# command_controller

Figure 1. Sequential cells colored by netlist name (command_controller).
(2 px per µm)
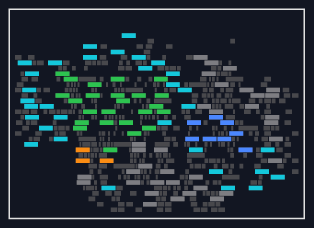

[src/rtl/command_controller_pkg.sv]
// command_controller_pkg
//   Shared constants and the framing FSM state type for command_controller.
//   Command codes, the number of value bytes per frame, and state_t.
package command_controller_pkg;

  localparam logic [7:0] READ_CMD    = 8'h00;
  localparam logic [7:0] WRITE_CMD   = 8'hAA;
  localparam int         VALUE_BYTES = 4;

  typedef enum logic [1:0] {
    S_CMD,
    S_ADDR,
    S_VAL
  } state_t;

endpackage

[src/rtl/command_controller_pulse_stretcher.sv]
// pulse_stretcher
//   Turns a single-cycle trigger into a pulse of LEN cycles. The pulse starts
//   on the cycle after the trigger. A retrigger while the pulse is active
//   reloads the down-counter, so the pulse stays high without a gap.
// Ports:
//   clk      in   system clock
//   i_reset  in   synchronous active-high reset, kills any active pulse
//   i_trig   in   load the counter with LEN
//   o_pulse  out  high while the counter is non-zero
module pulse_stretcher #(
  parameter int LEN = 4
) (
  input  logic clk,
  input  logic i_reset,
  input  logic i_trig,
  output logic o_pulse
);

  logic [7:0] r_cnt;

  always_ff @(posedge clk) begin
    if (i_reset) begin
      r_cnt <= 8'd0;
    end else if (i_trig) begin
      r_cnt <= 8'(LEN);
    end else if (r_cnt != 8'd0) begin
      r_cnt <= r_cnt - 8'd1;
    end
  end

  assign o_pulse = (r_cnt != 8'd0);

endmodule

[src/rtl/command_controller.sv]
// command_controller
//   Frames a byte stream into 6-byte commands (cmd, addr, 4 value bytes MSB
//   first) and issues register reads or writes.
//   Optional macro COMMAND_CONTROLLER_FRAME_TIMEOUT_EN: abandon a partial frame
//   after TIMEOUT_CYCLES consecutive idle cycles.
// Ports:
//   clk       in   system clock
//   i_reset   in   synchronous active-high reset
//   i_data    in   received byte, qualified by i_dv
//   i_dv      in   byte-valid strobe
//   o_w_addr  out  write address, held until the next write
//   o_w_data  out  write data, held until the next write
//   o_w_en    out  stretched write enable (PULSE_W_EN_MAX_LEN cycles)
//   o_r_addr  out  read address, held until the next read
//   o_r_en    out  single-cycle read strobe
//
// state  | meaning
// S_CMD  | waiting for the command byte
// S_ADDR | waiting for the address byte
// S_VAL  | collecting the four value bytes
module command_controller
  import command_controller_pkg::*;
#(
  parameter int PULSE_W_EN_MAX_LEN = 4,
  parameter int TIMEOUT_CYCLES     = 1000000
) (
  input  logic        clk,
  input  logic        i_reset,
  input  logic [7:0]  i_data,
  input  logic        i_dv,
  output logic [7:0]  o_w_addr,
  output logic [31:0] o_w_data,
  output logic        o_w_en,
  output logic [7:0]  o_r_addr,
  output logic        o_r_en
);

  state_t      r_state;
  state_t      w_state_nxt;
  logic [7:0]  r_cmd;
  logic [7:0]  r_addr;
  logic [23:0] r_value;   // only the first three value bytes need storing
  logic [2:0]  r_cnt;
  logic [7:0]  r_w_addr;
  logic [31:0] r_w_data;
  logic [7:0]  r_r_addr;
  logic        r_r_en;
  logic        w_last_val;
  logic        w_write_done;
  logic        w_read_hit;
  logic        w_timeout;

  assign w_last_val   = (r_state == S_VAL) && i_dv && (r_cnt == 3'(VALUE_BYTES - 1));
  assign w_write_done = w_last_val && (r_cmd == WRITE_CMD);
  assign w_read_hit   = (r_state == S_ADDR) && i_dv && (r_cmd == READ_CMD);

`ifdef COMMAND_CONTROLLER_FRAME_TIMEOUT_EN
  logic [31:0] r_idle;

  always_ff @(posedge clk) begin
    if (i_reset || i_dv || (r_state == S_CMD)) begin
      r_idle <= 32'd0;
    end else begin
      r_idle <= r_idle + 32'd1;
    end
  end

  // Fires on the TIMEOUT_CYCLES-th consecutive idle cycle inside a frame.
  assign w_timeout = (r_state != S_CMD) && !i_dv &&
                     (r_idle == 32'(TIMEOUT_CYCLES - 1));
`else
  logic [31:0] w_unused_timeout;
  assign w_unused_timeout = 32'(TIMEOUT_CYCLES);
  assign w_timeout        = 1'b0;
`endif

  always_ff @(posedge clk) begin
    if (i_reset) begin
      r_state <= S_CMD;
    end else begin
      r_state <= w_state_nxt;
    end
  end

  always_comb begin
    w_state_nxt = r_state;
    if (w_timeout) begin
      w_state_nxt = S_CMD;
    end else if (i_dv) begin
      case (r_state)
        S_CMD:   w_state_nxt = S_ADDR;
        S_ADDR:  w_state_nxt = S_VAL;
        S_VAL:   w_state_nxt = w_last_val ? S_CMD : S_VAL;
        default: w_state_nxt = S_CMD;
      endcase
    end
  end

  always_ff @(posedge clk) begin
    if (i_reset) begin
      r_cmd    <= 8'd0;
      r_addr   <= 8'd0;
      r_value  <= 24'd0;
      r_cnt    <= 3'd0;
      r_w_addr <= 8'd0;
      r_w_data <= 32'd0;
      r_r_addr <= 8'd0;
      r_r_en   <= 1'b0;
    end else begin
      r_r_en <= w_read_hit;
      if (i_dv) begin
        case (r_state)
          S_CMD:  r_cmd <= i_data;
          S_ADDR: begin
            r_addr <= i_data;
            r_cnt  <= 3'd0;
          end
          S_VAL: begin
            r_value <= {r_value[15:0], i_data};
            r_cnt   <= r_cnt + 3'd1;
          end
          default: ;
        endcase
      end
      if (w_read_hit) begin
        r_r_addr <= i_data;
      end
      if (w_write_done) begin
        r_w_addr <= r_addr;
        r_w_data <= {r_value, i_data};
      end
    end
  end

  pulse_stretcher #(
    .LEN (PULSE_W_EN_MAX_LEN)
  ) u_w_en_stretch (
    .clk     (clk),
    .i_reset (i_reset),
    .i_trig  (w_write_done),
    .o_pulse (o_w_en)
  );

  assign o_w_addr = r_w_addr;
  assign o_w_data = r_w_data;
  assign o_r_addr = r_r_addr;
  assign o_r_en   = r_r_en;

endmodule

[config.mk]
export PLATFORM = sky130hd
export DESIGN_NAME = command_controller
export DESIGN_NICKNAME = d
export VERILOG_FILES = /design/src/rtl/command_controller_pkg.sv /design/src/rtl/command_controller_pulse_stretcher.sv /design/src/rtl/command_controller.sv
export SDC_FILE = /design/constraint.sdc
export NUM_CORES = 1
export LEC_CHECK = 0
export CORE_ASPECT_RATIO = 0.7
export CORE_MARGIN = 2
export CORE_UTILIZATION = 30
export CTS_CLUSTER_DIAMETER = 100
export DETAILED_ROUTE_END_ITERATION = 8
export SLEW_MARGIN = 15
export SYNTH_ARGS = -nofsm -noshare
export SYNTH_HDL_FRONTEND = slang
export SYNTH_HIERARCHICAL = 1
export SYNTH_SLANG_ARGS = --single-unit
[constraint.sdc]
create_clock -name clk -period 6.2 [get_ports clk]
set_input_delay 0.62 -clock clk [delete_from_list [all_inputs] [get_ports clk]]
set_output_delay 0.62 -clock clk [all_outputs]
set_load 0.01 [all_outputs]
# if_stage

File: src/rtl/if_stage.sv
// Instruction-fetch stage: owns the PC, drives the ROM address and fills
// the IF/ID register. Redirects that arrive under stall are buffered.
module if_stage #(
    parameter logic [31:0] RESET_PC = 32'h0000_0000
) (
    input  logic        clk,
    input  logic        rst,
    input  logic        stall_if,
    input  logic        stall_id,
    input  logic        branch_flag_i,
    input  logic [31:0] branch_target_address_i,
    input  logic [31:0] inst_rom_data_i,
    output logic [31:0] inst_addr_o,
    output logic        ce_o,
    output logic [31:0] pc_o,
    output logic [31:0] inst_o
);

    logic [31:0] pc;
    logic        ce;
    logic        pend_v;
    logic [31:0] pend_tgt;
    logic        hold_pc;
    logic [31:0] next_pc;

    assign hold_pc = stall_if | stall_id;

    // Advance target: a live redirect beats a buffered one, else sequential.
    always_comb begin
        next_pc = pc + 32'd4;
        if (branch_flag_i) begin
            next_pc = branch_target_address_i;
        end else if (pend_v) begin
            next_pc = pend_tgt;
        end
    end

    // Chip enable rises on the first clock out of reset and stays high.
    always_ff @(posedge clk) begin
        if (rst) begin
            ce <= 1'b0;
        end else begin
            ce <= 1'b1;
        end
    end

    // Program counter: parked at RESET_PC until enabled, held under stall.
    always_ff @(posedge clk) begin
        if (rst) begin
            pc <= RESET_PC;
        end else if (!ce) begin
            pc <= RESET_PC;
        end else if (!hold_pc) begin
            pc <= next_pc;
        end
    end

    // Pending redirect: first target seen while held wins until released.
    always_ff @(posedge clk) begin
        if (rst) begin
            pend_v   <= 1'b0;
            pend_tgt <= 32'h0;
        end else if (ce) begin
            if (hold_pc) begin
                if (branch_flag_i && !pend_v) begin
                    pend_v   <= 1'b1;
                    pend_tgt <= branch_target_address_i;
                end
            end else begin
                pend_v <= 1'b0;
            end
        end
    end

    // IF/ID register: hold on ID stall, bubble on fetch stall or disabled.
    always_ff @(posedge clk) begin
        if (rst) begin
            pc_o   <= 32'h0;
            inst_o <= 32'h0;
        end else if (stall_id) begin
            pc_o   <= pc_o;
            inst_o <= inst_o;
        end else if (stall_if || !ce) begin
            pc_o   <= 32'h0;
            inst_o <= 32'h0;
        end else begin
            pc_o   <= pc;
            inst_o <= inst_rom_data_i;
        end
    end

    assign inst_addr_o = pc;
    assign ce_o        = ce;

endmodule

File: config.mk
export PLATFORM = sky130hd
export DESIGN_NAME = if_stage
export DESIGN_NICKNAME = d
export VERILOG_FILES = /design/src/rtl/if_stage.sv
export SDC_FILE = /design/constraint.sdc
export NUM_CORES = 1
export LEC_CHECK = 0
export CORE_MARGIN = 1.5
export CORE_UTILIZATION = 25
export DETAILED_ROUTE_END_ITERATION = 16
export HOLD_SLACK_MARGIN = 0.15
export PLACE_DENSITY = 0.45
export SYNTH_ARGS = -nofsm -noshare
export SYNTH_HDL_FRONTEND = slang
export SYNTH_SLANG_ARGS = --single-unit
File: constraint.sdc
create_clock -name clk -period 3.75 [get_ports clk]
set_clock_uncertainty 0.05 [all_clocks]
set_input_delay 0.9375 -clock clk [delete_from_list [all_inputs] [get_ports clk]]
set_output_delay 0.9375 -clock clk [all_outputs]
set_load 0.03 [all_outputs]
# cache_stats_snapshot_l2

===== src/rtl/cache_stats_snapshot_l2.sv =====
// Snapshot sequencer for the L2 performance controller: freezes the counters,
// walks the statistics index table into a 19-word buffer, then re-enables counting.
module cache_stats_snapshot_l2 (
  input  logic        clock_i,
  input  logic        reset_i,
  input  logic        start_i,
  input  logic        count_en_i,
  input  logic [1:0]  sel_i,
  input  logic [31:0] stats_i,
  output logic [31:0] comm_o,
  output logic [1:0]  select_o,
  input  logic [4:0]  rd_addr_i,
  output logic [31:0] rd_data_o,
  output logic        busy_o,
  output logic        done_o,
  output logic        snapshot_valid_o,
  output logic [2:0]  state_o
);

  localparam int         N_WORDS   = 19;
  localparam logic [4:0] LAST_SLOT = 5'd18;

  localparam logic [2:0] S_IDLE   = 3'd0;
  localparam logic [2:0] S_FREEZE = 3'd1;
  localparam logic [2:0] S_ISSUE  = 3'd2;
  localparam logic [2:0] S_DRAIN  = 3'd3;
  localparam logic [2:0] S_DONE   = 3'd4;

  logic [2:0]  state;
  logic [2:0]  state_nxt;
  logic [4:0]  slot;
  logic        drain_cnt;
  logic [4:0]  index;
  logic        count_en;
  logic        issue_a;
  logic        issue_b;
  logic [4:0]  slot_b;
  logic        done;
  logic        valid;
  logic [31:0] rd_data;
  logic [31:0] buffer [0:N_WORDS-1];

  // Slots 14..17 skip controller index 14/15; slot 18 picks up the cache id at 15.
  function automatic logic [4:0] slot_index(input logic [4:0] s);
    if (s >= 5'd14 && s <= 5'd17) return s + 5'd2;
    else if (s == LAST_SLOT)      return 5'd15;
    else                          return s;
  endfunction

  always_comb begin
    state_nxt = state;
    case (state)
      S_IDLE:   if (start_i) state_nxt = S_FREEZE;
      S_FREEZE: state_nxt = S_ISSUE;
      S_ISSUE:  if (slot == LAST_SLOT) state_nxt = S_DRAIN;
      S_DRAIN:  if (drain_cnt) state_nxt = S_DONE;
      S_DONE:   state_nxt = S_IDLE;
      default:  state_nxt = S_IDLE;
    endcase
  end

  always_ff @(posedge clock_i) begin
    if (reset_i) begin
      state     <= S_IDLE;
      slot      <= '0;
      drain_cnt <= 1'b0;
      index     <= '0;
      count_en  <= 1'b0;
      issue_a   <= 1'b0;
      issue_b   <= 1'b0;
      slot_b    <= '0;
      done      <= 1'b0;
      valid     <= 1'b0;
    end else begin
      state    <= state_nxt;
      // Counting is held off from the start edge until the DONE edge.
      count_en <= (state_nxt == S_IDLE) ? count_en_i : 1'b0;
      done     <= (state == S_DONE);
      // Second stage of the capture pipe: the controller registers its
      // return word one edge after the index, we capture one edge later.
      issue_b  <= issue_a;
      slot_b   <= slot;
      issue_a  <= 1'b0;
      case (state)
        S_IDLE: begin
          if (start_i) valid <= 1'b0;
        end
        S_FREEZE: begin
          slot    <= '0;
          index   <= slot_index(5'd0);
          issue_a <= 1'b1;
        end
        S_ISSUE: begin
          if (slot != LAST_SLOT) begin
            slot    <= slot + 5'd1;
            index   <= slot_index(slot + 5'd1);
            issue_a <= 1'b1;
          end
        end
        S_DRAIN: begin
          drain_cnt <= ~drain_cnt;
        end
        S_DONE: begin
          valid <= 1'b1;
        end
        default: ;
      endcase
    end
  end

  always_ff @(posedge clock_i) begin
    if (reset_i) begin
      for (int k = 0; k < N_WORDS; k++) buffer[k] <= '0;
      rd_data <= '0;
    end else begin
      if (issue_b) buffer[slot_b] <= stats_i;
      rd_data <= (rd_addr_i <= LAST_SLOT) ? buffer[rd_addr_i] : '0;
    end
  end

  assign busy_o           = (state != S_IDLE);
  assign done_o           = done;
  assign snapshot_valid_o = valid;
  assign rd_data_o        = rd_data;
  assign comm_o           = {7'b0, count_en, 19'b0, index};
  assign select_o         = busy_o ? 2'b00 : sel_i;
  assign state_o          = state;

endmodule


===== config.mk =====
export PLATFORM = sky130hd
export DESIGN_NAME = cache_stats_snapshot_l2
export DESIGN_NICKNAME = d
export VERILOG_FILES = /design/src/rtl/cache_stats_snapshot_l2.sv
export SDC_FILE = /design/constraint.sdc
export NUM_CORES = 1
export LEC_CHECK = 0
export CORE_UTILIZATION = 63
export CTS_CLUSTER_SIZE = 24
export DETAILED_ROUTE_END_ITERATION = 7
export PLACE_DENSITY = 0.82
export SYNTH_ARGS = -nofsm -noshare
export SYNTH_HDL_FRONTEND = slang
export SYNTH_SLANG_ARGS = --single-unit

===== constraint.sdc =====
create_clock -name clock_i -period 4.2 [get_ports clock_i]
set_input_delay 0.84 -clock clock_i [delete_from_list [all_inputs] [get_ports clock_i]]
set_output_delay 0.84 -clock clock_i [all_outputs]
set_load 0.01 [all_outputs]

Figure 2. The clock network (cache_stats_snapshot_l2).
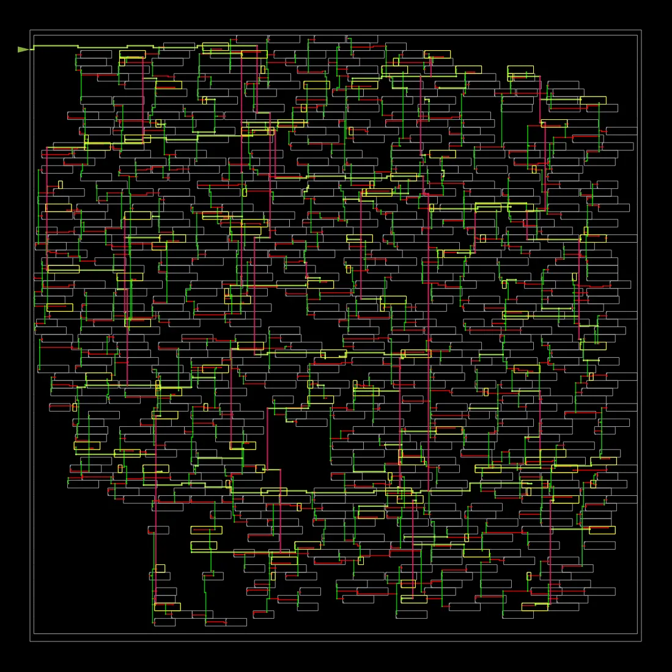
clk sinks: 664
registers: 664

==> impl_metrics.yaml, cache_stats_snapshot_l2 <==
# synthesis and place-and-route metrics
run_status:
  status: "finished clean"
layout:
  buffers: 148
  combAreaFraction_pct: 27.09
  diodes: 1
  largest_class: "registers"
  regArea_mm2: 0.01906
  fill_cells: 2843
  clockBufferCount: 90
  utilization_pct: 71.60
  comb_area_mm2: 0.008801
logic_synthesis:
  top_area_share_pct: 59.55
  synthCells: 2214
  top_cell: "edfxtp_1"
  ff_type: "edfxtp_1"
  synthAoiAreaFrac_pct: 5.100
  adder_share_pct: 0.2584
  top_logic_kind: "simple AND/OR/NAND/NOR gates"
  ys_sh_simple_pct: 13.25
timing:
  whs_ns: 0.4428
  tightest_slew_ns: 0.9390
  final-hold-violation-count: 0
routing:
  ant_nets: 0
  routed-wl-met3_um: 9244
  wl_met2_um: 38390
power_and_ir_drop:
  internal_power_mw: 11.07
  p_total_mw: 14.26
  p_sw_share_pct: 22.35
clock_network:
  cts_hold_buffers: 0
  cts_setup_buffers: 0
global_routing:
  grt_overflow: 0
placement:
  hpwl_um: 45430
  port_buffers: 88
worst_setup_path:
  r2r_setup_slack_ns: 1.29
  r2r_cells: 10
  crit_path_cell_trace: "ha_1 > xor2_1 > inv_1 > ha_1 > nand2_1 > a21oi_1 > a2111oi_4 > a21oi_1 > and4_1 > or3_1"
  crit_end: "index[3]$_SDFFE_PP0P_"
run:
  warnings: 30
floorplanning:
  core_mm2: 0.04538
  ios: 115
min_path:
  hold_path.class: "register to register"
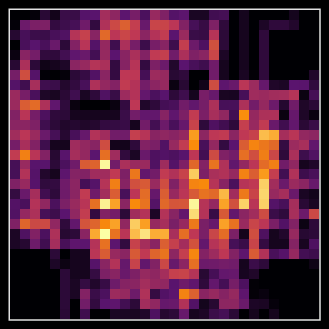
Figure 3: if_stage, wire density map.
(2 px per µm) The die is cut into 31 by 31 equal tiles; black is low, pale yellow is high, scaled to the fullest tile. Values are wire area over tile area, all layers added.
The fullest tile reaches 0.46. 14% of the tiles are nearly empty. The mean over all tiles is 0.13. The emptiest ninth of the die: upper right.

Figure 4. Met3 routing (if_stage).
(3 px per µm)
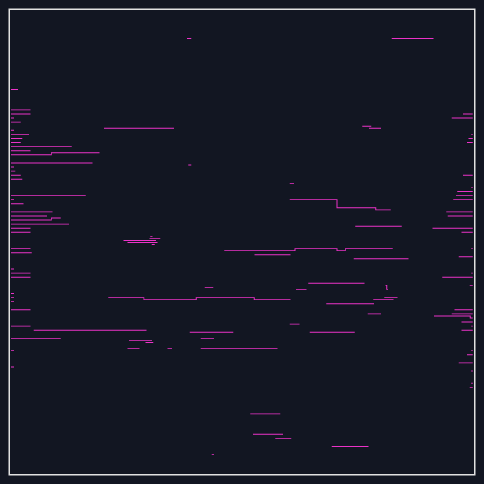
The layer holds 4.4% of the routed length. The wires run mostly horizontal. The layer carries 883 µm of wire. 97 nets have wire on it.

==> impl_metrics.yaml, if_stage <==
# synthesis and place-and-route metrics
run_status:
  status: "finished clean"
min_path:
  hp-start: "pend_tgt[1]$_SDFFE_PP0P_"
  hold_path.class: "register to register"
power_and_ir_drop:
  powerClk_mw: 1.60
  p_clk_share_pct: 46.7
  peakVddDrop_mv: 0.2950
  p_sw_share_pct: 27.33
worst_setup_path:
  worst_setup_path_start_kind: "register"
  crit_end: "inst_addr_o[21]"
  crit_cells: 1
  cp_max_fo: 9
  r2r_cells: 6
  path_class: "register to output port"
  crit_path_cell_trace: "clkdlybuf4s50_1"
  rr_startpoint: "inst_addr_o[2]$_SDFFE_PP0P_"
layout:
  nets: 917
  utilization_pct: 36.26
  seq_share_pct: 31.72
  drive_gt1_share_pct: 8.372
  inverters: 7
timing:
  tightest_slew_ns: 0.9139
  setup_tns_ns: 0
  rsz0062_at_grt: "no"
logic_synthesis:
  top_area_share_pct: 45.25
  top_logic_kind: "AND-OR/OR-AND gates"
  ff_type: "dfxtp_1"
clock_network:
  cts_setup_buffers: 0
  clkSlewWorstSetupHoldPaths_ns: 0.06
  cts_resized: 0
  cts_made_buffers: 17
placement:
  hpwl_um: 13660
routing:
  post_drt_via_cell_ratio: 4.891
global_routing:
  gr-usage-met2_pct: 27.71
floorplanning:
  die_y_um: 154.7
Figure 5. Sizing map (command_controller).
(3 px per µm)
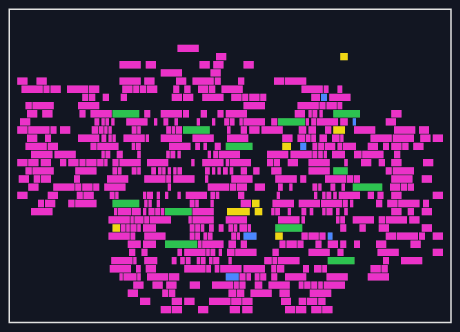
Key: _0 and _1 cells = magenta [cells 495, share 95%]; _3 and _4 cells = yellow [cells 8, share 1.5%]; _6 and larger = green [cells 12, share 2.3%]; _2 cells = blue [cells 6, share 1.2%]

About Figure 1:
Key: r_addr = blue [sequential cells 8]; o_w_data = cyan [sequential cells 32]; r_value = green [sequential cells 24]; r_cnt = orange [sequential cells 3]
Another 35 sequential cells are not colored.

==> impl_metrics.yaml, command_controller <==
# synthesis and place-and-route metrics
layout:
  final_area_mm2: 0.005313
  comb_area_mm2: 0.002061
  fill_cells: 1387
  seq_cells: 102
  comb_cells: 332
  diodes: 0
  syn2layout_area_growth_pct: 24.12
routing:
  vias: 3293
  post_drt_via_cell_ratio: 4.632
  drt_first_pass_iters: 4
  routedWlPerCell_um: 13.73
power_and_ir_drop:
  power.group.top: "sequential cells"
  p_clk_share_pct: 37.1
  peakVddDrop_mv: 0.1368
worst_setup_path:
  crit_path_cell_trace: "clkdlybuf4s50_1 > nand2_1 > nor4_4 > buf_4 > or2_2 > a211oi_1 > a41o_1"
  cp_max_fo: 25
  cp.arrival_ns: 3.53
logic_synthesis:
  top_cells_by_area: "dfxtp_1 48%, nand2b_1 12%, mux2i_1 9.6%, nand2_1 7.0%, a21oi_1 6.5%"
  synthCells: 476
  ff_type: "dfxtp_1"
  synth_seq_share_pct: 47.71
timing:
  relSlewSlack_pct: 44.67
  setup_tns_ns: 0
  setup_ws_ns: 2.897
floorplanning:
  core_mm2: 0.01392
  die_w_um: 146.8
run_status:
  status: "finished clean"
clock_network:
  clkSlewWorstSetupHoldPaths_ns: 0.06
  clockBufferDepth: 2
  cts.sinks: 102
global_routing:
  use_met3_pct: 3.816
  antenna_found_initial: 0
min_path:
  hp-start: "r_addr[3]$_SDFFE_PP0P_"
  hold-path-cell-count: 2

# unslice_flat

Figure 6. Met3 routing (unslice_flat).
(1 px per µm)
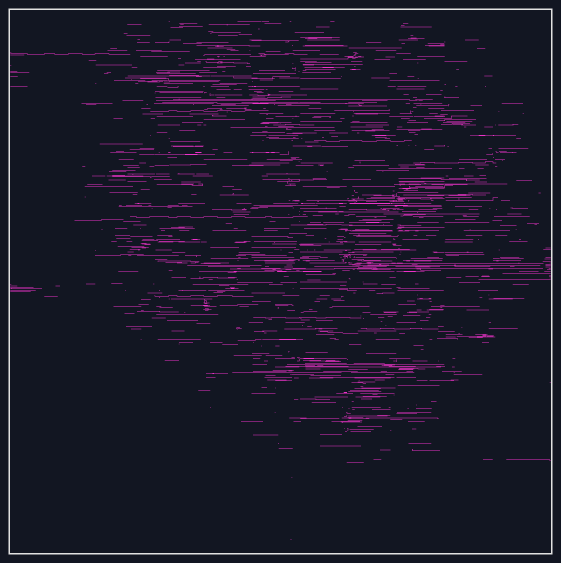

`config.mk`:
```
export PLATFORM = sky130hd
export DESIGN_NAME = unslice_flat
export DESIGN_NICKNAME = d
export VERILOG_FILES = /design/src/rtl/unslice_pkg.sv /design/src/rtl/unslice_if.sv /design/src/rtl/unslice_linebuf.sv /design/src/rtl/unslice.sv /design/src/flat_wrapper.sv
export SDC_FILE = /design/constraint.sdc
export NUM_CORES = 2
export LEC_CHECK = 0
export CORE_AREA = 2 2 539 541
export CTS_CLUSTER_DIAMETER = 120
export DETAILED_ROUTE_END_ITERATION = 10
export DIE_AREA = 0 0 541 543
export DONT_BUFFER_PORTS = 1
export PLACE_DENSITY = 0.6
export SLEW_MARGIN = 25
export SYNTH_ARGS = -nofsm -noshare
export SYNTH_HDL_FRONTEND = slang
export SYNTH_HIERARCHICAL = 1
export SYNTH_SLANG_ARGS = --single-unit
```
`constraint.sdc`:
```
create_clock -name clk -period 4.8 [get_ports clk]
set_input_delay 0.48 -clock clk [delete_from_list [all_inputs] [get_ports clk]]
set_output_delay 0.48 -clock clk [all_outputs]
set_load 0.02 [all_outputs]
```
`src/rtl/unslice_pkg.sv`:
```
// Shared types and width helpers for the depth-to-space (unslice) stage.
package unslice_pkg;

  typedef enum logic [2:0] {
    S_LOAD   = 3'd0,
    S_EVEN_A = 3'd1,
    S_EVEN_B = 3'd2,
    S_ODD_A  = 3'd3,
    S_ODD_B  = 3'd4
  } state_t;

  // Full-resolution side length produced from a sub-map side length.
  function automatic int out_width(input int w);
    return 2 * w;
  endfunction

  // Counter width able to index 0..w-1, never narrower than one bit.
  function automatic int cnt_width(input int w);
    return (w > 1) ? $clog2(w) : 1;
  endfunction

endpackage

```
`src/rtl/unslice_if.sv`:
```
// Beat input and pixel output handshake bundle of the unslice stage.
interface unslice_if #(
  parameter int WIDTH_each_data = 16
);
  logic [WIDTH_each_data-1:0] in_data_1;
  logic [WIDTH_each_data-1:0] in_data_2;
  logic [WIDTH_each_data-1:0] in_data_3;
  logic [WIDTH_each_data-1:0] in_data_4;
  logic                       in_valid;
  logic                       in_ready;
  logic [WIDTH_each_data-1:0] out_data;
  logic                       out_valid;
  logic                       out_ready;
  logic                       out_eol;
  logic                       out_last;
  logic                       busy;

  modport slave (
    input  in_data_1, in_data_2, in_data_3, in_data_4, in_valid, out_ready,
    output in_ready, out_data, out_valid, out_eol, out_last, busy
  );

  modport master (
    output in_data_1, in_data_2, in_data_3, in_data_4, in_valid, out_ready,
    input  in_ready, out_data, out_valid, out_eol, out_last, busy
  );
endinterface

```
`src/rtl/unslice_linebuf.sv`:
```
// Odd-row line buffer: one synchronous write port, one asynchronous read port.
module unslice_linebuf
  import unslice_pkg::*;
#(
  parameter  int DEPTH = 80,
  parameter  int WIDTH = 32,
  localparam int AW    = cnt_width(DEPTH)
) (
  input  logic             clk,
  input  logic             we,
  input  logic [AW-1:0]    waddr,
  input  logic [WIDTH-1:0] wdata,
  input  logic [AW-1:0]    raddr,
  output logic [WIDTH-1:0] rdata
);
  logic [WIDTH-1:0] mem [DEPTH];

  always_ff @(posedge clk) begin
    if (we) mem[waddr] <= wdata;
  end

  assign rdata = mem[raddr];
endmodule

```
`src/rtl/unslice.sv`:
```
// Depth-to-space merge: four co-located sub-map pixels per beat become a
// raster-order full-resolution pixel stream with row and frame markers.
module unslice
  import unslice_pkg::*;
#(
  parameter int WIDTH_in_data   = 80,
  parameter int WIDTH_each_data = 16
) (
  input logic      clk,
  input logic      rst,
  unslice_if.slave bus
);
  localparam int              WIDTH_out_data = out_width(WIDTH_in_data);
  localparam int              CW             = cnt_width(WIDTH_in_data);
  localparam logic [CW:0]     COL_LAST       = (CW+1)'(WIDTH_out_data - 1);
  localparam logic [CW-1:0]   ROW_LAST       = CW'(WIDTH_in_data - 1);

  state_t                       state, state_nxt;
  logic [CW-1:0]                n, n_nxt, m, m_nxt;
  logic [WIDTH_each_data-1:0]   hold1, hold2;
  logic [2*WIDTH_each_data-1:0] lb_rdata;
  logic                         load, col_last, row_last;
  logic                         in_ready, out_valid, out_eol, out_last;
  logic [WIDTH_each_data-1:0]   out_data;

  // Output column of a B-phase pixel is 2n+1; the row ends when it hits the last column.
  assign col_last = ({n, 1'b1} == COL_LAST);
  assign row_last = (m == ROW_LAST);

  // Writes land at the column the next beat belongs to, so the address is n_nxt.
  unslice_linebuf #(
    .DEPTH (WIDTH_in_data),
    .WIDTH (2*WIDTH_each_data)
  ) u_linebuf (
    .clk   (clk),
    .we    (load),
    .waddr (n_nxt),
    .wdata ({bus.in_data_3, bus.in_data_4}),
    .raddr (n),
    .rdata (lb_rdata)
  );

  always_ff @(posedge clk or posedge rst) begin
    if (rst) begin
      state <= S_LOAD;
      n     <= '0;
      m     <= '0;
      hold1 <= '0;
      hold2 <= '0;
    end else begin
      state <= state_nxt;
      n     <= n_nxt;
      m     <= m_nxt;
      if (load) begin
        hold1 <= bus.in_data_1;
        hold2 <= bus.in_data_2;
      end
    end
  end

  always_comb begin
    state_nxt = state;
    n_nxt     = n;
    m_nxt     = m;
    load      = 1'b0;
    in_ready  = 1'b0;
    out_valid = 1'b0;
    out_data  = '0;
    out_eol   = 1'b0;
    out_last  = 1'b0;
    case (state)
      S_LOAD: begin
        in_ready = 1'b1;
        if (bus.in_valid) begin
          load      = 1'b1;
          state_nxt = S_EVEN_A;
        end
      end
      S_EVEN_A: begin
        out_valid = 1'b1;
        out_data  = hold1;
        if (bus.out_ready) state_nxt = S_EVEN_B;
      end
      S_EVEN_B: begin
        out_valid = 1'b1;
        out_data  = hold2;
        out_eol   = col_last;
        // Combinational ready lets the next beat load while this pixel leaves.
        in_ready  = bus.out_ready && !col_last;
        if (bus.out_ready) begin
          if (col_last) begin
            n_nxt     = '0;
            state_nxt = S_ODD_A;
          end else begin
            n_nxt = n + 1'b1;
            if (bus.in_valid) begin
              load      = 1'b1;
              state_nxt = S_EVEN_A;
            end else begin
              state_nxt = S_LOAD;
            end
          end
        end
      end
      S_ODD_A: begin
        out_valid = 1'b1;
        out_data  = lb_rdata[2*WIDTH_each_data-1:WIDTH_each_data];
        if (bus.out_ready) state_nxt = S_ODD_B;
      end
      S_ODD_B: begin
        out_valid = 1'b1;
        out_data  = lb_rdata[WIDTH_each_data-1:0];
        out_eol   = col_last;
        out_last  = col_last && row_last;
        if (bus.out_ready) begin
          if (!col_last) begin
            n_nxt     = n + 1'b1;
            state_nxt = S_ODD_A;
          end else begin
            n_nxt     = '0;
            m_nxt     = row_last ? '0 : m + 1'b1;
            state_nxt = S_LOAD;
          end
        end
      end
      default: state_nxt = S_LOAD;
    endcase
  end

  assign bus.in_ready  = in_ready;
  assign bus.out_valid = out_valid;
  assign bus.out_data  = out_data;
  assign bus.out_eol   = out_eol;
  assign bus.out_last  = out_last;
  assign bus.busy      = (m != '0) || (n != '0) || (state != S_LOAD);
endmodule

```
`src/flat_wrapper.sv`:
```
// flat-port wrapper written by rule: the top's interface ports become plain ports
module unslice_flat import unslice_pkg::*;
#(
  parameter int WIDTH_in_data   = 80,
  parameter int WIDTH_each_data = 16
)
  (clk, rst, bus_in_data_1, bus_in_data_2, bus_in_data_3, bus_in_data_4, bus_in_valid, bus_out_ready, bus_in_ready, bus_out_data, bus_out_valid, bus_out_eol, bus_out_last, bus_busy);
  unslice_if #(.WIDTH_each_data(WIDTH_each_data)) bus_i ();
  input logic clk;
  input logic rst;
  input wire logic [$bits(bus_i.in_data_1)-1:0] bus_in_data_1;
  input wire logic [$bits(bus_i.in_data_2)-1:0] bus_in_data_2;
  input wire logic [$bits(bus_i.in_data_3)-1:0] bus_in_data_3;
  input wire logic [$bits(bus_i.in_data_4)-1:0] bus_in_data_4;
  input wire logic [$bits(bus_i.in_valid)-1:0] bus_in_valid;
  input wire logic [$bits(bus_i.out_ready)-1:0] bus_out_ready;
  output wire logic [$bits(bus_i.in_ready)-1:0] bus_in_ready;
  output wire logic [$bits(bus_i.out_data)-1:0] bus_out_data;
  output wire logic [$bits(bus_i.out_valid)-1:0] bus_out_valid;
  output wire logic [$bits(bus_i.out_eol)-1:0] bus_out_eol;
  output wire logic [$bits(bus_i.out_last)-1:0] bus_out_last;
  output wire logic [$bits(bus_i.busy)-1:0] bus_busy;
  assign bus_i.in_data_1 = bus_in_data_1;
  assign bus_i.in_data_2 = bus_in_data_2;
  assign bus_i.in_data_3 = bus_in_data_3;
  assign bus_i.in_data_4 = bus_in_data_4;
  assign bus_i.in_valid = bus_in_valid;
  assign bus_i.out_ready = bus_out_ready;
  assign bus_in_ready = bus_i.in_ready;
  assign bus_out_data = bus_i.out_data;
  assign bus_out_valid = bus_i.out_valid;
  assign bus_out_eol = bus_i.out_eol;
  assign bus_out_last = bus_i.out_last;
  assign bus_busy = bus_i.busy;
  unslice #(.WIDTH_in_data(WIDTH_in_data), .WIDTH_each_data(WIDTH_each_data)) u_core (.clk(clk), .rst(rst), .bus(bus_i));
endmodule
```
# trigger_scheduler_flat

**src/rtl/trigger_scheduler_if.sv**
```systemverilog
// Command/trigger bundle between the UART command path, the scheduler and the
// pulse generator. The scheduler uses the slave side.
interface trigger_scheduler_if;
  logic       cmd_valid;
  logic [7:0] cmd_data;
  logic       abort;
  logic       new_pattern;
  logic [1:0] pulse_rate;
  logic       busy;
  logic [2:0] fifo_count;
  logic       fifo_full;
  logic       cmd_drop;
  logic       seq_done;

  modport master (
    output cmd_valid, cmd_data, abort,
    input  new_pattern, pulse_rate, busy, fifo_count, fifo_full, cmd_drop, seq_done
  );

  modport slave (
    input  cmd_valid, cmd_data, abort,
    output new_pattern, pulse_rate, busy, fifo_count, fifo_full, cmd_drop, seq_done
  );
endinterface

```
**src/rtl/trigger_scheduler.sv**
```systemverilog
// Buffers command bytes in a small FIFO and expands each into a train of
// evenly spaced one-cycle trigger strobes for the pulse generator.
module trigger_scheduler #(
  parameter int WIDTH_0    = 27000,
  parameter int WIDTH_1    = 54000,
  parameter int WIDTH_2    = 135000,
  parameter int WIDTH_3    = 270000,
  parameter int GAP_0      = 0,
  parameter int GAP_1      = 27000,
  parameter int GAP_2      = 270000,
  parameter int GAP_3      = 2700000,
  parameter int GUARD      = 4,
  parameter int FIFO_DEPTH = 4
) (
  input  logic              clock,
  input  logic              n_reset,
  trigger_scheduler_if.slave bus
);
  localparam int PW = $clog2(FIFO_DEPTH);

  typedef enum logic [1:0] {IDLE, LOAD, FIRE, WAIT} state_t;

  logic [7:0]    mem_q [FIFO_DEPTH];
  logic [PW-1:0] wr_ptr_q, rd_ptr_q;
  logic [2:0]    count_q, count_d;
  logic          full, push, pop, drop;
  logic [7:0]    head;

  state_t        state_q;
  logic [4:0]    remain_q;
  logic [24:0]   wait_q;
  logic [24:0]   period_q;
  logic [1:0]    pulse_rate_q;
  logic          new_pattern_q;
  logic          seq_done_q;
  logic          cmd_drop_q;
  logic          aborted_q;

  function automatic logic [24:0] width_of(input logic [1:0] code);
    case (code)
      2'd0:    return 25'(WIDTH_0);
      2'd1:    return 25'(WIDTH_1);
      2'd2:    return 25'(WIDTH_2);
      default: return 25'(WIDTH_3);
    endcase
  endfunction

  function automatic logic [24:0] gap_of(input logic [1:0] code);
    case (code)
      2'd0:    return 25'(GAP_0);
      2'd1:    return 25'(GAP_1);
      2'd2:    return 25'(GAP_2);
      default: return 25'(GAP_3);
    endcase
  endfunction

  // Full is judged on the registered count, so a same-cycle pop never frees a slot.
  assign full = (count_q == 3'(FIFO_DEPTH));
  assign push = bus.cmd_valid && !bus.abort && !full;
  assign drop = bus.cmd_valid && (bus.abort || full);
  assign pop  = (state_q == LOAD);
  assign head = mem_q[rd_ptr_q];

  always_comb begin
    count_d = count_q;
    if (bus.abort)
      count_d = '0;
    else if (push && !pop)
      count_d = count_q + 3'd1;
    else if (pop && !push)
      count_d = count_q - 3'd1;
  end

  always_ff @(posedge clock) begin
    if (push)
      mem_q[wr_ptr_q] <= bus.cmd_data;
  end

  always_ff @(posedge clock) begin
    if (!n_reset) begin
      wr_ptr_q   <= '0;
      rd_ptr_q   <= '0;
      count_q    <= '0;
      cmd_drop_q <= 1'b0;
    end else begin
      count_q    <= count_d;
      cmd_drop_q <= drop;
      if (bus.abort) begin
        wr_ptr_q <= '0;
        rd_ptr_q <= '0;
      end else begin
        if (push)
          wr_ptr_q <= wr_ptr_q + PW'(1);
        if (pop)
          rd_ptr_q <= rd_ptr_q + PW'(1);
      end
    end
  end

  // The strobe cycle is the first of PERIOD; WAIT leaves when the counter hits 0.
  always_ff @(posedge clock) begin
    if (!n_reset) begin
      state_q       <= IDLE;
      remain_q      <= '0;
      wait_q        <= '0;
      period_q      <= '0;
      pulse_rate_q  <= '0;
      new_pattern_q <= 1'b0;
      seq_done_q    <= 1'b0;
      aborted_q     <= 1'b0;
    end else begin
      new_pattern_q <= 1'b0;
      seq_done_q    <= 1'b0;
      case (state_q)
        IDLE: begin
          aborted_q <= 1'b0;
          if (count_q != 3'd0 && !bus.abort)
            state_q <= LOAD;
        end
        LOAD: begin
          pulse_rate_q  <= head[1:0];
          remain_q      <= bus.abort ? 5'd0 : ({1'b0, head[5:2]} + 5'd1);
          period_q      <= width_of(head[1:0]) + 25'(GUARD) + gap_of(head[7:6]);
          new_pattern_q <= 1'b1;
          state_q       <= FIRE;
        end
        FIRE: begin
          remain_q <= (bus.abort || remain_q == 5'd0) ? 5'd0 : remain_q - 5'd1;
          wait_q   <= period_q - 25'd1;
          state_q  <= WAIT;
        end
        default: begin
          wait_q <= wait_q - 25'd1;
          if (bus.abort)
            remain_q <= '0;
          // seq_done must land in the final cycle of the period, one edge before IDLE.
          if (wait_q == 25'd2 && remain_q == 5'd0 && !aborted_q && !bus.abort)
            seq_done_q <= 1'b1;
          if (wait_q == 25'd1) begin
            if (remain_q != 5'd0 && !bus.abort) begin
              new_pattern_q <= 1'b1;
              state_q       <= FIRE;
            end else begin
              state_q <= IDLE;
            end
          end
        end
      endcase
      if (bus.abort && state_q != IDLE)
        aborted_q <= 1'b1;
    end
  end

  assign bus.new_pattern = new_pattern_q;
  assign bus.pulse_rate  = pulse_rate_q;
  assign bus.busy        = (state_q != IDLE);
  assign bus.fifo_count  = count_q;
  assign bus.fifo_full   = full;
  assign bus.cmd_drop    = cmd_drop_q;
  assign bus.seq_done    = seq_done_q;
endmodule
```
**src/flat_wrapper.sv**
```systemverilog
// flat-port wrapper written by rule: the top's interface ports become plain ports
module trigger_scheduler_flat 
#(
  parameter int WIDTH_0    = 27000,
  parameter int WIDTH_1    = 54000,
  parameter int WIDTH_2    = 135000,
  parameter int WIDTH_3    = 270000,
  parameter int GAP_0      = 0,
  parameter int GAP_1      = 27000,
  parameter int GAP_2      = 270000,
  parameter int GAP_3      = 2700000,
  parameter int GUARD      = 4,
  parameter int FIFO_DEPTH = 4
)
  (clock, n_reset, bus_cmd_valid, bus_cmd_data, bus_abort, bus_new_pattern, bus_pulse_rate, bus_busy, bus_fifo_count, bus_fifo_full, bus_cmd_drop, bus_seq_done);
  trigger_scheduler_if bus_i ();
  input  logic clock;
  input  logic n_reset;
  input wire logic [$bits(bus_i.cmd_valid)-1:0] bus_cmd_valid;
  input wire logic [$bits(bus_i.cmd_data)-1:0] bus_cmd_data;
  input wire logic [$bits(bus_i.abort)-1:0] bus_abort;
  output wire logic [$bits(bus_i.new_pattern)-1:0] bus_new_pattern;
  output wire logic [$bits(bus_i.pulse_rate)-1:0] bus_pulse_rate;
  output wire logic [$bits(bus_i.busy)-1:0] bus_busy;
  output wire logic [$bits(bus_i.fifo_count)-1:0] bus_fifo_count;
  output wire logic [$bits(bus_i.fifo_full)-1:0] bus_fifo_full;
  output wire logic [$bits(bus_i.cmd_drop)-1:0] bus_cmd_drop;
  output wire logic [$bits(bus_i.seq_done)-1:0] bus_seq_done;
  assign bus_i.cmd_valid = bus_cmd_valid;
  assign bus_i.cmd_data = bus_cmd_data;
  assign bus_i.abort = bus_abort;
  assign bus_new_pattern = bus_i.new_pattern;
  assign bus_pulse_rate = bus_i.pulse_rate;
  assign bus_busy = bus_i.busy;
  assign bus_fifo_count = bus_i.fifo_count;
  assign bus_fifo_full = bus_i.fifo_full;
  assign bus_cmd_drop = bus_i.cmd_drop;
  assign bus_seq_done = bus_i.seq_done;
  trigger_scheduler #(.WIDTH_0(WIDTH_0), .WIDTH_1(WIDTH_1), .WIDTH_2(WIDTH_2), .WIDTH_3(WIDTH_3), .GAP_0(GAP_0), .GAP_1(GAP_1), .GAP_2(GAP_2), .GAP_3(GAP_3), .GUARD(GUARD), .FIFO_DEPTH(FIFO_DEPTH)) u_core (.clock(clock), .n_reset(n_reset), .bus(bus_i));
endmodule
```
**config.mk**
```make
export PLATFORM = sky130hd
export DESIGN_NAME = trigger_scheduler_flat
export DESIGN_NICKNAME = d
export VERILOG_FILES = /design/src/rtl/trigger_scheduler_if.sv /design/src/rtl/trigger_scheduler.sv /design/src/flat_wrapper.sv
export SDC_FILE = /design/constraint.sdc
export NUM_CORES = 1
export LEC_CHECK = 0
export ABC_AREA = 1
export CAP_MARGIN = 20
export CORE_ASPECT_RATIO = 1.1
export CORE_MARGIN = 5
export CORE_UTILIZATION = 60
export DETAILED_ROUTE_END_ITERATION = 10
export PLACE_DENSITY = 0.86
export SLEW_MARGIN = 10
export SYNTH_ARGS = -nofsm -noshare
export SYNTH_HDL_FRONTEND = slang
export SYNTH_SLANG_ARGS = --single-unit
```
**constraint.sdc**
```tcl
create_clock -name clock -period 5.15 [get_ports clock]
set_input_delay 1.03 -clock clock [delete_from_list [all_inputs] [get_ports clock]]
set_output_delay 1.03 -clock clock [all_outputs]
set_load 0.02 [all_outputs]
```
# block_pixel_streamer

$ cat config.mk
export PLATFORM = sky130hd
export DESIGN_NAME = block_pixel_streamer
export DESIGN_NICKNAME = d
export VERILOG_FILES = /design/src/rtl/block_pixel_streamer.sv
export SDC_FILE = /design/constraint.sdc
export NUM_CORES = 1
export LEC_CHECK = 0
export ABC_AREA = 0
export CORE_MARGIN = 3
export CORE_UTILIZATION = 60
export CTS_BUF_LIST = sky130_fd_sc_hd__clkbuf_8
export DETAILED_ROUTE_END_ITERATION = 8
export PLACE_DENSITY = 0.79
export SYNTH_ARGS = -nofsm -noshare
export SYNTH_HDL_FRONTEND = slang
export SYNTH_SLANG_ARGS = --single-unit
export TNS_END_PERCENT = 1
$ cat constraint.sdc
create_clock -name clk_i -period 11.5 [get_ports clk_i]
set_clock_uncertainty 0.1 [all_clocks]
set_input_delay 2.3 -clock clk_i [delete_from_list [all_inputs] [get_ports clk_i]]
set_output_delay 2.3 -clock clk_i [all_outputs]
set_load 0.01 [all_outputs]
$ cat src/rtl/block_pixel_streamer.sv
// block_pixel_streamer: scans a grayscale frame from a synchronous pixel memory
// as non-overlapping MxM blocks in raster order. Each block goes out as a
// row-major pixel/ena burst, and the streamer waits for the sigma calculator's
// ready before it starts the next block. Partial edge blocks are skipped.
module block_pixel_streamer #(
    parameter int Data_Depth = 8,
    parameter int Img_Width  = 512,
    parameter int Img_Height = 512,
    parameter int Addr_Width = 18
) (
    input  logic                  clk_i,
    input  logic                  rst_i,
    input  logic                  start_i,
    input  logic [9:0]            m_i,
    output logic                  mem_rd_o,
    output logic [Addr_Width-1:0] mem_addr_o,
    input  logic [Data_Depth-1:0] mem_data_i,
    output logic [Data_Depth-1:0] pixel_o,
    output logic                  ena_o,
    input  logic                  sigma_ready_i,
    output logic [9:0]            block_x_o,
    output logic [9:0]            block_y_o,
    output logic                  busy_o,
    output logic                  done_o,
    output logic                  err_o
);

    localparam int MinDim = (Img_Width < Img_Height) ? Img_Width : Img_Height;
    // Wide enough for (block origin + 2*M), which is used to spot the last block.
    localparam int PosW   = $clog2(Img_Width + Img_Height) + 2;

    localparam logic [Addr_Width-1:0] RowPitch = Addr_Width'(Img_Width);
    localparam logic [PosW-1:0]       ImgW     = PosW'(Img_Width);
    localparam logic [PosW-1:0]       ImgH     = PosW'(Img_Height);

    typedef enum logic [1:0] {
        S_IDLE,
        S_STREAM,
        S_WAIT,
        S_DONE
    } state_t;

    state_t                  state_q;
    logic [9:0]              m_q;
    logic [19:0]             mm_q;          // M*M pixels per block
    logic [19:0]             pix_cnt_q;     // reads issued in the current block
    logic [9:0]              col_q;         // column within the block
    logic [PosW-1:0]         x0_q;          // pixel column of the block origin
    logic [PosW-1:0]         y0_q;          // pixel row of the block origin
    logic [9:0]              bx_q;
    logic [9:0]              by_q;
    logic [Addr_Width-1:0]   blk_base_q;    // address of the block's top-left pixel
    logic [Addr_Width-1:0]   row_base_q;    // address of column 0 of the current row
    logic [Addr_Width-1:0]   mem_addr_q;
    logic                    mem_rd_q;
    logic                    rd_dly_q;      // mem_data_i carries a requested pixel this cycle
    logic [Data_Depth-1:0]   pixel_q;
    logic                    ena_q;
    logic                    busy_q;
    logic                    done_q;
    logic                    err_q;

    logic                    m_legal_d;
    logic [PosW-1:0]         m_ext_d;
    logic [Addr_Width-1:0]   row_next_d;
    logic [Addr_Width-1:0]   blk_next_d;
    logic                    last_pix_d;
    logic                    col_wrap_d;
    logic                    last_col_d;
    logic                    last_row_d;

    // Address stepping and block-grid decisions; all adders, no multiplier.
    always_comb begin
        // NOTE: every signal gets a default first so no path leaves it unassigned and infers a latch.
        m_legal_d  = (m_i != '0) && (int'(m_i) <= MinDim);
        m_ext_d    = PosW'(m_q);
        row_next_d = row_base_q + RowPitch;
        last_pix_d = (pix_cnt_q == mm_q - 20'd1);
        col_wrap_d = (col_q == m_q - 10'd1);
        // The block is the last in its row/column when another full block would not fit.
        last_col_d = (x0_q + (m_ext_d << 1)) > ImgW;
        last_row_d = (y0_q + (m_ext_d << 1)) > ImgH;
        // In WAIT, row_base_q already points M rows below the block origin.
        blk_next_d = blk_base_q + Addr_Width'(m_q);
        if (last_col_d) begin
            blk_next_d = row_base_q - Addr_Width'(x0_q);
        end
    end

    // Frame-scan FSM with registered read strobe, pixel pipeline and status outputs.
    always_ff @(posedge clk_i) begin
        if (rst_i) begin
            state_q    <= S_IDLE;
            m_q        <= '0;
            mm_q       <= '0;
            pix_cnt_q  <= '0;
            col_q      <= '0;
            x0_q       <= '0;
            y0_q       <= '0;
            bx_q       <= '0;
            by_q       <= '0;
            blk_base_q <= '0;
            row_base_q <= '0;
            mem_addr_q <= '0;
            mem_rd_q   <= 1'b0;
            rd_dly_q   <= 1'b0;
            pixel_q    <= '0;
            ena_q      <= 1'b0;
            busy_q     <= 1'b0;
            done_q     <= 1'b0;
            err_q      <= 1'b0;
        end else begin
            // NOTE: non-blocking assignments so every register samples pre-edge values.
            rd_dly_q <= mem_rd_q;
            if (rd_dly_q) begin
                pixel_q <= mem_data_i;
            end
            // ena follows the returning data and is held through WAIT until ready.
            ena_q <= rd_dly_q | (ena_q & (state_q == S_WAIT) & ~sigma_ready_i);

            case (state_q)
                S_IDLE: begin
                    if (start_i) begin
                        if (m_legal_d) begin
                            m_q        <= m_i;
                            mm_q       <= 20'(m_i) * 20'(m_i);
                            pix_cnt_q  <= '0;
                            col_q      <= '0;
                            x0_q       <= '0;
                            y0_q       <= '0;
                            bx_q       <= '0;
                            by_q       <= '0;
                            blk_base_q <= '0;
                            row_base_q <= '0;
                            mem_addr_q <= '0;
                            mem_rd_q   <= 1'b1;
                            busy_q     <= 1'b1;
                            err_q      <= 1'b0;
                            state_q    <= S_STREAM;
                        end else begin
                            err_q   <= 1'b1;
                            done_q  <= 1'b1;
                            state_q <= S_DONE;
                        end
                    end
                end

                S_STREAM: begin
                    if (col_wrap_d) begin
                        col_q      <= '0;
                        row_base_q <= row_next_d;
                    end else begin
                        col_q <= col_q + 10'd1;
                    end
                    if (last_pix_d) begin
                        pix_cnt_q <= '0;
                        mem_rd_q  <= 1'b0;
                        state_q   <= S_WAIT;
                    end else begin
                        pix_cnt_q  <= pix_cnt_q + 20'd1;
                        mem_addr_q <= col_wrap_d ? row_next_d : mem_addr_q + 1'b1;
                    end
                end

                S_WAIT: begin
                    if (sigma_ready_i) begin
                        if (last_col_d && last_row_d) begin
                            busy_q  <= 1'b0;
                            done_q  <= 1'b1;
                            state_q <= S_DONE;
                        end else begin
                            if (last_col_d) begin
                                bx_q <= '0;
                                x0_q <= '0;
                                by_q <= by_q + 10'd1;
                                y0_q <= y0_q + m_ext_d;
                            end else begin
                                bx_q <= bx_q + 10'd1;
                                x0_q <= x0_q + m_ext_d;
                            end
                            blk_base_q <= blk_next_d;
                            row_base_q <= blk_next_d;
                            mem_addr_q <= blk_next_d;
                            col_q      <= '0;
                            mem_rd_q   <= 1'b1;
                            state_q    <= S_STREAM;
                        end
                    end
                end

                S_DONE: begin
                    done_q  <= 1'b0;
                    state_q <= S_IDLE;
                end

                default: state_q <= S_IDLE;
            endcase
        end
    end

    assign mem_rd_o   = mem_rd_q;
    assign mem_addr_o = mem_addr_q;
    assign pixel_o    = pixel_q;
    assign ena_o      = ena_q;
    assign block_x_o  = bx_q;
    assign block_y_o  = by_q;
    assign busy_o     = busy_q;
    assign done_o     = done_q;
    assign err_o      = err_q;

endmodule


==> layout pictures side by side <==
The clock network.
picture 1
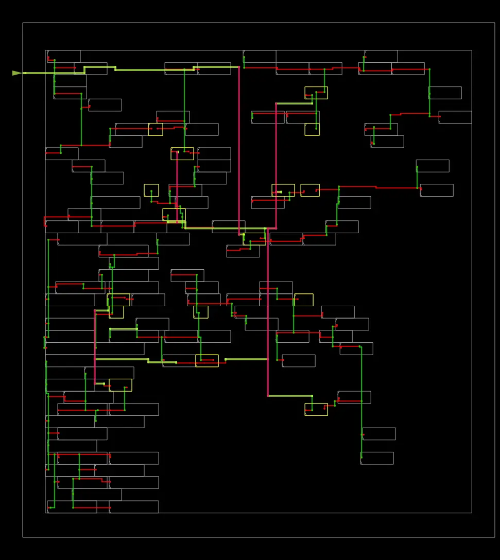
picture 2
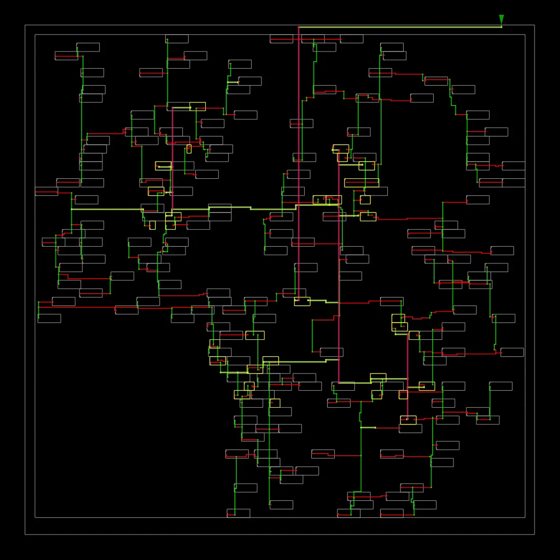
picture 3
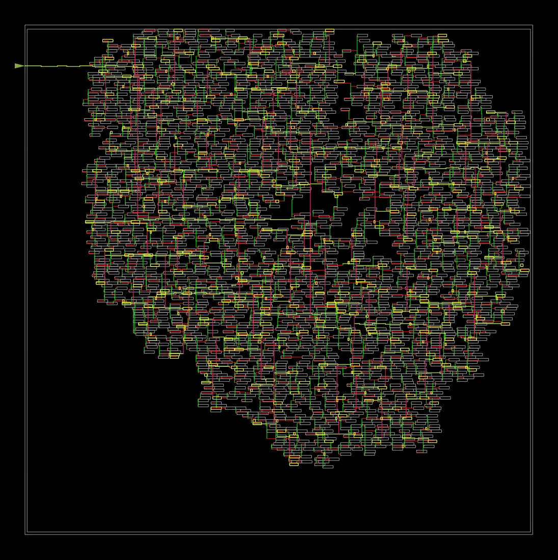
- block_pixel_streamer = picture 2
- unslice_flat = picture 3
- trigger_scheduler_flat = picture 1
Of these, most clock buffers: picture 3
Of these, fewest sequential cells: picture 1

Figure 7. Sequential cells colored by netlist name (unslice_flat).
(1 px per µm)
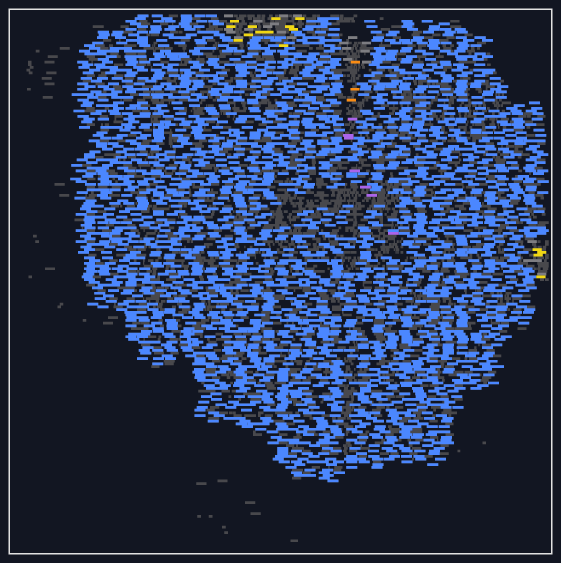
Key: u_core/n = purple [sequential cells 7]; u_core/u_linebuf/mem = blue [sequential cells 2560]; u_core/hold1 = yellow [sequential cells 16]; u_core/state = orange [sequential cells 3]
Another 23 sequential cells are not colored.

## Picture notes: Figure 6
The layer holds 8.2% of the routed length. The layer carries 22.5 mm of wire.
met3 global-route usage: 3.175%
via count: 50590
final wirelength: 276500 µm

==> impl_metrics.yaml, unslice_flat <==
# synthesis and place-and-route metrics
placement:
  gp_congestion: 0.8366
  pre_cts_ws_ns: 0.3765
  hpwl_um: 158700
power_and_ir_drop:
  pwr-share-comb_pct: 29.6
  leakagePower_nw: 37.49
worst_setup_path:
  cp_common_cell: "buf_4"
  crit_cells: 11
  worst_setup_path_start_kind: "register"
  crit_path_cell_trace: "buf_6 > buf_12 > buf_16 > or3b_1 > buf_4 > o22ai_1 > a211oi_1 > a32oi_1 > nand2_1 > a221o_1 > buf_4"
  path_buffers: 5
  crit_start: "u_core/n[0]$_DFF_PP0_"
  cp_max_fo: 17
  path_class: "register to output port"
  endpoint_kind: "output port"
  slowest_delay_ns: 0.64
  r2r_setup_slack_ns: 0.59
logic_synthesis:
  top_cells_by_count: "2560 x edfxtp_1, 609 x mux4_2, 144 x nor2_1, 135 x mux2i_1, 99 x nand2_1"
  ff_type: "edfxtp_1"
  ys_cells: 4509
  synth_nets: 4581
  synth_area_mm2: 0.1005
  synth.avg_cell_area_um2: 22.29
  xor_share_pct: 0.06973
  top_logic_kind: "multiplexers"
global_routing:
  grt_max_degree: 108
  grt_overflow: 0
  grt_pass1_wl_um: 387100
timing:
  period_used_pct: 99.79
  setup_ws_ns: 0.009981
  fmax_mhz: 208.8
  setup_viol: 0
  relSlewSlack_pct: 24.80
  final-hold-violation-count: 0
  fin_crit_ns: 4.790
  whs_ns: 0.07227
layout:
  clkCellAreaFrac_pct: 7.404
  diodes: 5
  layout.cells.non_filler: 9025
  combAreaFraction_pct: 18.29
  drive_gt1_share_pct: 31.80
  top_regs: "u_core/u_linebuf/mem x2560, u_core/hold1 x16, u_core/hold2 x16"
  clockBufferCount: 334
  largest_class: "registers"
  fill_cells: 24620
  nets: 5122
  comb_area_mm2: 0.02191
  largest_reg_flops: 2560
  seq_cells: 2609
  buffer_area_share_pct: 5.107
  largest_register: "u_core/u_linebuf/mem"
routing:
  drc: 0
  wl_met2_um: 132600
  drt_first_pass_iters: 6
  drtIter0Drc: 6865
  routedWlPerCell_um: 30.63
clock_network:
  cts_resized: 69
  clockBufferDepth: 4
  clkSlewWorstSetupHoldPaths_ns: 0.07
  clock_latency_ns: 0.93
  cts.sinks: 2609
min_path:
  hold_path.class: "input pin to register"
floorplanning:
  die_w_um: 541
run:
  maxCapViolCount: 0
run_status:
  status: "finished clean"
Figure 8. Sequential cells colored by netlist name (trigger_scheduler_flat).
(3 px per µm)
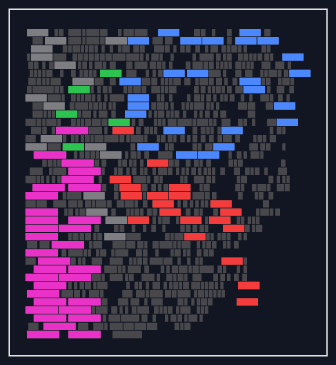
Key: u_core.period_q = red [sequential cells 20, where center]; u_core.wait_q = blue [sequential cells 25]; u_core.mem_q = magenta [sequential cells 32]; u_core.remain_q = green [sequential cells 5]
Another 17 sequential cells are not colored.

Figure 9. Met3 routing (trigger_scheduler_flat).
(4 px per µm)
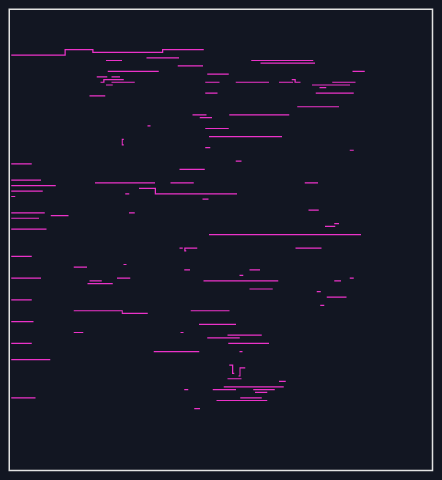
The layer holds 4.5% of the routed length. The wires run mostly horizontal. The longest straight run is 37.7 µm. The layer carries 640 µm of wire. 78 nets have wire on it.

==> impl_metrics.yaml, trigger_scheduler_flat <==
# synthesis and place-and-route metrics
worst_setup_path:
  slowest_stage: "dfxtp_1"
  timing.rr.end: "u_core.period_q[13]$_SDFFE_PN0P_"
  crit_end: "u_core.period_q[13]$_SDFFE_PN0P_"
  cp_max_fo: 17
routing:
  drt_wl_total_um: 14350
  vias: 5360
global_routing:
  grt_max_degree: 31
  grt_overflow: 0
run_status:
  status: "finished clean"
timing:
  relSlewSlack_pct: 34.49
  fmax_mhz: 297.5
power_and_ir_drop:
  powerClk_mw: 0.486
  internal_power_mw: 1.845
  peakVddDrop_mv: 0.3551
  pwr-share-seq_pct: 31.3
layout:
  layout_top_cells: "129 x nand2_1, 100 x inv_1, 90 x nor2_1"
  seq_cells: 99
  drive_gt1_share_pct: 9.729
  diodes: 0
  fill_cells: 827
  final_area_mm2: 0.006450
logic_synthesis:
  async_flop_share_pct: 0
  largest_area_cell: "dfxtp_1"
  synth_area_mm2: 0.006010
  xor_share_pct: 3.664
run:
  warnings: 39
Figure 10. Met3 routing (block_pixel_streamer).
(3 px per µm)
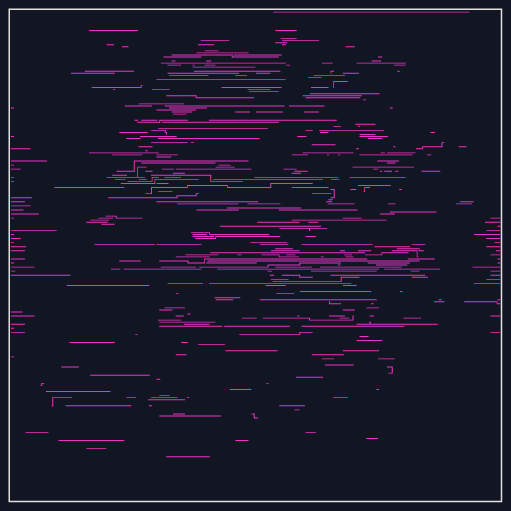
232 nets have wire on it. The longest straight run is 70.4 µm. The layer holds 9.3% of the routed length.
via count: 14060
final wirelength: 40950 µm

Figure 11. Sizing map (block_pixel_streamer).
(3 px per µm)
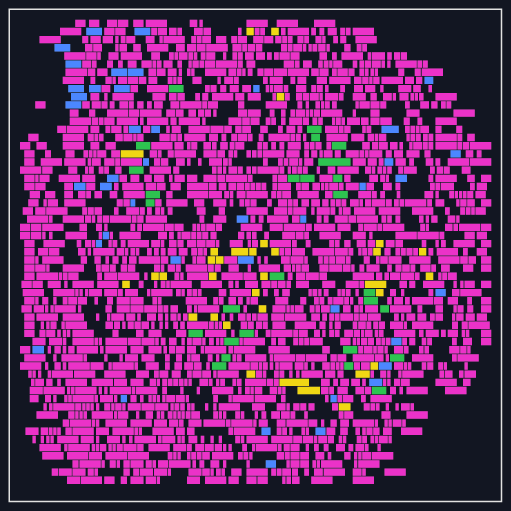
Key: _2 cells = blue [cells 42, share 2.2%]; _0 and _1 cells = magenta [cells 1788, share 95%]; _6 and larger = green [cells 27, share 1.4%]; _3 and _4 cells = yellow [cells 33, share 1.7%]
worst setup margin: 3.543 ns
final instance area: 0.01620 mm²
Area growth syn-to-layout: 8.779%
Plain + repair buffers: 94

==> impl_metrics.yaml, block_pixel_streamer <==
# synthesis and place-and-route metrics
run_status:
  status: "finished clean"
global_routing:
  grt_pass1_wl_um: 66210
  use_met3_pct: 5.782
  grt_busiest_layer: "met2"
  gr-usage-met2_pct: 47.37
worst_setup_path:
  cp_top_family: "adder cells"
  timing.rr.end: "mem_addr_o[7]$_SDFFE_PP0P_"
  worst_setup_path_start_kind: "input pin"
  crit_cells: 20
logic_synthesis:
  synthAoiAreaFrac_pct: 22.09
  ff_type: "dfxtp_1"
  synth_seq_share_pct: 23.12
  edf_count: 0
  synth_area_mm2: 0.01489
  async_flop_share_pct: 0
  ys_cells: 1864
  top_cell: "a21oi_1"
  top_cells_by_count: "180 x a21oi_1, 172 x dfxtp_1, 150 x nand2_1, 135 x inv_1, 123 x ha_1"
  largest_area_cell: "dfxtp_1"
  synthCells: 1864
  ys_chip_area_mm2: 0.01489
min_path:
  hold-path-cell-count: 2
  min_to: "block_x_o[9]$_SDFFE_PP0P_"
clock_network:
  cts.sinks: 172
  clkSlewWorstSetupHoldPaths_ns: 0.10
  tritoncts: "built"
timing:
  setup_viol: 0
  fmax_mhz: 125.7
  final-hold-violation-count: 0
  setup_tns_ns: 0
power_and_ir_drop:
  p_sw_mw: 1.209
  pwr-share-comb_pct: 55.2
  p_clk_share_pct: 17.4
placement:
  pre_cts_ws_ns: 3.179
  place_area_mm2: 0.01581
  place_inst: 2182
  port_buffers: 72
routing:
  routedWlPerCell_um: 18.50
  m1WireLength_um: 17990
  post_drt_via_cell_ratio: 6.352
  drt_first_pass_iters: 6
layout:
  utilization_pct: 66.43
  regArea_mm2: 0.003443
  layout.cells.non_filler: 2214
  comb_area_mm2: 0.01057
  clockBufferCount: 17
  combAreaFraction_pct: 65.22
  nets: 2075
run:
  maxCapViolCount: 0
floorplanning:
  core_util_floorplan_pct: 61.06

# mem_arbiter_flat

Figure 12. Met3 routing (mem_arbiter_flat).
(3 px per µm)
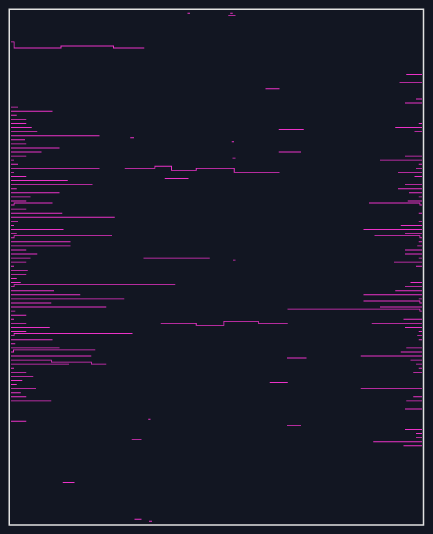

File: src/rtl/mem_arbiter_if.sv
// Bus bundle between the IF/MEM requesters, the unified RAM and mem_arbiter.
// The arbiter uses the slave modport; requesters and the RAM side use master.
interface mem_arbiter_if #(
  parameter int ADDR_W = 32
);
  logic              if_req;
  logic [ADDR_W-1:0] if_addr;
  logic [31:0]       if_rdata;
  logic              if_ready;

  logic              mem_rd;
  logic              mem_wr;
  logic [ADDR_W-1:0] mem_addr;
  logic [31:0]       mem_wdata;
  logic [3:0]        mem_be;
  logic [31:0]       mem_rdata;
  logic              mem_ready;

  logic              ram_en;
  logic              ram_we;
  logic [ADDR_W-3:0] ram_addr;
  logic [31:0]       ram_wdata;
  logic [3:0]        ram_be;
  logic [31:0]       ram_rdata;

  logic              stall_if;
  logic              stall_mem;

  modport slave (
    input  if_req, if_addr, mem_rd, mem_wr, mem_addr, mem_wdata, mem_be, ram_rdata,
    output if_rdata, if_ready, mem_rdata, mem_ready,
           ram_en, ram_we, ram_addr, ram_wdata, ram_be, stall_if, stall_mem
  );

  modport master (
    output if_req, if_addr, mem_rd, mem_wr, mem_addr, mem_wdata, mem_be, ram_rdata,
    input  if_rdata, if_ready, mem_rdata, mem_ready,
           ram_en, ram_we, ram_addr, ram_wdata, ram_be, stall_if, stall_mem
  );
endinterface

File: src/rtl/mem_arbiter.sv
// Arbiter/sequencer for the unified single-port RAM shared by IF and MEM.
// Define ARB_FAIR_EN for round-robin on ties; default is fixed MEM-over-IF priority.
module mem_arbiter #(
  parameter int WAIT_STATES = 1,
  parameter int ADDR_W      = 32
) (
  input  logic          clk,
  input  logic          rst,
  mem_arbiter_if.slave  bus
);

  // state  | meaning
  // IDLE   | sample requests, grant and latch the winner
  // ACCESS | single ram_en strobe from the latched request
  // WAIT   | count out RAM latency, capture read data on terminal count
  // RESP   | one-cycle ready pulse to the owner
  typedef enum logic [1:0] {S_IDLE, S_ACCESS, S_WAIT, S_RESP} state_t;

  state_t            state, state_nxt;
  logic              owner_mem;
  logic              wr_q;
  logic [ADDR_W-3:0] addr_q;
  logic [31:0]       wdata_q;
  logic [3:0]        be_q;
  logic [3:0]        cnt;
  logic [31:0]       if_rdata_q;
  logic [31:0]       mem_rdata_q;

  logic mem_req;
  logic grant_any;
  logic grant_mem;

  assign mem_req   = bus.mem_rd | bus.mem_wr;
  assign grant_any = mem_req | bus.if_req;

`ifdef ARB_FAIR_EN
  logic last_mem;

  // On a tie the requester that did not win last time gets the RAM.
  assign grant_mem = mem_req & (~bus.if_req | ~last_mem);

  always_ff @(posedge clk) begin
    if (rst) begin
      last_mem <= 1'b0;
    end else if (state == S_IDLE && grant_any) begin
      last_mem <= grant_mem;
    end
  end
`else
  assign grant_mem = mem_req;
`endif

  always_ff @(posedge clk) begin
    if (rst) begin
      state <= S_IDLE;
    end else begin
      state <= state_nxt;
    end
  end

  always_comb begin
    state_nxt = state;
    case (state)
      S_IDLE:   if (grant_any) state_nxt = S_ACCESS;
      S_ACCESS: state_nxt = S_WAIT;
      S_WAIT:   if (cnt == 4'd0) state_nxt = S_RESP;
      S_RESP:   state_nxt = S_IDLE;
      default:  state_nxt = S_IDLE;
    endcase
  end

  always_comb begin
    bus.ram_en    = (state == S_ACCESS);
    bus.ram_we    = (state == S_ACCESS) & wr_q;
    bus.if_ready  = (state == S_RESP) & ~owner_mem;
    bus.mem_ready = (state == S_RESP) & owner_mem;
  end

  always_ff @(posedge clk) begin
    if (rst) begin
      owner_mem   <= 1'b0;
      wr_q        <= 1'b0;
      addr_q      <= '0;
      wdata_q     <= '0;
      be_q        <= 4'b0000;
      cnt         <= 4'd0;
      if_rdata_q  <= '0;
      mem_rdata_q <= '0;
    end else begin
      case (state)
        S_IDLE: begin
          if (grant_any) begin
            owner_mem <= grant_mem;
            if (grant_mem) begin
              addr_q  <= bus.mem_addr[ADDR_W-1:2];
              wr_q    <= bus.mem_wr;
              wdata_q <= bus.mem_wdata;
              be_q    <= bus.mem_wr ? bus.mem_be : 4'b1111;
            end else begin
              addr_q  <= bus.if_addr[ADDR_W-1:2];
              wr_q    <= 1'b0;
              be_q    <= 4'b1111;
            end
          end
        end
        S_ACCESS: cnt <= 4'(WAIT_STATES - 1);
        S_WAIT: begin
          if (cnt == 4'd0) begin
            if (!wr_q) begin
              if (owner_mem) mem_rdata_q <= bus.ram_rdata;
              else           if_rdata_q  <= bus.ram_rdata;
            end
          end else begin
            cnt <= cnt - 4'd1;
          end
        end
        default: ;
      endcase
    end
  end

  assign bus.ram_addr  = addr_q;
  assign bus.ram_wdata = wdata_q;
  assign bus.ram_be    = be_q;
  assign bus.if_rdata  = if_rdata_q;
  assign bus.mem_rdata = mem_rdata_q;

  assign bus.stall_if  = bus.if_req & ~bus.if_ready;
  assign bus.stall_mem = mem_req & ~bus.mem_ready;

  // Byte-offset bits never reach the word-addressed RAM.
  logic unused_addr_bits;
  assign unused_addr_bits = ^{bus.if_addr[1:0], bus.mem_addr[1:0]};

endmodule

File: src/flat_wrapper.sv
// flat-port wrapper written by rule: the top's interface ports become plain ports
module mem_arbiter_flat 
#(
  parameter int WAIT_STATES = 1,
  parameter int ADDR_W      = 32
)
  (clk, rst, bus_if_req, bus_if_addr, bus_mem_rd, bus_mem_wr, bus_mem_addr, bus_mem_wdata, bus_mem_be, bus_ram_rdata, bus_if_rdata, bus_if_ready, bus_mem_rdata, bus_mem_ready, bus_ram_en, bus_ram_we, bus_ram_addr, bus_ram_wdata, bus_ram_be, bus_stall_if, bus_stall_mem);
  mem_arbiter_if #(.ADDR_W(ADDR_W)) bus_i ();
  input  logic clk;
  input  logic rst;
  input wire logic [$bits(bus_i.if_req)-1:0] bus_if_req;
  input wire logic [$bits(bus_i.if_addr)-1:0] bus_if_addr;
  input wire logic [$bits(bus_i.mem_rd)-1:0] bus_mem_rd;
  input wire logic [$bits(bus_i.mem_wr)-1:0] bus_mem_wr;
  input wire logic [$bits(bus_i.mem_addr)-1:0] bus_mem_addr;
  input wire logic [$bits(bus_i.mem_wdata)-1:0] bus_mem_wdata;
  input wire logic [$bits(bus_i.mem_be)-1:0] bus_mem_be;
  input wire logic [$bits(bus_i.ram_rdata)-1:0] bus_ram_rdata;
  output wire logic [$bits(bus_i.if_rdata)-1:0] bus_if_rdata;
  output wire logic [$bits(bus_i.if_ready)-1:0] bus_if_ready;
  output wire logic [$bits(bus_i.mem_rdata)-1:0] bus_mem_rdata;
  output wire logic [$bits(bus_i.mem_ready)-1:0] bus_mem_ready;
  output wire logic [$bits(bus_i.ram_en)-1:0] bus_ram_en;
  output wire logic [$bits(bus_i.ram_we)-1:0] bus_ram_we;
  output wire logic [$bits(bus_i.ram_addr)-1:0] bus_ram_addr;
  output wire logic [$bits(bus_i.ram_wdata)-1:0] bus_ram_wdata;
  output wire logic [$bits(bus_i.ram_be)-1:0] bus_ram_be;
  output wire logic [$bits(bus_i.stall_if)-1:0] bus_stall_if;
  output wire logic [$bits(bus_i.stall_mem)-1:0] bus_stall_mem;
  assign bus_i.if_req = bus_if_req;
  assign bus_i.if_addr = bus_if_addr;
  assign bus_i.mem_rd = bus_mem_rd;
  assign bus_i.mem_wr = bus_mem_wr;
  assign bus_i.mem_addr = bus_mem_addr;
  assign bus_i.mem_wdata = bus_mem_wdata;
  assign bus_i.mem_be = bus_mem_be;
  assign bus_i.ram_rdata = bus_ram_rdata;
  assign bus_if_rdata = bus_i.if_rdata;
  assign bus_if_ready = bus_i.if_ready;
  assign bus_mem_rdata = bus_i.mem_rdata;
  assign bus_mem_ready = bus_i.mem_ready;
  assign bus_ram_en = bus_i.ram_en;
  assign bus_ram_we = bus_i.ram_we;
  assign bus_ram_addr = bus_i.ram_addr;
  assign bus_ram_wdata = bus_i.ram_wdata;
  assign bus_ram_be = bus_i.ram_be;
  assign bus_stall_if = bus_i.stall_if;
  assign bus_stall_mem = bus_i.stall_mem;
  mem_arbiter #(.WAIT_STATES(WAIT_STATES), .ADDR_W(ADDR_W)) u_core (.clk(clk), .rst(rst), .bus(bus_i));
endmodule
File: config.mk
export PLATFORM = sky130hd
export DESIGN_NAME = mem_arbiter_flat
export DESIGN_NICKNAME = d
export VERILOG_FILES = /design/src/rtl/mem_arbiter_if.sv /design/src/rtl/mem_arbiter.sv /design/src/flat_wrapper.sv
export SDC_FILE = /design/constraint.sdc
export NUM_CORES = 1
export LEC_CHECK = 0
export ABC_CLOCK_PERIOD_IN_PS = 3310
export CAP_MARGIN = 20
export CELL_PAD_IN_SITES_DETAIL_PLACEMENT = 1
export CELL_PAD_IN_SITES_GLOBAL_PLACEMENT = 2
export CORE_ASPECT_RATIO = 1.25
export CORE_UTILIZATION = 25
export DETAILED_ROUTE_END_ITERATION = 8
export PLACE_DENSITY_LB_ADDON = 0.08
export SLEW_MARGIN = 0
export SYNTH_ARGS = -nofsm -noshare
export SYNTH_HDL_FRONTEND = slang
export SYNTH_SLANG_ARGS = --single-unit
File: constraint.sdc
create_clock -name clk -period 3.31 [get_ports clk]
set_input_delay 0.662 -clock clk [delete_from_list [all_inputs] [get_ports clk]]
set_output_delay 0.662 -clock clk [all_outputs]
set_load 0.01 [all_outputs]
# pipa_count_scheduler

$ cat src/rtl/pipa_pkg.sv
// Shared definitions for the PIPA count scheduler: axis codes, FSM states,
// net-count width and the default saturation magnitude.
package pipa_pkg;

  typedef enum logic [1:0] {
    AXIS_X = 2'd0,
    AXIS_Y = 2'd1,
    AXIS_Z = 2'd2
  } axis_e;

  typedef enum logic {
    ST_IDLE = 1'b0,
    ST_REQ  = 1'b1
  } state_e;

  localparam int NET_W           = 3;
  localparam int NET_MAX_DEFAULT = 3;

  // Axis reached by stepping 'step' places forward from 'last' in X->Y->Z order.
  function automatic axis_e rrAxis(axis_e last, int step);
    int idx;
    idx = (int'(last) + step) % 3;
    return axis_e'(idx[1:0]);
  endfunction

endpackage

$ cat src/rtl/pipa_axis_net.sv
// Saturating signed net pending count for one axis; count events and the
// acknowledge step are combined into one sum before saturation.
module pipa_axis_net
  import pipa_pkg::*;
#(
  parameter int NET_MAX = NET_MAX_DEFAULT
) (
  input  logic                    clk_i,
  input  logic                    rst_ni,
  input  logic                    plus_i,
  input  logic                    minus_i,
  input  logic                    ackDec_i,
  input  logic                    ackInc_i,
  output logic signed [NET_W-1:0] net_o,
  output logic                    zero_o,
  output logic                    sign_o,
  output logic                    ovf_o
);

  localparam int SUM_W = NET_W + 2;
  localparam logic signed [SUM_W-1:0] SUM_ONE = SUM_W'(1);
  localparam logic signed [SUM_W-1:0] SUM_MAX = SUM_W'(NET_MAX);
  localparam logic signed [SUM_W-1:0] SUM_MIN = -SUM_MAX;

  logic signed [NET_W-1:0] net_q, net_d;
  logic signed [SUM_W-1:0] sum;

  always_comb begin
    sum = {{2{net_q[NET_W-1]}}, net_q};
    if (plus_i)   sum = sum + SUM_ONE;
    if (minus_i)  sum = sum - SUM_ONE;
    if (ackInc_i) sum = sum + SUM_ONE;
    if (ackDec_i) sum = sum - SUM_ONE;
    ovf_o = 1'b0;
    net_d = NET_W'(sum);
    // Anything beyond the saturation magnitude is a lost pulse.
    if (sum > SUM_MAX) begin
      net_d = NET_W'(SUM_MAX);
      ovf_o = 1'b1;
    end else if (sum < SUM_MIN) begin
      net_d = NET_W'(SUM_MIN);
      ovf_o = 1'b1;
    end
  end

  always_ff @(posedge clk_i or negedge rst_ni) begin
    if (!rst_ni) net_q <= '0;
    else         net_q <= net_d;
  end

  assign net_o  = net_q;
  assign zero_o = (net_q == '0);
  assign sign_o = net_q[NET_W-1];

endmodule

$ cat src/rtl/pipa_count_scheduler.sv
// Samples the six active-low PIPA pulse lines, accumulates per-axis net counts
// and issues round-robin increment requests to the counter sequencer.
module pipa_count_scheduler
  import pipa_pkg::*;
#(
  parameter int NET_MAX = NET_MAX_DEFAULT
) (
  input  logic       CLOCK,
  input  logic       rst_,
  input  logic       PIPAXp_,
  input  logic       PIPAXm_,
  input  logic       PIPAYp_,
  input  logic       PIPAYm_,
  input  logic       PIPAZp_,
  input  logic       PIPAZm_,
  input  logic       PIPSAM,
  output logic       PIPGXp,
  output logic       PIPGXm,
  output logic       PIPGYp,
  output logic       PIPGYm,
  output logic       PIPGZp,
  output logic       PIPGZm,
  output logic       CNTREQ,
  output logic [1:0] CNTAXIS,
  output logic       CNTDIR,
  input  logic       CNTACK,
  output logic       PIPOVF,
  input  logic       CLRPIP
);

  // Bit 2*axis is the plus line, bit 2*axis+1 the minus line.
  logic [5:0] pipaIn;
  logic [5:0] pipg_q, pipg_d;
  logic [5:0] evt;
  logic       armed_q, sampled_q, sampleEn;

  state_e state_q, state_d;
  axis_e  cntAxis_q, cntAxis_d, last_q, last_d, pick;
  logic   cntDir_q, cntDir_d, ovf_q, ovf_d, ackGrant;

  logic signed [NET_W-1:0] netVal [3];
  logic [2:0] netZero, netSign, netOvf;

  assign pipaIn   = ~{PIPAZm_, PIPAZp_, PIPAYm_, PIPAYp_, PIPAXm_, PIPAXp_};
  // The strobe on the very first edge out of reset is discarded.
  assign sampleEn = PIPSAM & armed_q;
  assign pipg_d   = sampleEn ? pipaIn : pipg_q;
  assign evt      = pipg_q & {6{sampled_q}};
  assign ackGrant = (state_q == ST_REQ) & CNTACK;

  for (genvar a = 0; a < 3; a++) begin : gAxis
    logic granted;
    assign granted = ackGrant && (cntAxis_q == axis_e'(a));
    pipa_axis_net #(.NET_MAX(NET_MAX)) uNet (
      .clk_i   (CLOCK),
      .rst_ni  (rst_),
      .plus_i  (evt[2*a]),
      .minus_i (evt[2*a+1]),
      .ackDec_i(granted && !cntDir_q),
      .ackInc_i(granted && cntDir_q),
      .net_o   (netVal[a]),
      .zero_o  (netZero[a]),
      .sign_o  (netSign[a]),
      .ovf_o   (netOvf[a])
    );
  end

  always_comb begin
    state_d   = state_q;
    cntAxis_d = cntAxis_q;
    cntDir_d  = cntDir_q;
    last_d    = last_q;
    pick      = rrAxis(last_q, 1);
    // Scan lowest priority first so the highest-priority nonzero axis wins.
    for (int k = 3; k > 0; k--) begin
      if (netVal[rrAxis(last_q, k)] != '0) pick = rrAxis(last_q, k);
    end
    case (state_q)
      ST_IDLE: begin
        if (!(&netZero)) begin
          state_d   = ST_REQ;
          cntAxis_d = pick;
          cntDir_d  = netSign[pick];
        end
      end
      ST_REQ: begin
        if (CNTACK) begin
          state_d = ST_IDLE;
          last_d  = cntAxis_q;
        end
      end
      default: state_d = ST_IDLE;
    endcase
    ovf_d = (|netOvf) ? 1'b1 : (CLRPIP ? 1'b0 : ovf_q);
  end

  always_ff @(posedge CLOCK or negedge rst_) begin
    if (!rst_) begin
      pipg_q    <= '0;
      armed_q   <= 1'b0;
      sampled_q <= 1'b0;
      state_q   <= ST_IDLE;
      cntAxis_q <= AXIS_X;
      cntDir_q  <= 1'b0;
      last_q    <= AXIS_Z;
      ovf_q     <= 1'b0;
    end else begin
      pipg_q    <= pipg_d;
      armed_q   <= 1'b1;
      sampled_q <= sampleEn;
      state_q   <= state_d;
      cntAxis_q <= cntAxis_d;
      cntDir_q  <= cntDir_d;
      last_q    <= last_d;
      ovf_q     <= ovf_d;
    end
  end

  assign {PIPGZm, PIPGZp, PIPGYm, PIPGYp, PIPGXm, PIPGXp} = pipg_q;
  assign CNTREQ  = (state_q == ST_REQ);
  assign CNTAXIS = cntAxis_q;
  assign CNTDIR  = cntDir_q;
  assign PIPOVF  = ovf_q;

endmodule

$ cat config.mk
export PLATFORM = sky130hd
export DESIGN_NAME = pipa_count_scheduler
export DESIGN_NICKNAME = d
export VERILOG_FILES = /design/src/rtl/pipa_pkg.sv /design/src/rtl/pipa_axis_net.sv /design/src/rtl/pipa_count_scheduler.sv
export SDC_FILE = /design/constraint.sdc
export NUM_CORES = 1
export LEC_CHECK = 0
export CAP_MARGIN = 20
export CORE_MARGIN = 2
export CORE_UTILIZATION = 45
export DETAILED_ROUTE_END_ITERATION = 6
export GPL_ROUTABILITY_DRIVEN = 1
export PLACE_DENSITY = 0.74
export SLEW_MARGIN = 20
export SYNTH_ARGS = -nofsm -noshare
export SYNTH_HDL_FRONTEND = slang
export SYNTH_SLANG_ARGS = --single-unit
$ cat constraint.sdc
create_clock -name CLOCK -period 3.1 [get_ports CLOCK]
set_input_delay 0.465 -clock CLOCK [delete_from_list [all_inputs] [get_ports CLOCK]]
set_output_delay 0.465 -clock CLOCK [all_outputs]
set_load 0.05 [all_outputs]
# mult8_seq

File: src/rtl/mult8_seq.sv
// Sequential 8x8 unsigned shift-and-add multiplier driven by a single adder8.
// Accepts start in IDLE, runs eight add/shift iterations, then pulses done
// for one cycle with the 16-bit product held until the next accepted start.

// 8-bit ripple adder with carry out; the multiplier's only adder.
module adder8 (
    input  logic [7:0] a,
    input  logic [7:0] b,
    output logic [7:0] sum,
    output logic       carryout
);
    assign {carryout, sum} = 9'(a) + 9'(b);
endmodule

module mult8_seq (
    input  logic        clk,
    input  logic        rst_n,
    input  logic        start,
    input  logic [7:0]  a,
    input  logic [7:0]  b,
    output logic [15:0] product,
    output logic        busy,
    output logic        done
);
    localparam int unsigned W  = 8;
    localparam int unsigned PW = 2 * W;
    localparam int unsigned CW = 4;

    typedef enum logic [1:0] {
        IDLE = 2'd0,
        RUN  = 2'd1,
        DONE = 2'd2
    } state_t;

    state_t          state;
    state_t          state_next;
    logic [W-1:0]    m;
    logic [W-1:0]    acc;
    logic [W-1:0]    q;
    logic [CW-1:0]   cnt;
    logic [W-1:0]    add_b;
    logic [W-1:0]    add_sum;
    logic            add_carry;
    logic [PW-1:0]   shifted;
    logic            last_iter;

    // Partial-product adder: ACC plus M gated by the current multiplier bit.
    assign add_b = q[0] ? m : '0;

    adder8 u_adder8 (
        .a        (acc),
        .b        (add_b),
        .sum      (add_sum),
        .carryout (add_carry)
    );

    // {carry, sum, Q} shifted right by one; carry lands in ACC[7].
    assign shifted   = {add_carry, add_sum, q[W-1:1]};
    assign last_iter = (cnt == CW'(W - 1));

    // State register plus registered busy/done decoded from the next state.
    always_ff @(posedge clk or negedge rst_n) begin
        if (!rst_n) begin
            state <= IDLE;
            busy  <= 1'b0;
            done  <= 1'b0;
        end else begin
            state <= state_next;
            busy  <= (state_next != IDLE);
            done  <= (state_next == DONE);
        end
    end

    // Next-state logic; start is only looked at in IDLE.
    always_comb begin
        state_next = state;
        case (state)
            IDLE:    if (start) state_next = RUN;
            RUN:     if (last_iter) state_next = DONE;
            DONE:    state_next = IDLE;
            default: state_next = IDLE;
        endcase
    end

    // Datapath: operand capture, add/shift iterations and product capture.
    always_ff @(posedge clk or negedge rst_n) begin
        if (!rst_n) begin
            m       <= '0;
            acc     <= '0;
            q       <= '0;
            cnt     <= '0;
            product <= '0;
        end else begin
            case (state)
                IDLE: begin
                    if (start) begin
                        m   <= a;
                        q   <= b;
                        acc <= '0;
                        cnt <= '0;
                    end
                end
                RUN: begin
                    acc <= shifted[PW-1:W];
                    q   <= shifted[W-1:0];
                    cnt <= cnt + CW'(1);
                    if (last_iter) product <= shifted;
                end
                default: begin
                end
            endcase
        end
    end
endmodule

File: config.mk
export PLATFORM = sky130hd
export DESIGN_NAME = mult8_seq
export DESIGN_NICKNAME = d
export VERILOG_FILES = /design/src/rtl/mult8_seq.sv
export SDC_FILE = /design/constraint.sdc
export NUM_CORES = 1
export LEC_CHECK = 0
export ABC_AREA = 1
export CORE_ASPECT_RATIO = 1.5
export CORE_UTILIZATION = 40
export CTS_BUF_LIST = sky130_fd_sc_hd__clkbuf_16
export DETAILED_ROUTE_END_ITERATION = 8
export HOLD_SLACK_MARGIN = 0.15
export SETUP_SLACK_MARGIN = 0.05
export SYNTH_ARGS = -nofsm -noshare
export SYNTH_HDL_FRONTEND = slang
export SYNTH_SLANG_ARGS = --single-unit
File: constraint.sdc
create_clock -name clk -period 4.4 [get_ports clk]
set_clock_uncertainty 0.2 [all_clocks]
set_input_delay 1.32 -clock clk [delete_from_list [all_inputs] [get_ports clk]]
set_output_delay 1.32 -clock clk [all_outputs]
set_load 0.02 [all_outputs]
# serial_index_sorter_flat

**config.mk**
```make
export PLATFORM = sky130hd
export DESIGN_NAME = serial_index_sorter_flat
export DESIGN_NICKNAME = d
export VERILOG_FILES = /design/src/rtl/serial_index_sorter_pkg.sv /design/src/rtl/serial_index_sorter_if.sv /design/src/rtl/serial_index_sorter_compare_swap.sv /design/src/rtl/serial_index_sorter.sv /design/src/flat_wrapper.sv
export SDC_FILE = /design/constraint.sdc
export NUM_CORES = 2
export LEC_CHECK = 0
export ABC_AREA = 1
export CORE_ASPECT_RATIO = 0.7
export CORE_UTILIZATION = 46
export CTS_CLUSTER_DIAMETER = 50
export DETAILED_ROUTE_END_ITERATION = 16
export DONT_BUFFER_PORTS = 1
export PLACE_DENSITY = 0.71
export SKIP_LAST_GASP = 1
export SLEW_MARGIN = 20
export SYNTH_ARGS = -nofsm -noshare
export SYNTH_HDL_FRONTEND = slang
export SYNTH_SLANG_ARGS = --single-unit
```
**constraint.sdc**
```tcl
create_clock -name clk -period 7.45 [get_ports clk]
set_input_delay 0.745 -clock clk [delete_from_list [all_inputs] [get_ports clk]]
set_output_delay 0.745 -clock clk [all_outputs]
set_load 0.01 [all_outputs]
```
**src/rtl/serial_index_sorter_pkg.sv**
```systemverilog
// Shared types for the serial index sorter: default widths,
// the {data, index} entry and the sequencer state encoding.
package serial_index_sorter_pkg;

  localparam int NETWORK_WIDTH = 8;
  localparam int INDEX_WIDTH   = 5;

  typedef struct packed {
    logic [NETWORK_WIDTH-1:0] data;
    logic [INDEX_WIDTH-1:0]   index;
  } sort_entry_t;

  typedef enum logic [1:0] {
    S_LOAD,
    S_SORT,
    S_DRAIN
  } sorter_state_t;

endpackage

```
**src/rtl/serial_index_sorter_if.sv**
```systemverilog
// Sample-in / sorted-out stream bundle: flush, input valid/ready/data,
// output valid/ready/data/index/last and busy status.
interface serial_index_sorter_if #(
  parameter int NETWORK_WIDTH = serial_index_sorter_pkg::NETWORK_WIDTH,
  parameter int INDEX_WIDTH   = serial_index_sorter_pkg::INDEX_WIDTH
) ();

  logic                     flush;
  logic                     in_valid;
  logic                     in_ready;
  logic [NETWORK_WIDTH-1:0] in_data;
  logic                     out_valid;
  logic                     out_ready;
  logic [NETWORK_WIDTH-1:0] out_data;
  logic [INDEX_WIDTH-1:0]   out_index;
  logic                     out_last;
  logic                     busy;

  modport master (
    output flush, in_valid, in_data, out_ready,
    input  in_ready, out_valid, out_data,
    input  out_index, out_last, busy
  );

  modport slave (
    input  flush, in_valid, in_data, out_ready,
    output in_ready, out_valid, out_data,
    output out_index, out_last, busy
  );

endinterface

```
**src/rtl/serial_index_sorter_compare_swap.sv**
```systemverilog
// Compare-exchange cell: a_i/b_i in, ordered pair lo_o/hi_o out.
// Equal data never swaps, which keeps the network stable.
module serial_index_sorter_compare_swap
  import serial_index_sorter_pkg::*;
#(
  parameter bit  ASCENDING = 1'b1,
  parameter type entry_t   = sort_entry_t
) (
  input  entry_t a_i,
  input  entry_t b_i,
  output entry_t lo_o,
  output entry_t hi_o
);

  logic swap;

  assign swap = ASCENDING ? (a_i.data > b_i.data)
                          : (a_i.data < b_i.data);
  assign lo_o = swap ? b_i : a_i;
  assign hi_o = swap ? a_i : b_i;

endmodule

```
**src/rtl/serial_index_sorter.sv**
```systemverilog
// Serial odd-even transposition sorter: clk, rst_n, bus (slave).
// Loads a frame, sorts one phase per clock, drains {data, index}.
module serial_index_sorter #(
  parameter int NUM_ELEMENTS  = 32,
  parameter int NETWORK_WIDTH = serial_index_sorter_pkg::NETWORK_WIDTH,
  parameter int INDEX_WIDTH   = serial_index_sorter_pkg::INDEX_WIDTH,
  parameter bit ASCENDING     = 1'b1
) (
  input  logic                clk,
  input  logic                rst_n,
  serial_index_sorter_if.slave bus
);
  import serial_index_sorter_pkg::*;

  typedef struct packed {
    logic [NETWORK_WIDTH-1:0] data;
    logic [INDEX_WIDTH-1:0]   index;
  } entry_t;

  localparam int HALF = NUM_ELEMENTS / 2;
  localparam logic [INDEX_WIDTH-1:0] LAST =
    INDEX_WIDTH'(NUM_ELEMENTS - 1);

  sorter_state_t            state_q, state_d;
  logic [INDEX_WIDTH-1:0]   wr_cnt_q, wr_cnt_d;
  logic [INDEX_WIDTH-1:0]   pass_cnt_q, pass_cnt_d;
  logic [INDEX_WIDTH-1:0]   rd_cnt_q, rd_cnt_d;
  logic [INDEX_WIDTH-1:0]   rd_nxt;
  logic [NETWORK_WIDTH-1:0] out_data_q, out_data_d;
  logic [INDEX_WIDTH-1:0]   out_index_q, out_index_d;
  logic                     odd_phase;

  entry_t buf_q [NUM_ELEMENTS];
  entry_t buf_d [NUM_ELEMENTS];
  entry_t net   [NUM_ELEMENTS];
  entry_t cs_a  [HALF];
  entry_t cs_b  [HALF];
  entry_t cs_lo [HALF];
  entry_t cs_hi [HALF];

  assign odd_phase = pass_cnt_q[0];

  // Cell k serves (2k,2k+1) on even phases and (2k+1,2k+2) on odd
  // ones; the last cell has no odd pair and its result is ignored.
  for (genvar k = 0; k < HALF; k++) begin : g_cs
    assign cs_a[k] = odd_phase ? buf_q[2*k+1] : buf_q[2*k];
    assign cs_b[k] = odd_phase ? buf_q[(2*k+2) % NUM_ELEMENTS]
                               : buf_q[2*k+1];
    serial_index_sorter_compare_swap #(
      .ASCENDING (ASCENDING),
      .entry_t   (entry_t)
    ) u_cs (
      .a_i  (cs_a[k]),
      .b_i  (cs_b[k]),
      .lo_o (cs_lo[k]),
      .hi_o (cs_hi[k])
    );
  end

  // Route cell outputs back to slots; the end slots pass through
  // untouched on odd phases.
  for (genvar i = 0; i < NUM_ELEMENTS; i++) begin : g_net
    if (i % 2 == 0) begin : g_even
      if (i == 0) begin : g_first
        assign net[i] = odd_phase ? buf_q[i] : cs_lo[i/2];
      end else begin : g_mid
        assign net[i] = odd_phase ? cs_hi[i/2-1] : cs_lo[i/2];
      end
    end else begin : g_odd
      if (i == NUM_ELEMENTS - 1) begin : g_end
        assign net[i] = odd_phase ? buf_q[i] : cs_hi[i/2];
      end else begin : g_mid
        assign net[i] = odd_phase ? cs_lo[i/2] : cs_hi[i/2];
      end
    end
  end

  always_comb begin
    state_d     = state_q;
    wr_cnt_d    = wr_cnt_q;
    pass_cnt_d  = pass_cnt_q;
    rd_cnt_d    = rd_cnt_q;
    out_data_d  = out_data_q;
    out_index_d = out_index_q;
    buf_d       = buf_q;
    rd_nxt      = rd_cnt_q + 1'b1;
    unique case (state_q)
      S_LOAD: begin
        if (bus.in_valid) begin
          buf_d[wr_cnt_q] = '{data: bus.in_data, index: wr_cnt_q};
          if (wr_cnt_q == LAST) begin
            wr_cnt_d   = '0;
            pass_cnt_d = '0;
            state_d    = S_SORT;
          end else begin
            wr_cnt_d = wr_cnt_q + 1'b1;
          end
        end
      end
      S_SORT: begin
        buf_d = net;
        if (pass_cnt_q == LAST) begin
          pass_cnt_d  = '0;
          rd_cnt_d    = '0;
          out_data_d  = net[0].data;
          out_index_d = net[0].index;
          state_d     = S_DRAIN;
        end else begin
          pass_cnt_d = pass_cnt_q + 1'b1;
        end
      end
      S_DRAIN: begin
        if (bus.out_ready) begin
          if (rd_cnt_q == LAST) begin
            rd_cnt_d = '0;
            state_d  = S_LOAD;
          end else begin
            rd_cnt_d    = rd_nxt;
            out_data_d  = buf_q[rd_nxt].data;
            out_index_d = buf_q[rd_nxt].index;
          end
        end
      end
      default: state_d = S_LOAD;
    endcase
    if (bus.flush) begin
      state_d    = S_LOAD;
      wr_cnt_d   = '0;
      pass_cnt_d = '0;
      rd_cnt_d   = '0;
    end
  end

  always_ff @(posedge clk or negedge rst_n) begin
    if (!rst_n) begin
      state_q     <= S_LOAD;
      wr_cnt_q    <= '0;
      pass_cnt_q  <= '0;
      rd_cnt_q    <= '0;
      out_data_q  <= '0;
      out_index_q <= '0;
    end else begin
      state_q     <= state_d;
      wr_cnt_q    <= wr_cnt_d;
      pass_cnt_q  <= pass_cnt_d;
      rd_cnt_q    <= rd_cnt_d;
      out_data_q  <= out_data_d;
      out_index_q <= out_index_d;
    end
  end

  // Sample storage keeps its contents across reset.
  always_ff @(posedge clk) begin
    buf_q <= buf_d;
  end

  assign bus.in_ready  = (state_q == S_LOAD);
  assign bus.out_valid = (state_q == S_DRAIN);
  assign bus.busy      = (state_q != S_LOAD);
  assign bus.out_last  = (state_q == S_DRAIN) && (rd_cnt_q == LAST);
  assign bus.out_data  = out_data_q;
  assign bus.out_index = out_index_q;

endmodule

```
**src/flat_wrapper.sv**
```systemverilog
// flat-port wrapper written by rule: the top's interface ports become plain ports
module serial_index_sorter_flat import serial_index_sorter_pkg::*;
#(
  parameter int NUM_ELEMENTS  = 32,
  parameter int NETWORK_WIDTH = serial_index_sorter_pkg::NETWORK_WIDTH,
  parameter int INDEX_WIDTH   = serial_index_sorter_pkg::INDEX_WIDTH,
  parameter bit ASCENDING     = 1'b1
)
  (clk, rst_n, bus_flush, bus_in_valid, bus_in_data, bus_out_ready, bus_in_ready, bus_out_valid, bus_out_data, bus_out_index, bus_out_last, bus_busy);
  serial_index_sorter_if #(.NETWORK_WIDTH(NETWORK_WIDTH), .INDEX_WIDTH(INDEX_WIDTH)) bus_i ();
  input  logic clk;
  input  logic rst_n;
  input wire logic [$bits(bus_i.flush)-1:0] bus_flush;
  input wire logic [$bits(bus_i.in_valid)-1:0] bus_in_valid;
  input wire logic [$bits(bus_i.in_data)-1:0] bus_in_data;
  input wire logic [$bits(bus_i.out_ready)-1:0] bus_out_ready;
  output wire logic [$bits(bus_i.in_ready)-1:0] bus_in_ready;
  output wire logic [$bits(bus_i.out_valid)-1:0] bus_out_valid;
  output wire logic [$bits(bus_i.out_data)-1:0] bus_out_data;
  output wire logic [$bits(bus_i.out_index)-1:0] bus_out_index;
  output wire logic [$bits(bus_i.out_last)-1:0] bus_out_last;
  output wire logic [$bits(bus_i.busy)-1:0] bus_busy;
  assign bus_i.flush = bus_flush;
  assign bus_i.in_valid = bus_in_valid;
  assign bus_i.in_data = bus_in_data;
  assign bus_i.out_ready = bus_out_ready;
  assign bus_in_ready = bus_i.in_ready;
  assign bus_out_valid = bus_i.out_valid;
  assign bus_out_data = bus_i.out_data;
  assign bus_out_index = bus_i.out_index;
  assign bus_out_last = bus_i.out_last;
  assign bus_busy = bus_i.busy;
  serial_index_sorter #(.NUM_ELEMENTS(NUM_ELEMENTS), .NETWORK_WIDTH(NETWORK_WIDTH), .INDEX_WIDTH(INDEX_WIDTH), .ASCENDING(ASCENDING)) u_core (.clk(clk), .rst_n(rst_n), .bus(bus_i));
endmodule
```

## Gallery

Sequential cells colored by netlist name.
image #1
(1 px per µm)
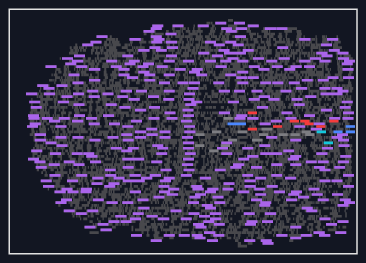
image #2
(4 px per µm)
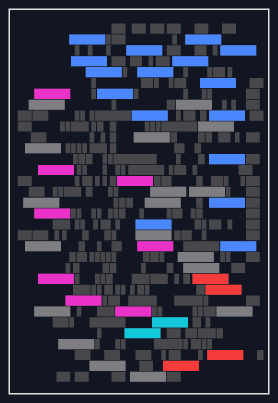
image #3
(4 px per µm)
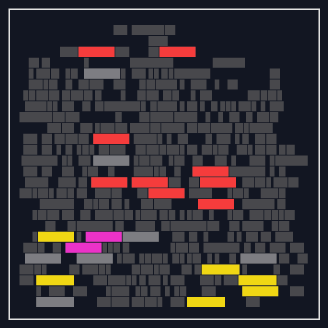
image #4
(2 px per µm)
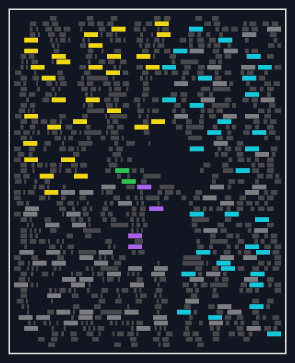
pipa_count_scheduler: image #3
mem_arbiter_flat: image #4
serial_index_sorter_flat: image #1
mult8_seq: image #2

Figure 13. Sizing map (mem_arbiter_flat).
(3 px per µm)
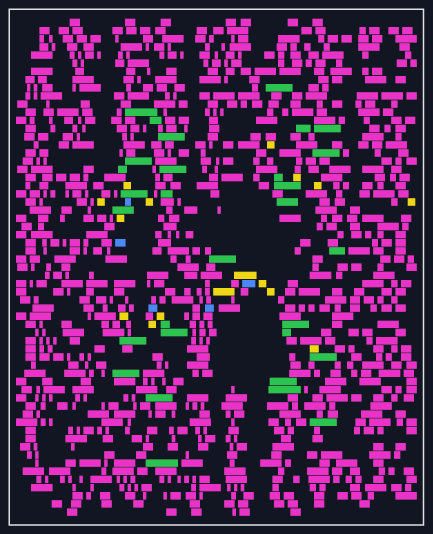
Key: _2 cells = blue [cells 5, share 0.56%]; _3 and _4 cells = yellow [cells 16, share 1.8%]; _6 and larger = green [cells 30, share 3.4%]; _0 and _1 cells = magenta [cells 843, share 94%]
worst setup margin: 0.7130 ns
Plain + repair buffers: 280
Area growth syn-to-layout: 62.13%

Figure 14. The clock network (mem_arbiter_flat).
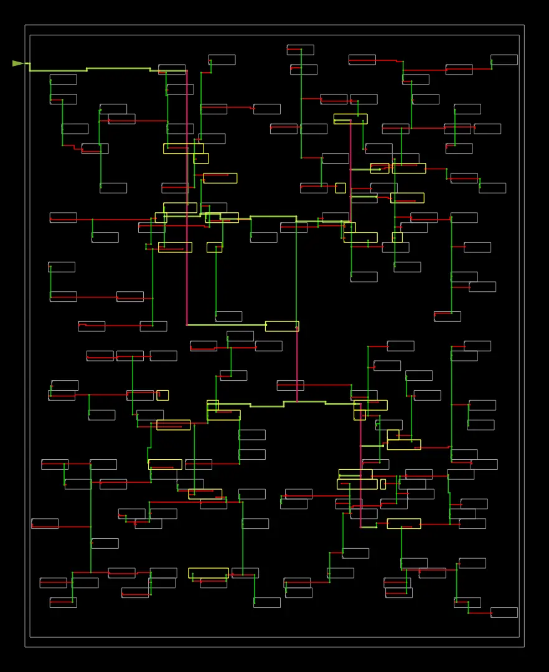
clk sinks: 138
clock buffers: 19
registers: 138

## Picture notes: Figure 12
145 nets have wire on it. The layer holds 7.8% of the routed length.

==> impl_metrics.yaml, mem_arbiter_flat <==
# synthesis and place-and-route metrics
global_routing:
  grt_busiest_layer: "met2"
  first_global_vias: 5738
  use_met3_pct: 6.248
power_and_ir_drop:
  powerClk_mw: 2.03
  p_clk_share_pct: 31.8
  peakVddDrop_mv: 0.3551
  p_sw_share_pct: 32.05
  p_total_mw: 6.377
  p_comb_mw: 2.16
clock_network:
  cts_hold_buffers: 0
  clockBufferDepth: 2
  tritoncts: "built"
layout:
  layout_top_cells: "267 x clkdlybuf4s50_1, 138 x dfxtp_1, 99 x nand2b_1"
  diodes: 0
  largest_class: "buffers"
  comb_area_mm2: 0.002744
  layout.cells.non_filler: 1177
  layout_top_cell: "clkdlybuf4s50_1"
  drive_gt1_share_pct: 5.705
  final_area_mm2: 0.009309
  combAreaFraction_pct: 29.48
  inverters: 6
  utilization_pct: 41.63
run_status:
  status: "finished clean"
worst_setup_path:
  crit_cells: 4
  slowest_delay_ns: 0.60
  crit_start: "bus_mem_rd"
  cp_top_family: "buffers and inverters"
  cp_common_cell: "clkdlybuf4s50_1"
  timing.rr.end: "u_core.bus.mem_rdata[0]$_SDFFE_PP0P_"
  rr_startpoint: "u_core.state[0]$_SDFFE_PP0P_"
  r2r_setup_slack_ns: 0.98
  worst_setup_path_start_kind: "input pin"
  r2r_cells: 5
  crit_end: "bus_stall_mem"
routing:
  m1WireLength_um: 7705
  wl_met2_um: 9754
  drt_wl_total_um: 19330
  drc: 0
  ant_nets: 0
  drt_first_pass_iters: 4
timing:
  clock_skew_ns: 0.01206
  final-hold-violation-count: 0
  rsz0062_at_grt: "no"
  fmax_mhz: 385.1
  fin_crit_ns: 2.597
floorplanning:
  die_y_um: 171.4
  die_w_um: 137.6
  ios: 273
  core_mm2: 0.02236
placement:
  place_area_mm2: 0.008671
  hpwl_um: 13710
  place_inst: 1144
  port_buffers: 268
  gp_congestion: 0.7341
logic_synthesis:
  ys_cells: 634
  adder_share_pct: 1.307
  top_cell: "dfxtp_1"
  top_area_share_pct: 48.12
  largest_area_cell: "dfxtp_1"
  ff_type: "dfxtp_1"
  synthAoiAreaFrac_pct: 11.99
  ys_sh_mux_pct: 11.51
  synth-seq-cells: 138
  xor_share_pct: 0
  synthCells: 634
  ys_chip_area_mm2: 0.005742
run:
  warnings: 34
min_path:
  hold_path.class: "register to register"
  hold-path-cell-count: 2
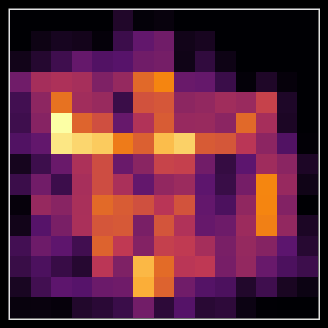
Figure 15: pipa_count_scheduler, wire density map.
(4 px per µm) The die is cut into 15 by 15 equal tiles; black is low, pale yellow is high, scaled to the fullest tile. Values are wire area over tile area, all layers added.
19% of the tiles are over half the peak. The densest ninth of the die: center. The emptiest ninth of the die: upper right. The fullest tile reaches 0.57. The mean over all tiles is 0.17.
Global Route Usage Sum: 21.68%
final wirelength: 6442 µm
via count: 2412

==> impl_metrics.yaml, pipa_count_scheduler <==
# synthesis and place-and-route metrics
timing:
  setup_viol: 5
  slew_viol_final: 0
  period_used_pct: 107.4
  setup_ws_ns: -0.2299
layout:
  fill_cells: 461
  layout.cells.non_filler: 429
  seq_cells: 24
  buffers: 67
  drive_gt1_share_pct: 27.30
  comb_cells: 242
worst_setup_path:
  cp_top_family: "simple AND/OR/NAND/NOR gates"
  path_class: "register to register"
  timing.rr.end: "PIPOVF$_DFFE_PN0P_"
  required_ns: 3.24
  worst_setup_path_start_kind: "register"
  r2r_setup_slack_ns: -0.23
  cp_max_fo: 3
  rr_startpoint: "gAxis[2].uNet.net_o[0]$_DFF_PN0_"
  slowest_delay_ns: 0.40
logic_synthesis:
  synth.avg_cell_area_um2: 8.016
  synthAoiAreaFrac_pct: 18.68
  yosysWarnings: 0
  synth-seq-cells: 24
  top_cells_by_area: "dfrtp_1 24%, ha_1 8.8%, nor2_1 5.5%, xnor2_1 5.5%, nand2_1 4.7%"
  largest_area_cell: "dfrtp_1"
  top_logic_kind: "simple AND/OR/NAND/NOR gates"
  yosysUniqueCellTypes: 61
  ys_sh_mux_pct: 5.775
placement:
  hpwl_um: 4669
  port_buffers: 21
  gp_congestion: 0.8502
global_routing:
  use_met3_pct: 1.882
  grt_max_degree: 25
  grt_pass1_wl_um: 10700
  gr-usage-met2_pct: 41.58
floorplanning:
  num_rows: 26
  die_y_um: 77.10
routing:
  routed.top_layer: "met4"
  routed-wl-met3_um: 210
power_and_ir_drop:
  p_clk_share_pct: 8.2
  pg_seq_mw: 0.590
  powerDensity_mw_per_mm2: 1029
  p_sw_share_pct: 47.45
  p_sw_mw: 1.610
  pwr-share-seq_pct: 17.4
  internal_power_mw: 1.783
clock_network:
  cts_hold_buffers: 0
run_status:
  violations: "negative setup slack"
  status: "finished, violations left"
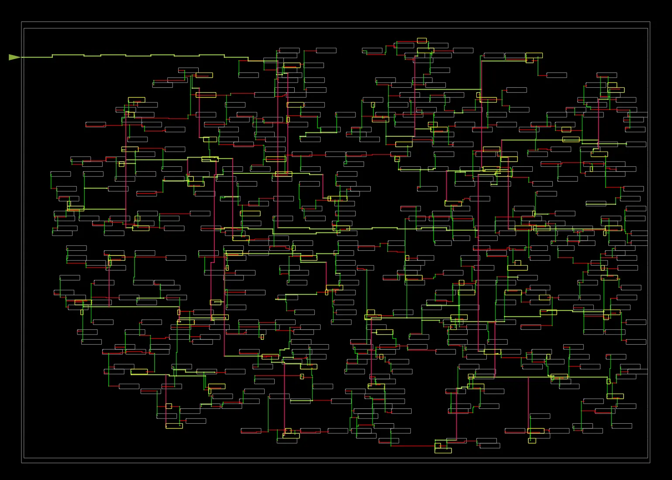
Figure 16: serial_index_sorter_flat, the clock network.
clk sinks: 446
Clk. pwr: 2.96 mW
worst skew pair latency: 0.67 ns

==> impl_metrics.yaml, serial_index_sorter_flat <==
# synthesis and place-and-route metrics
worst_setup_path:
  path_class: "register to register"
  cp_top_family: "simple AND/OR/NAND/NOR gates"
  rr_startpoint: "u_core.pass_cnt_q[0]$_DFFE_PN0P_"
floorplanning:
  core_util_floorplan_pct: 46.93
  die_y_um: 243.0
run_status:
  status: "finished clean"
power_and_ir_drop:
  power.group.top: "clock"
  leakagePower_nw: 16.08
layout:
  clkCellAreaFrac_pct: 4.783
  regArea_mm2: 0.01325
  seq_cells: 446
  seq_share_pct: 32.66
logic_synthesis:
  async_flop_share_pct: 6.726
clock_network:
  cts.htree.levels: 2
  clkSlewWorstSetupHoldPaths_ns: 0.07
timing:
  clock_skew_ns: 0.02275
Figure 17. The clock network (mult8_seq).
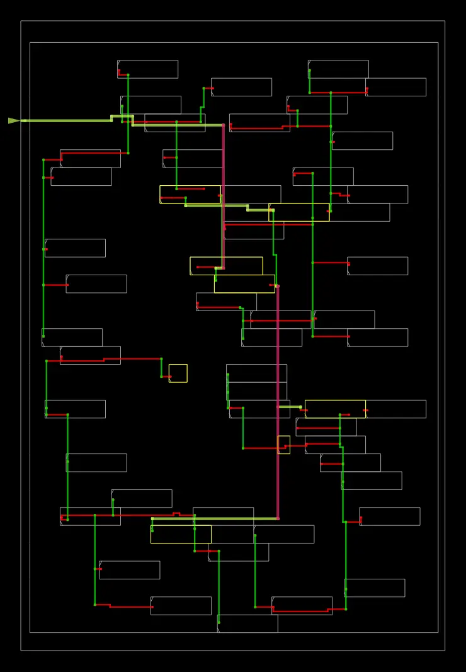
total CTS buffers: 5
clock buffers: 5

==> impl_metrics.yaml, mult8_seq <==
# synthesis and place-and-route metrics
run_status:
  status: "finished clean"
logic_synthesis:
  top_logic_kind: "simple AND/OR/NAND/NOR gates"
  synth-seq-cells: 48
  yosysUniqueCellTypes: 31
  async_flop_share_pct: 100.0
  ys_chip_area_mm2: 0.002345
  top_cell: "nand2_1"
  ys_cells: 255
layout:
  syn2layout_area_growth_pct: 24.55
  seq_cells: 48
  layout_top_cell: "nand2_1"
  largest_register: "product"
  layout.cells.non_filler: 364
  combAreaFraction_pct: 32.78
  seq_share_pct: 41.13
  clkCellAreaFrac_pct: 5.741
  utilization_pct: 52.39
  comb_area_um2: 957.2
  regArea_mm2: 0.001201
  largest_reg_flops: 16
clock_network:
  clkSlewWorstSetupHoldPaths_ns: 0.07
  cts.htree.levels: 2
  tritoncts: "built"
  cts.sinks: 48
  cts_resized: 0
worst_setup_path:
  crit_end: "product[12]"
  r2r_setup_slack_ns: 2.24
  crit_path_cell_trace: "clkdlybuf4s50_1"
  path_buffers: 1
  slowest_stage: "clkdlybuf4s50_1"
  cp.arrival_ns: 1.25
  slowest_delay_ns: 0.60
power_and_ir_drop:
  powerClk_mw: 0.431
  internal_power_mw: 1.339
  p_clk_share_pct: 19.5
  leakagePower_nw: 1.502
  p_sw_mw: 0.8658
  pwr-share-comb_pct: 45.9
global_routing:
  gr-usage-all-layers_pct: 17.71
  grt_max_degree: 49
  met1_usage_pct: 21.15
  grt_busiest_layer: "met2"
  gr-usage-met2_pct: 30.00
  antenna_found_initial: 0
run:
  maxCapViolCount: 0
placement:
  place_inst: 356
timing:
  fin_crit_ns: 2.770
  setup_tns_ns: 0
  tightest_slew_ns: 1.052
routing:
  ant_nets: 0
  routed-wl-met3_um: 142
  drc: 0
  routedWlPerCell_um: 12.75
  routed.top_layer: "met4"
floorplanning:
  ios: 37
  core_mm2: 0.005574
min_path:
  min_to: "product[6]$_DFFE_PN0P_"

# shift_seq

File: src/rtl/shift_pkg.sv
// Shared definitions for the sequential shifter.
// Holds the operation encodings, the FSM state encodings and the default
// per-cycle shift distance used by shift_seq and shift_step.
package shift_pkg;

    typedef enum logic [1:0] {
        OP_SLL  = 2'b00,
        OP_SRL  = 2'b01,
        OP_SRA  = 2'b10,
        OP_ROTR = 2'b11
    } op_e;

    typedef enum logic [1:0] {
        S_IDLE  = 2'b00,
        S_SHIFT = 2'b01,
        S_DONE  = 2'b10
    } state_e;

    localparam int unsigned DEFAULT_STEP = 4;

endpackage

File: src/rtl/shift_step.sv
// shift_step: combinational single-step shifter, shifting by 0..STEP bits.
// Configuration macro: SHIFT_SEQ_ROTATE_EN -- when defined, OP_ROTR rotates
// right; when undefined, OP_ROTR behaves as SRL and no rotate logic exists.
// Ports:
//   data   in  32          operand
//   op     in  op_e        shift operation
//   sign   in  1           fill bit used by SRA
//   amount in  clog2(STEP)+1  shift distance, 0..STEP
//   result out 32          shifted operand
module shift_step
    import shift_pkg::*;
#(
    parameter int unsigned STEP = DEFAULT_STEP
) (
    input  logic [31:0]          data,
    input  op_e                  op,
    input  logic                 sign,
    input  logic [$clog2(STEP):0] amount,
    output logic [31:0]          result
);

    // Ones in the bit positions vacated by a right shift.
    logic [31:0] vacated;

    always_comb begin
        vacated = ~(32'hFFFF_FFFF >> amount);
        case (op)
            OP_SLL:  result = data << amount;
            OP_SRL:  result = data >> amount;
            OP_SRA:  result = (data >> amount) | ({32{sign}} & vacated);
`ifdef SHIFT_SEQ_ROTATE_EN
            // A left shift by 32 yields zero, so amount 0 needs no special case.
            OP_ROTR: result = (data >> amount) | (data << (6'd32 - 6'(amount)));
`endif
            default: result = data >> amount;
        endcase
    end

endmodule

File: src/rtl/shift_seq.sv
// shift_seq: multi-cycle barrel shifter with valid/ready handshakes.
// Shifts by at most STEP bits per cycle until the requested amount is done.
// Configuration macro: SHIFT_SEQ_ROTATE_EN -- enables rotate-right for op 11
// (otherwise op 11 executes as SRL).
// Ports:
//   clk        in  1   clock, rising edge
//   rst        in  1   synchronous active-high reset
//   flush      in  1   abandon in-flight operation
//   req_valid  in  1   request present
//   req_ready  out 1   high only in IDLE
//   req_op     in  2   00 SLL, 01 SRL, 10 SRA, 11 ROTR
//   req_data   in  32  operand
//   req_shamt  in  5   shift amount 0..31
//   rsp_valid  out 1   result present
//   rsp_ready  in  1   consumer accepts result
//   rsp_data   out 32  result, zero when rsp_valid is low
//   busy       out 1   high in any state other than IDLE
module shift_seq
    import shift_pkg::*;
#(
    parameter int unsigned STEP = DEFAULT_STEP
) (
    input  logic        clk,
    input  logic        rst,
    input  logic        flush,
    input  logic        req_valid,
    output logic        req_ready,
    input  logic [1:0]  req_op,
    input  logic [31:0] req_data,
    input  logic [4:0]  req_shamt,
    output logic        rsp_valid,
    input  logic        rsp_ready,
    output logic [31:0] rsp_data,
    output logic        busy
);

    localparam int unsigned AW = $clog2(STEP) + 1;

    state_e      state;
    op_e         op_q;
    logic [31:0] data_q;
    logic        sign_q;
    logic [4:0]  remaining;

    logic          last;
    logic [AW-1:0] k;
    logic [31:0]   step_out;

    // Final step when what is left fits within one STEP.
    always_comb begin
        last = ({1'b0, remaining} <= 6'(STEP));
        k    = last ? AW'(remaining) : AW'(STEP);
    end

    shift_step #(
        .STEP (STEP)
    ) u_step (
        .data   (data_q),
        .op     (op_q),
        .sign   (sign_q),
        .amount (k),
        .result (step_out)
    );

    always_ff @(posedge clk) begin
        if (rst) begin
            state     <= S_IDLE;
            op_q      <= OP_SLL;
            data_q    <= '0;
            sign_q    <= 1'b0;
            remaining <= '0;
            req_ready <= 1'b1;
            busy      <= 1'b0;
            rsp_valid <= 1'b0;
            rsp_data  <= '0;
        end else if (flush) begin
            state     <= S_IDLE;
            remaining <= '0;
            req_ready <= 1'b1;
            busy      <= 1'b0;
            rsp_valid <= 1'b0;
            rsp_data  <= '0;
        end else begin
            case (state)
                S_IDLE: begin
                    if (req_valid) begin
                        data_q    <= req_data;
                        op_q      <= op_e'(req_op);
                        sign_q    <= req_data[31];
                        remaining <= req_shamt;
                        req_ready <= 1'b0;
                        busy      <= 1'b1;
                        if (req_shamt == '0) begin
                            state     <= S_DONE;
                            rsp_valid <= 1'b1;
                            rsp_data  <= req_data;
                        end else begin
                            state <= S_SHIFT;
                        end
                    end
                end
                S_SHIFT: begin
                    data_q    <= step_out;
                    remaining <= remaining - 5'(k);
                    if (last) begin
                        state     <= S_DONE;
                        rsp_valid <= 1'b1;
                        rsp_data  <= step_out;
                    end
                end
                S_DONE: begin
                    if (rsp_ready) begin
                        state     <= S_IDLE;
                        req_ready <= 1'b1;
                        busy      <= 1'b0;
                        rsp_valid <= 1'b0;
                        rsp_data  <= '0;
                    end
                end
                default: begin
                    state     <= S_IDLE;
                    req_ready <= 1'b1;
                    busy      <= 1'b0;
                    rsp_valid <= 1'b0;
                    rsp_data  <= '0;
                end
            endcase
        end
    end

endmodule

File: config.mk
export PLATFORM = sky130hd
export DESIGN_NAME = shift_seq
export DESIGN_NICKNAME = d
export VERILOG_FILES = /design/src/rtl/shift_pkg.sv /design/src/rtl/shift_step.sv /design/src/rtl/shift_seq.sv
export SDC_FILE = /design/constraint.sdc
export NUM_CORES = 1
export LEC_CHECK = 0
export ABC_CLOCK_PERIOD_IN_PS = 5500
export CAP_MARGIN = 20
export CORE_MARGIN = 2
export CORE_UTILIZATION = 35
export DETAILED_ROUTE_END_ITERATION = 16
export MAX_ROUTING_LAYER = met4
export PLACE_DENSITY = 0.58
export SYNTH_ARGS = -nofsm -noshare
export SYNTH_HDL_FRONTEND = slang
export SYNTH_SLANG_ARGS = --single-unit
File: constraint.sdc
create_clock -name clk -period 5.5 [get_ports clk]
set_input_delay 0.55 -clock clk [delete_from_list [all_inputs] [get_ports clk]]
set_output_delay 0.55 -clock clk [all_outputs]
set_load 0.02 [all_outputs]
Figure 18. Met3 routing (shift_seq).
(4 px per µm)
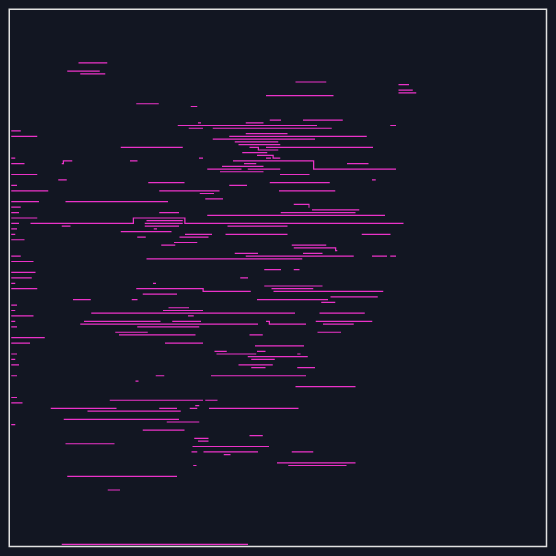
The wires run mostly horizontal. The layer carries 1760 µm of wire. The longest straight run is 54.5 µm. 122 nets have wire on it. The layer holds 7.9% of the routed length.
via count: 6324
met3 global-route usage: 3.779%
final wirelength: 22190 µm

Figure 19. The clock network (shift_seq).
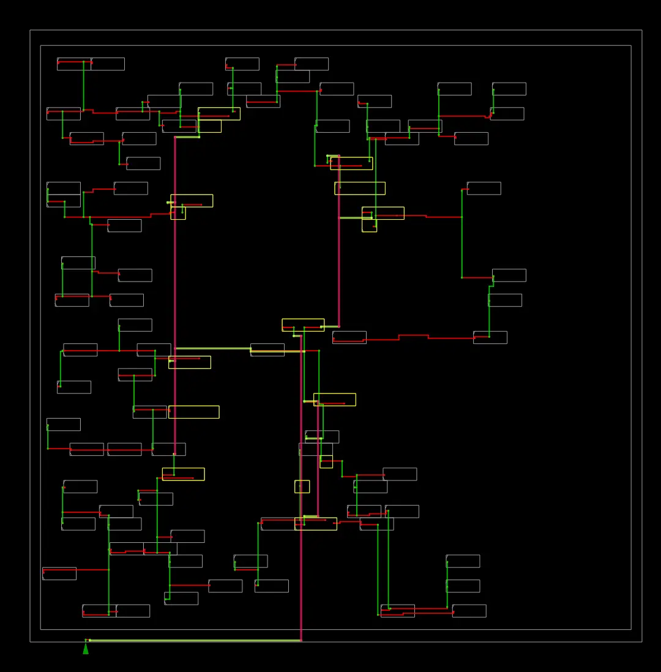
Worst Skew: 0.007691 ns
registers: 77
clock buffers: 10
clk sinks: 77
Clk. pwr: 0.687 mW

Figure 20. Sizing map (shift_seq).
(4 px per µm)
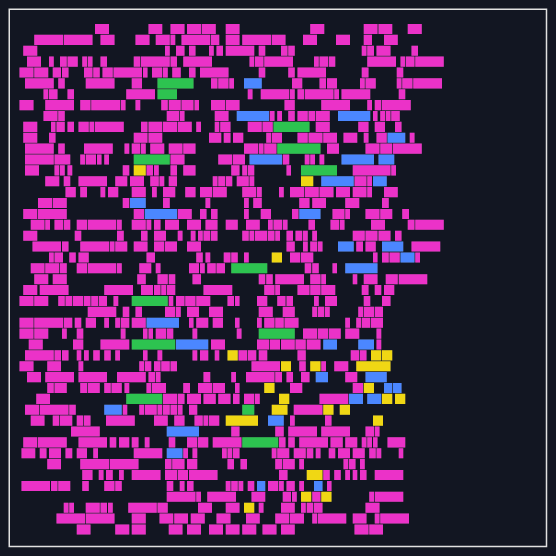
Key: _0 and _1 cells = magenta [cells 729, share 91%]; _6 and larger = green [cells 13, share 1.6%]; _2 cells = blue [cells 32, share 4.0%]; _3 and _4 cells = yellow [cells 23, share 2.9%]

==> impl_metrics.yaml <==
# synthesis and place-and-route metrics
floorplanning:
  taps: 220
  ios: 79
  die_area_mm2: 0.01794
  num_rows: 47
  core_mm2: 0.01652
layout:
  syn2layout_area_growth_pct: 19.06
  layout_top_cell: "nand2_1"
  final_area_mm2: 0.007036
  nets: 837
  drive_gt1_share_pct: 8.532
power_and_ir_drop:
  internal_power_mw: 1.180
  leakagePower_nw: 2.506
  p_sw_share_pct: 33.78
  pg_seq_mw: 0.651
  peakVddDrop_mv: 0.1374
  p_sw_mw: 0.6020
  power.group.top: "clock"
worst_setup_path:
  timing.rr.end: "rsp_data[9]$_SDFFE_PP0P_"
  cp_max_fo: 43
  crit_cells: 8
  cp_top_family: "AND-OR/OR-AND gates"
  crit_path_cell_trace: "buf_4 > or4b_1 > buf_4 > a221oi_2 > a211oi_1 > a221o_1 > a32oi_1 > a31oi_1"
  slowest_delay_ns: 0.86
  endpoint_kind: "register"
timing:
  relSlewSlack_pct: 35.63
  setup_ws_ns: 2.346
  setup_viol: 0
  setup_tns_ns: 0
  period_used_pct: 57.34
  final-hold-violation-count: 0
global_routing:
  gr-usage-met2_pct: 37.35
  grt_pass1_wl_um: 35180
  grt_busiest_layer: "met2"
  met1_usage_pct: 36.15
  first_global_vias: 5923
  gr-usage-all-layers_pct: 25.55
  antenna_found_initial: 0
logic_synthesis:
  top_logic_kind: "AND-OR/OR-AND gates"
  synthCells: 775
  ys_chip_area_mm2: 0.005909
  adder_share_pct: 0.2117
  synth_seq_share_pct: 26.09
  ys_sh_simple_pct: 18.06
  edf_count: 0
  top_cell: "nand2_1"
  yosysUniqueCellTypes: 70
  largest_area_cell: "dfxtp_1"
  async_flop_share_pct: 0
  synth.avg_cell_area_um2: 7.625
  top_area_share_pct: 26.09
placement:
  place_inst: 1000
  place_area_mm2: 0.006695
clock_network:
  cts_setup_buffers: 0
  cts_resized: 0
routing:
  drc: 0
  ant_nets: 0
  routed-wl-met3_um: 1759
min_path:
  hold_path.class: "register to register"
  hold-path-cell-count: 2
run_status:
  status: "finished clean"


==> notes/layouts.md <==
Pictures saved along the way, in no particular order.

Sizing map.
panel A
(1.5 px per µm)
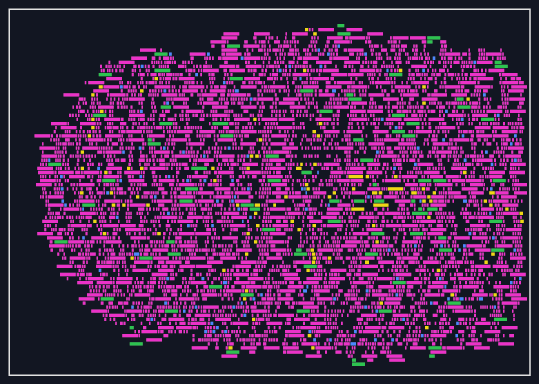
panel B
(3 px per µm)
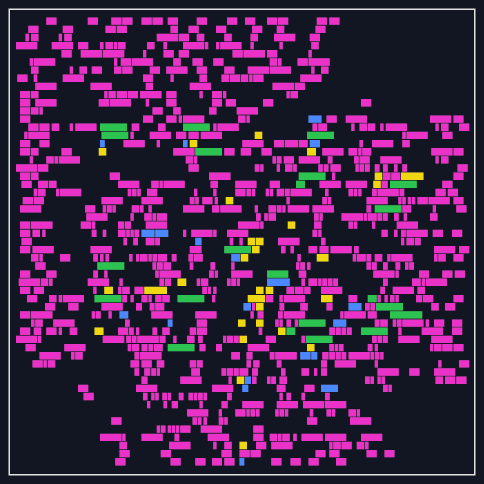
panel C
(6 px per µm)
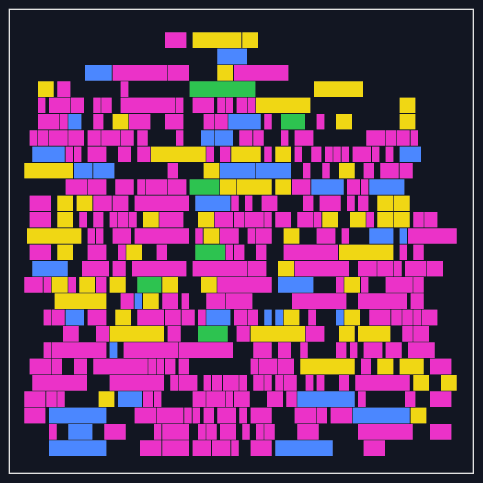
panel D
(2 px per µm)
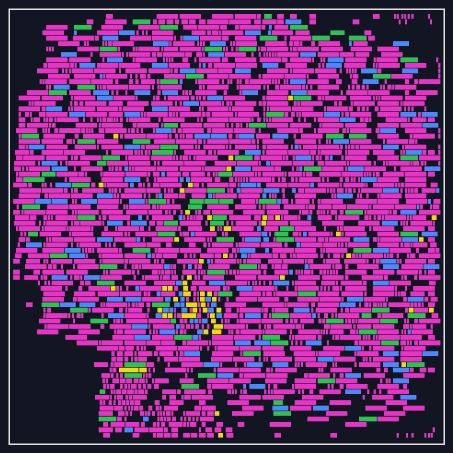
panel E
(4 px per µm)
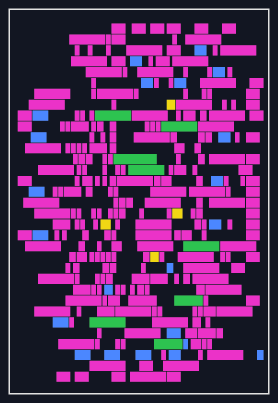
panel F
(4 px per µm)
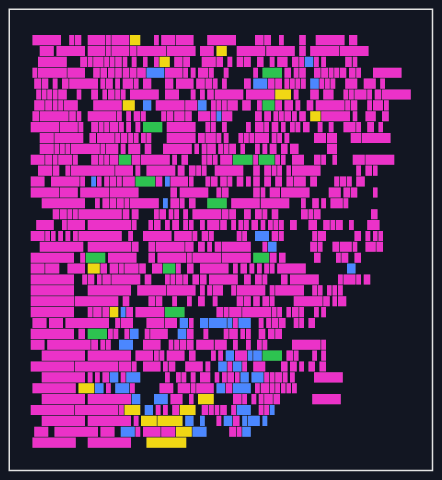
| from | picture |
|---|---|
| trigger_scheduler_flat | panel F |
| cache_stats_snapshot_l2 | panel D |
| mult8_seq | panel E |
| serial_index_sorter_flat | panel A |
| if_stage | panel B |
| pipa_count_scheduler | panel C |
- largest die: panel A


==> screenshots <==
Wire density map.
shot_01.png
(2 px per µm) The die is cut into 29 by 21 equal tiles; black is low, pale yellow is high, scaled to the fullest tile. Values are wire area over tile area, all layers added.
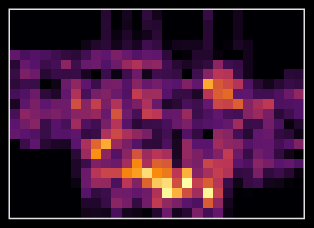
shot_02.png
(1.5 px per µm) The die is cut into 22 by 22 equal tiles; black is low, pale yellow is high, scaled to the fullest tile. Values are wire area over tile area, all layers added.
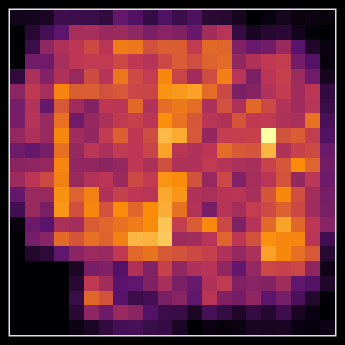
shot_03.png
(3 px per µm) The die is cut into 27 by 27 equal tiles; black is low, pale yellow is high, scaled to the fullest tile. Values are wire area over tile area, all layers added.
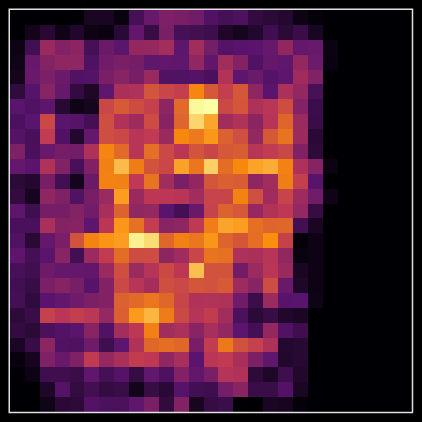
shot_04.png
(4 px per µm) The die is cut into 13 by 19 equal tiles; black is low, pale yellow is high, scaled to the fullest tile. Values are wire area over tile area, all layers added.
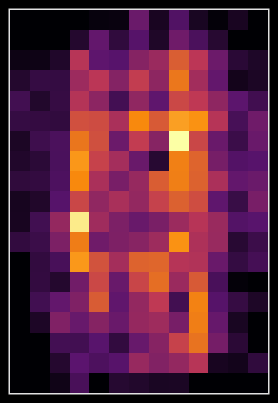
shot_05.png
The die is cut into 27 by 27 equal tiles; black is low, pale yellow is high, scaled to the fullest tile. Values are wire area over tile area, all layers added.
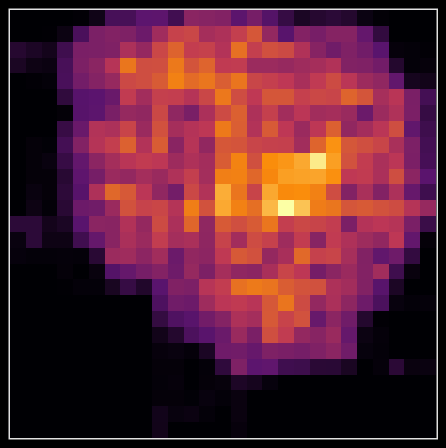
shot_06.png
(3 px per µm) The die is cut into 21 by 23 equal tiles; black is low, pale yellow is high, scaled to the fullest tile. Values are wire area over tile area, all layers added.
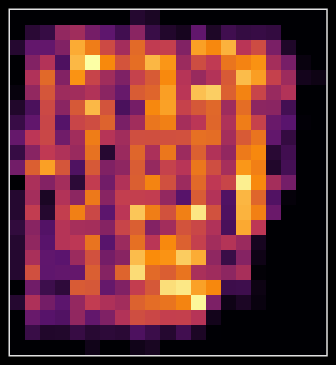
shot_04.png -> mult8_seq
shot_03.png -> shift_seq
shot_06.png -> trigger_scheduler_flat
shot_05.png -> unslice_flat
shot_02.png -> cache_stats_snapshot_l2
shot_01.png -> command_controller
- largest die: shot_05.png
- smallest die: shot_04.png

No activity file was given, so power comes from the tool's default toggle rates.
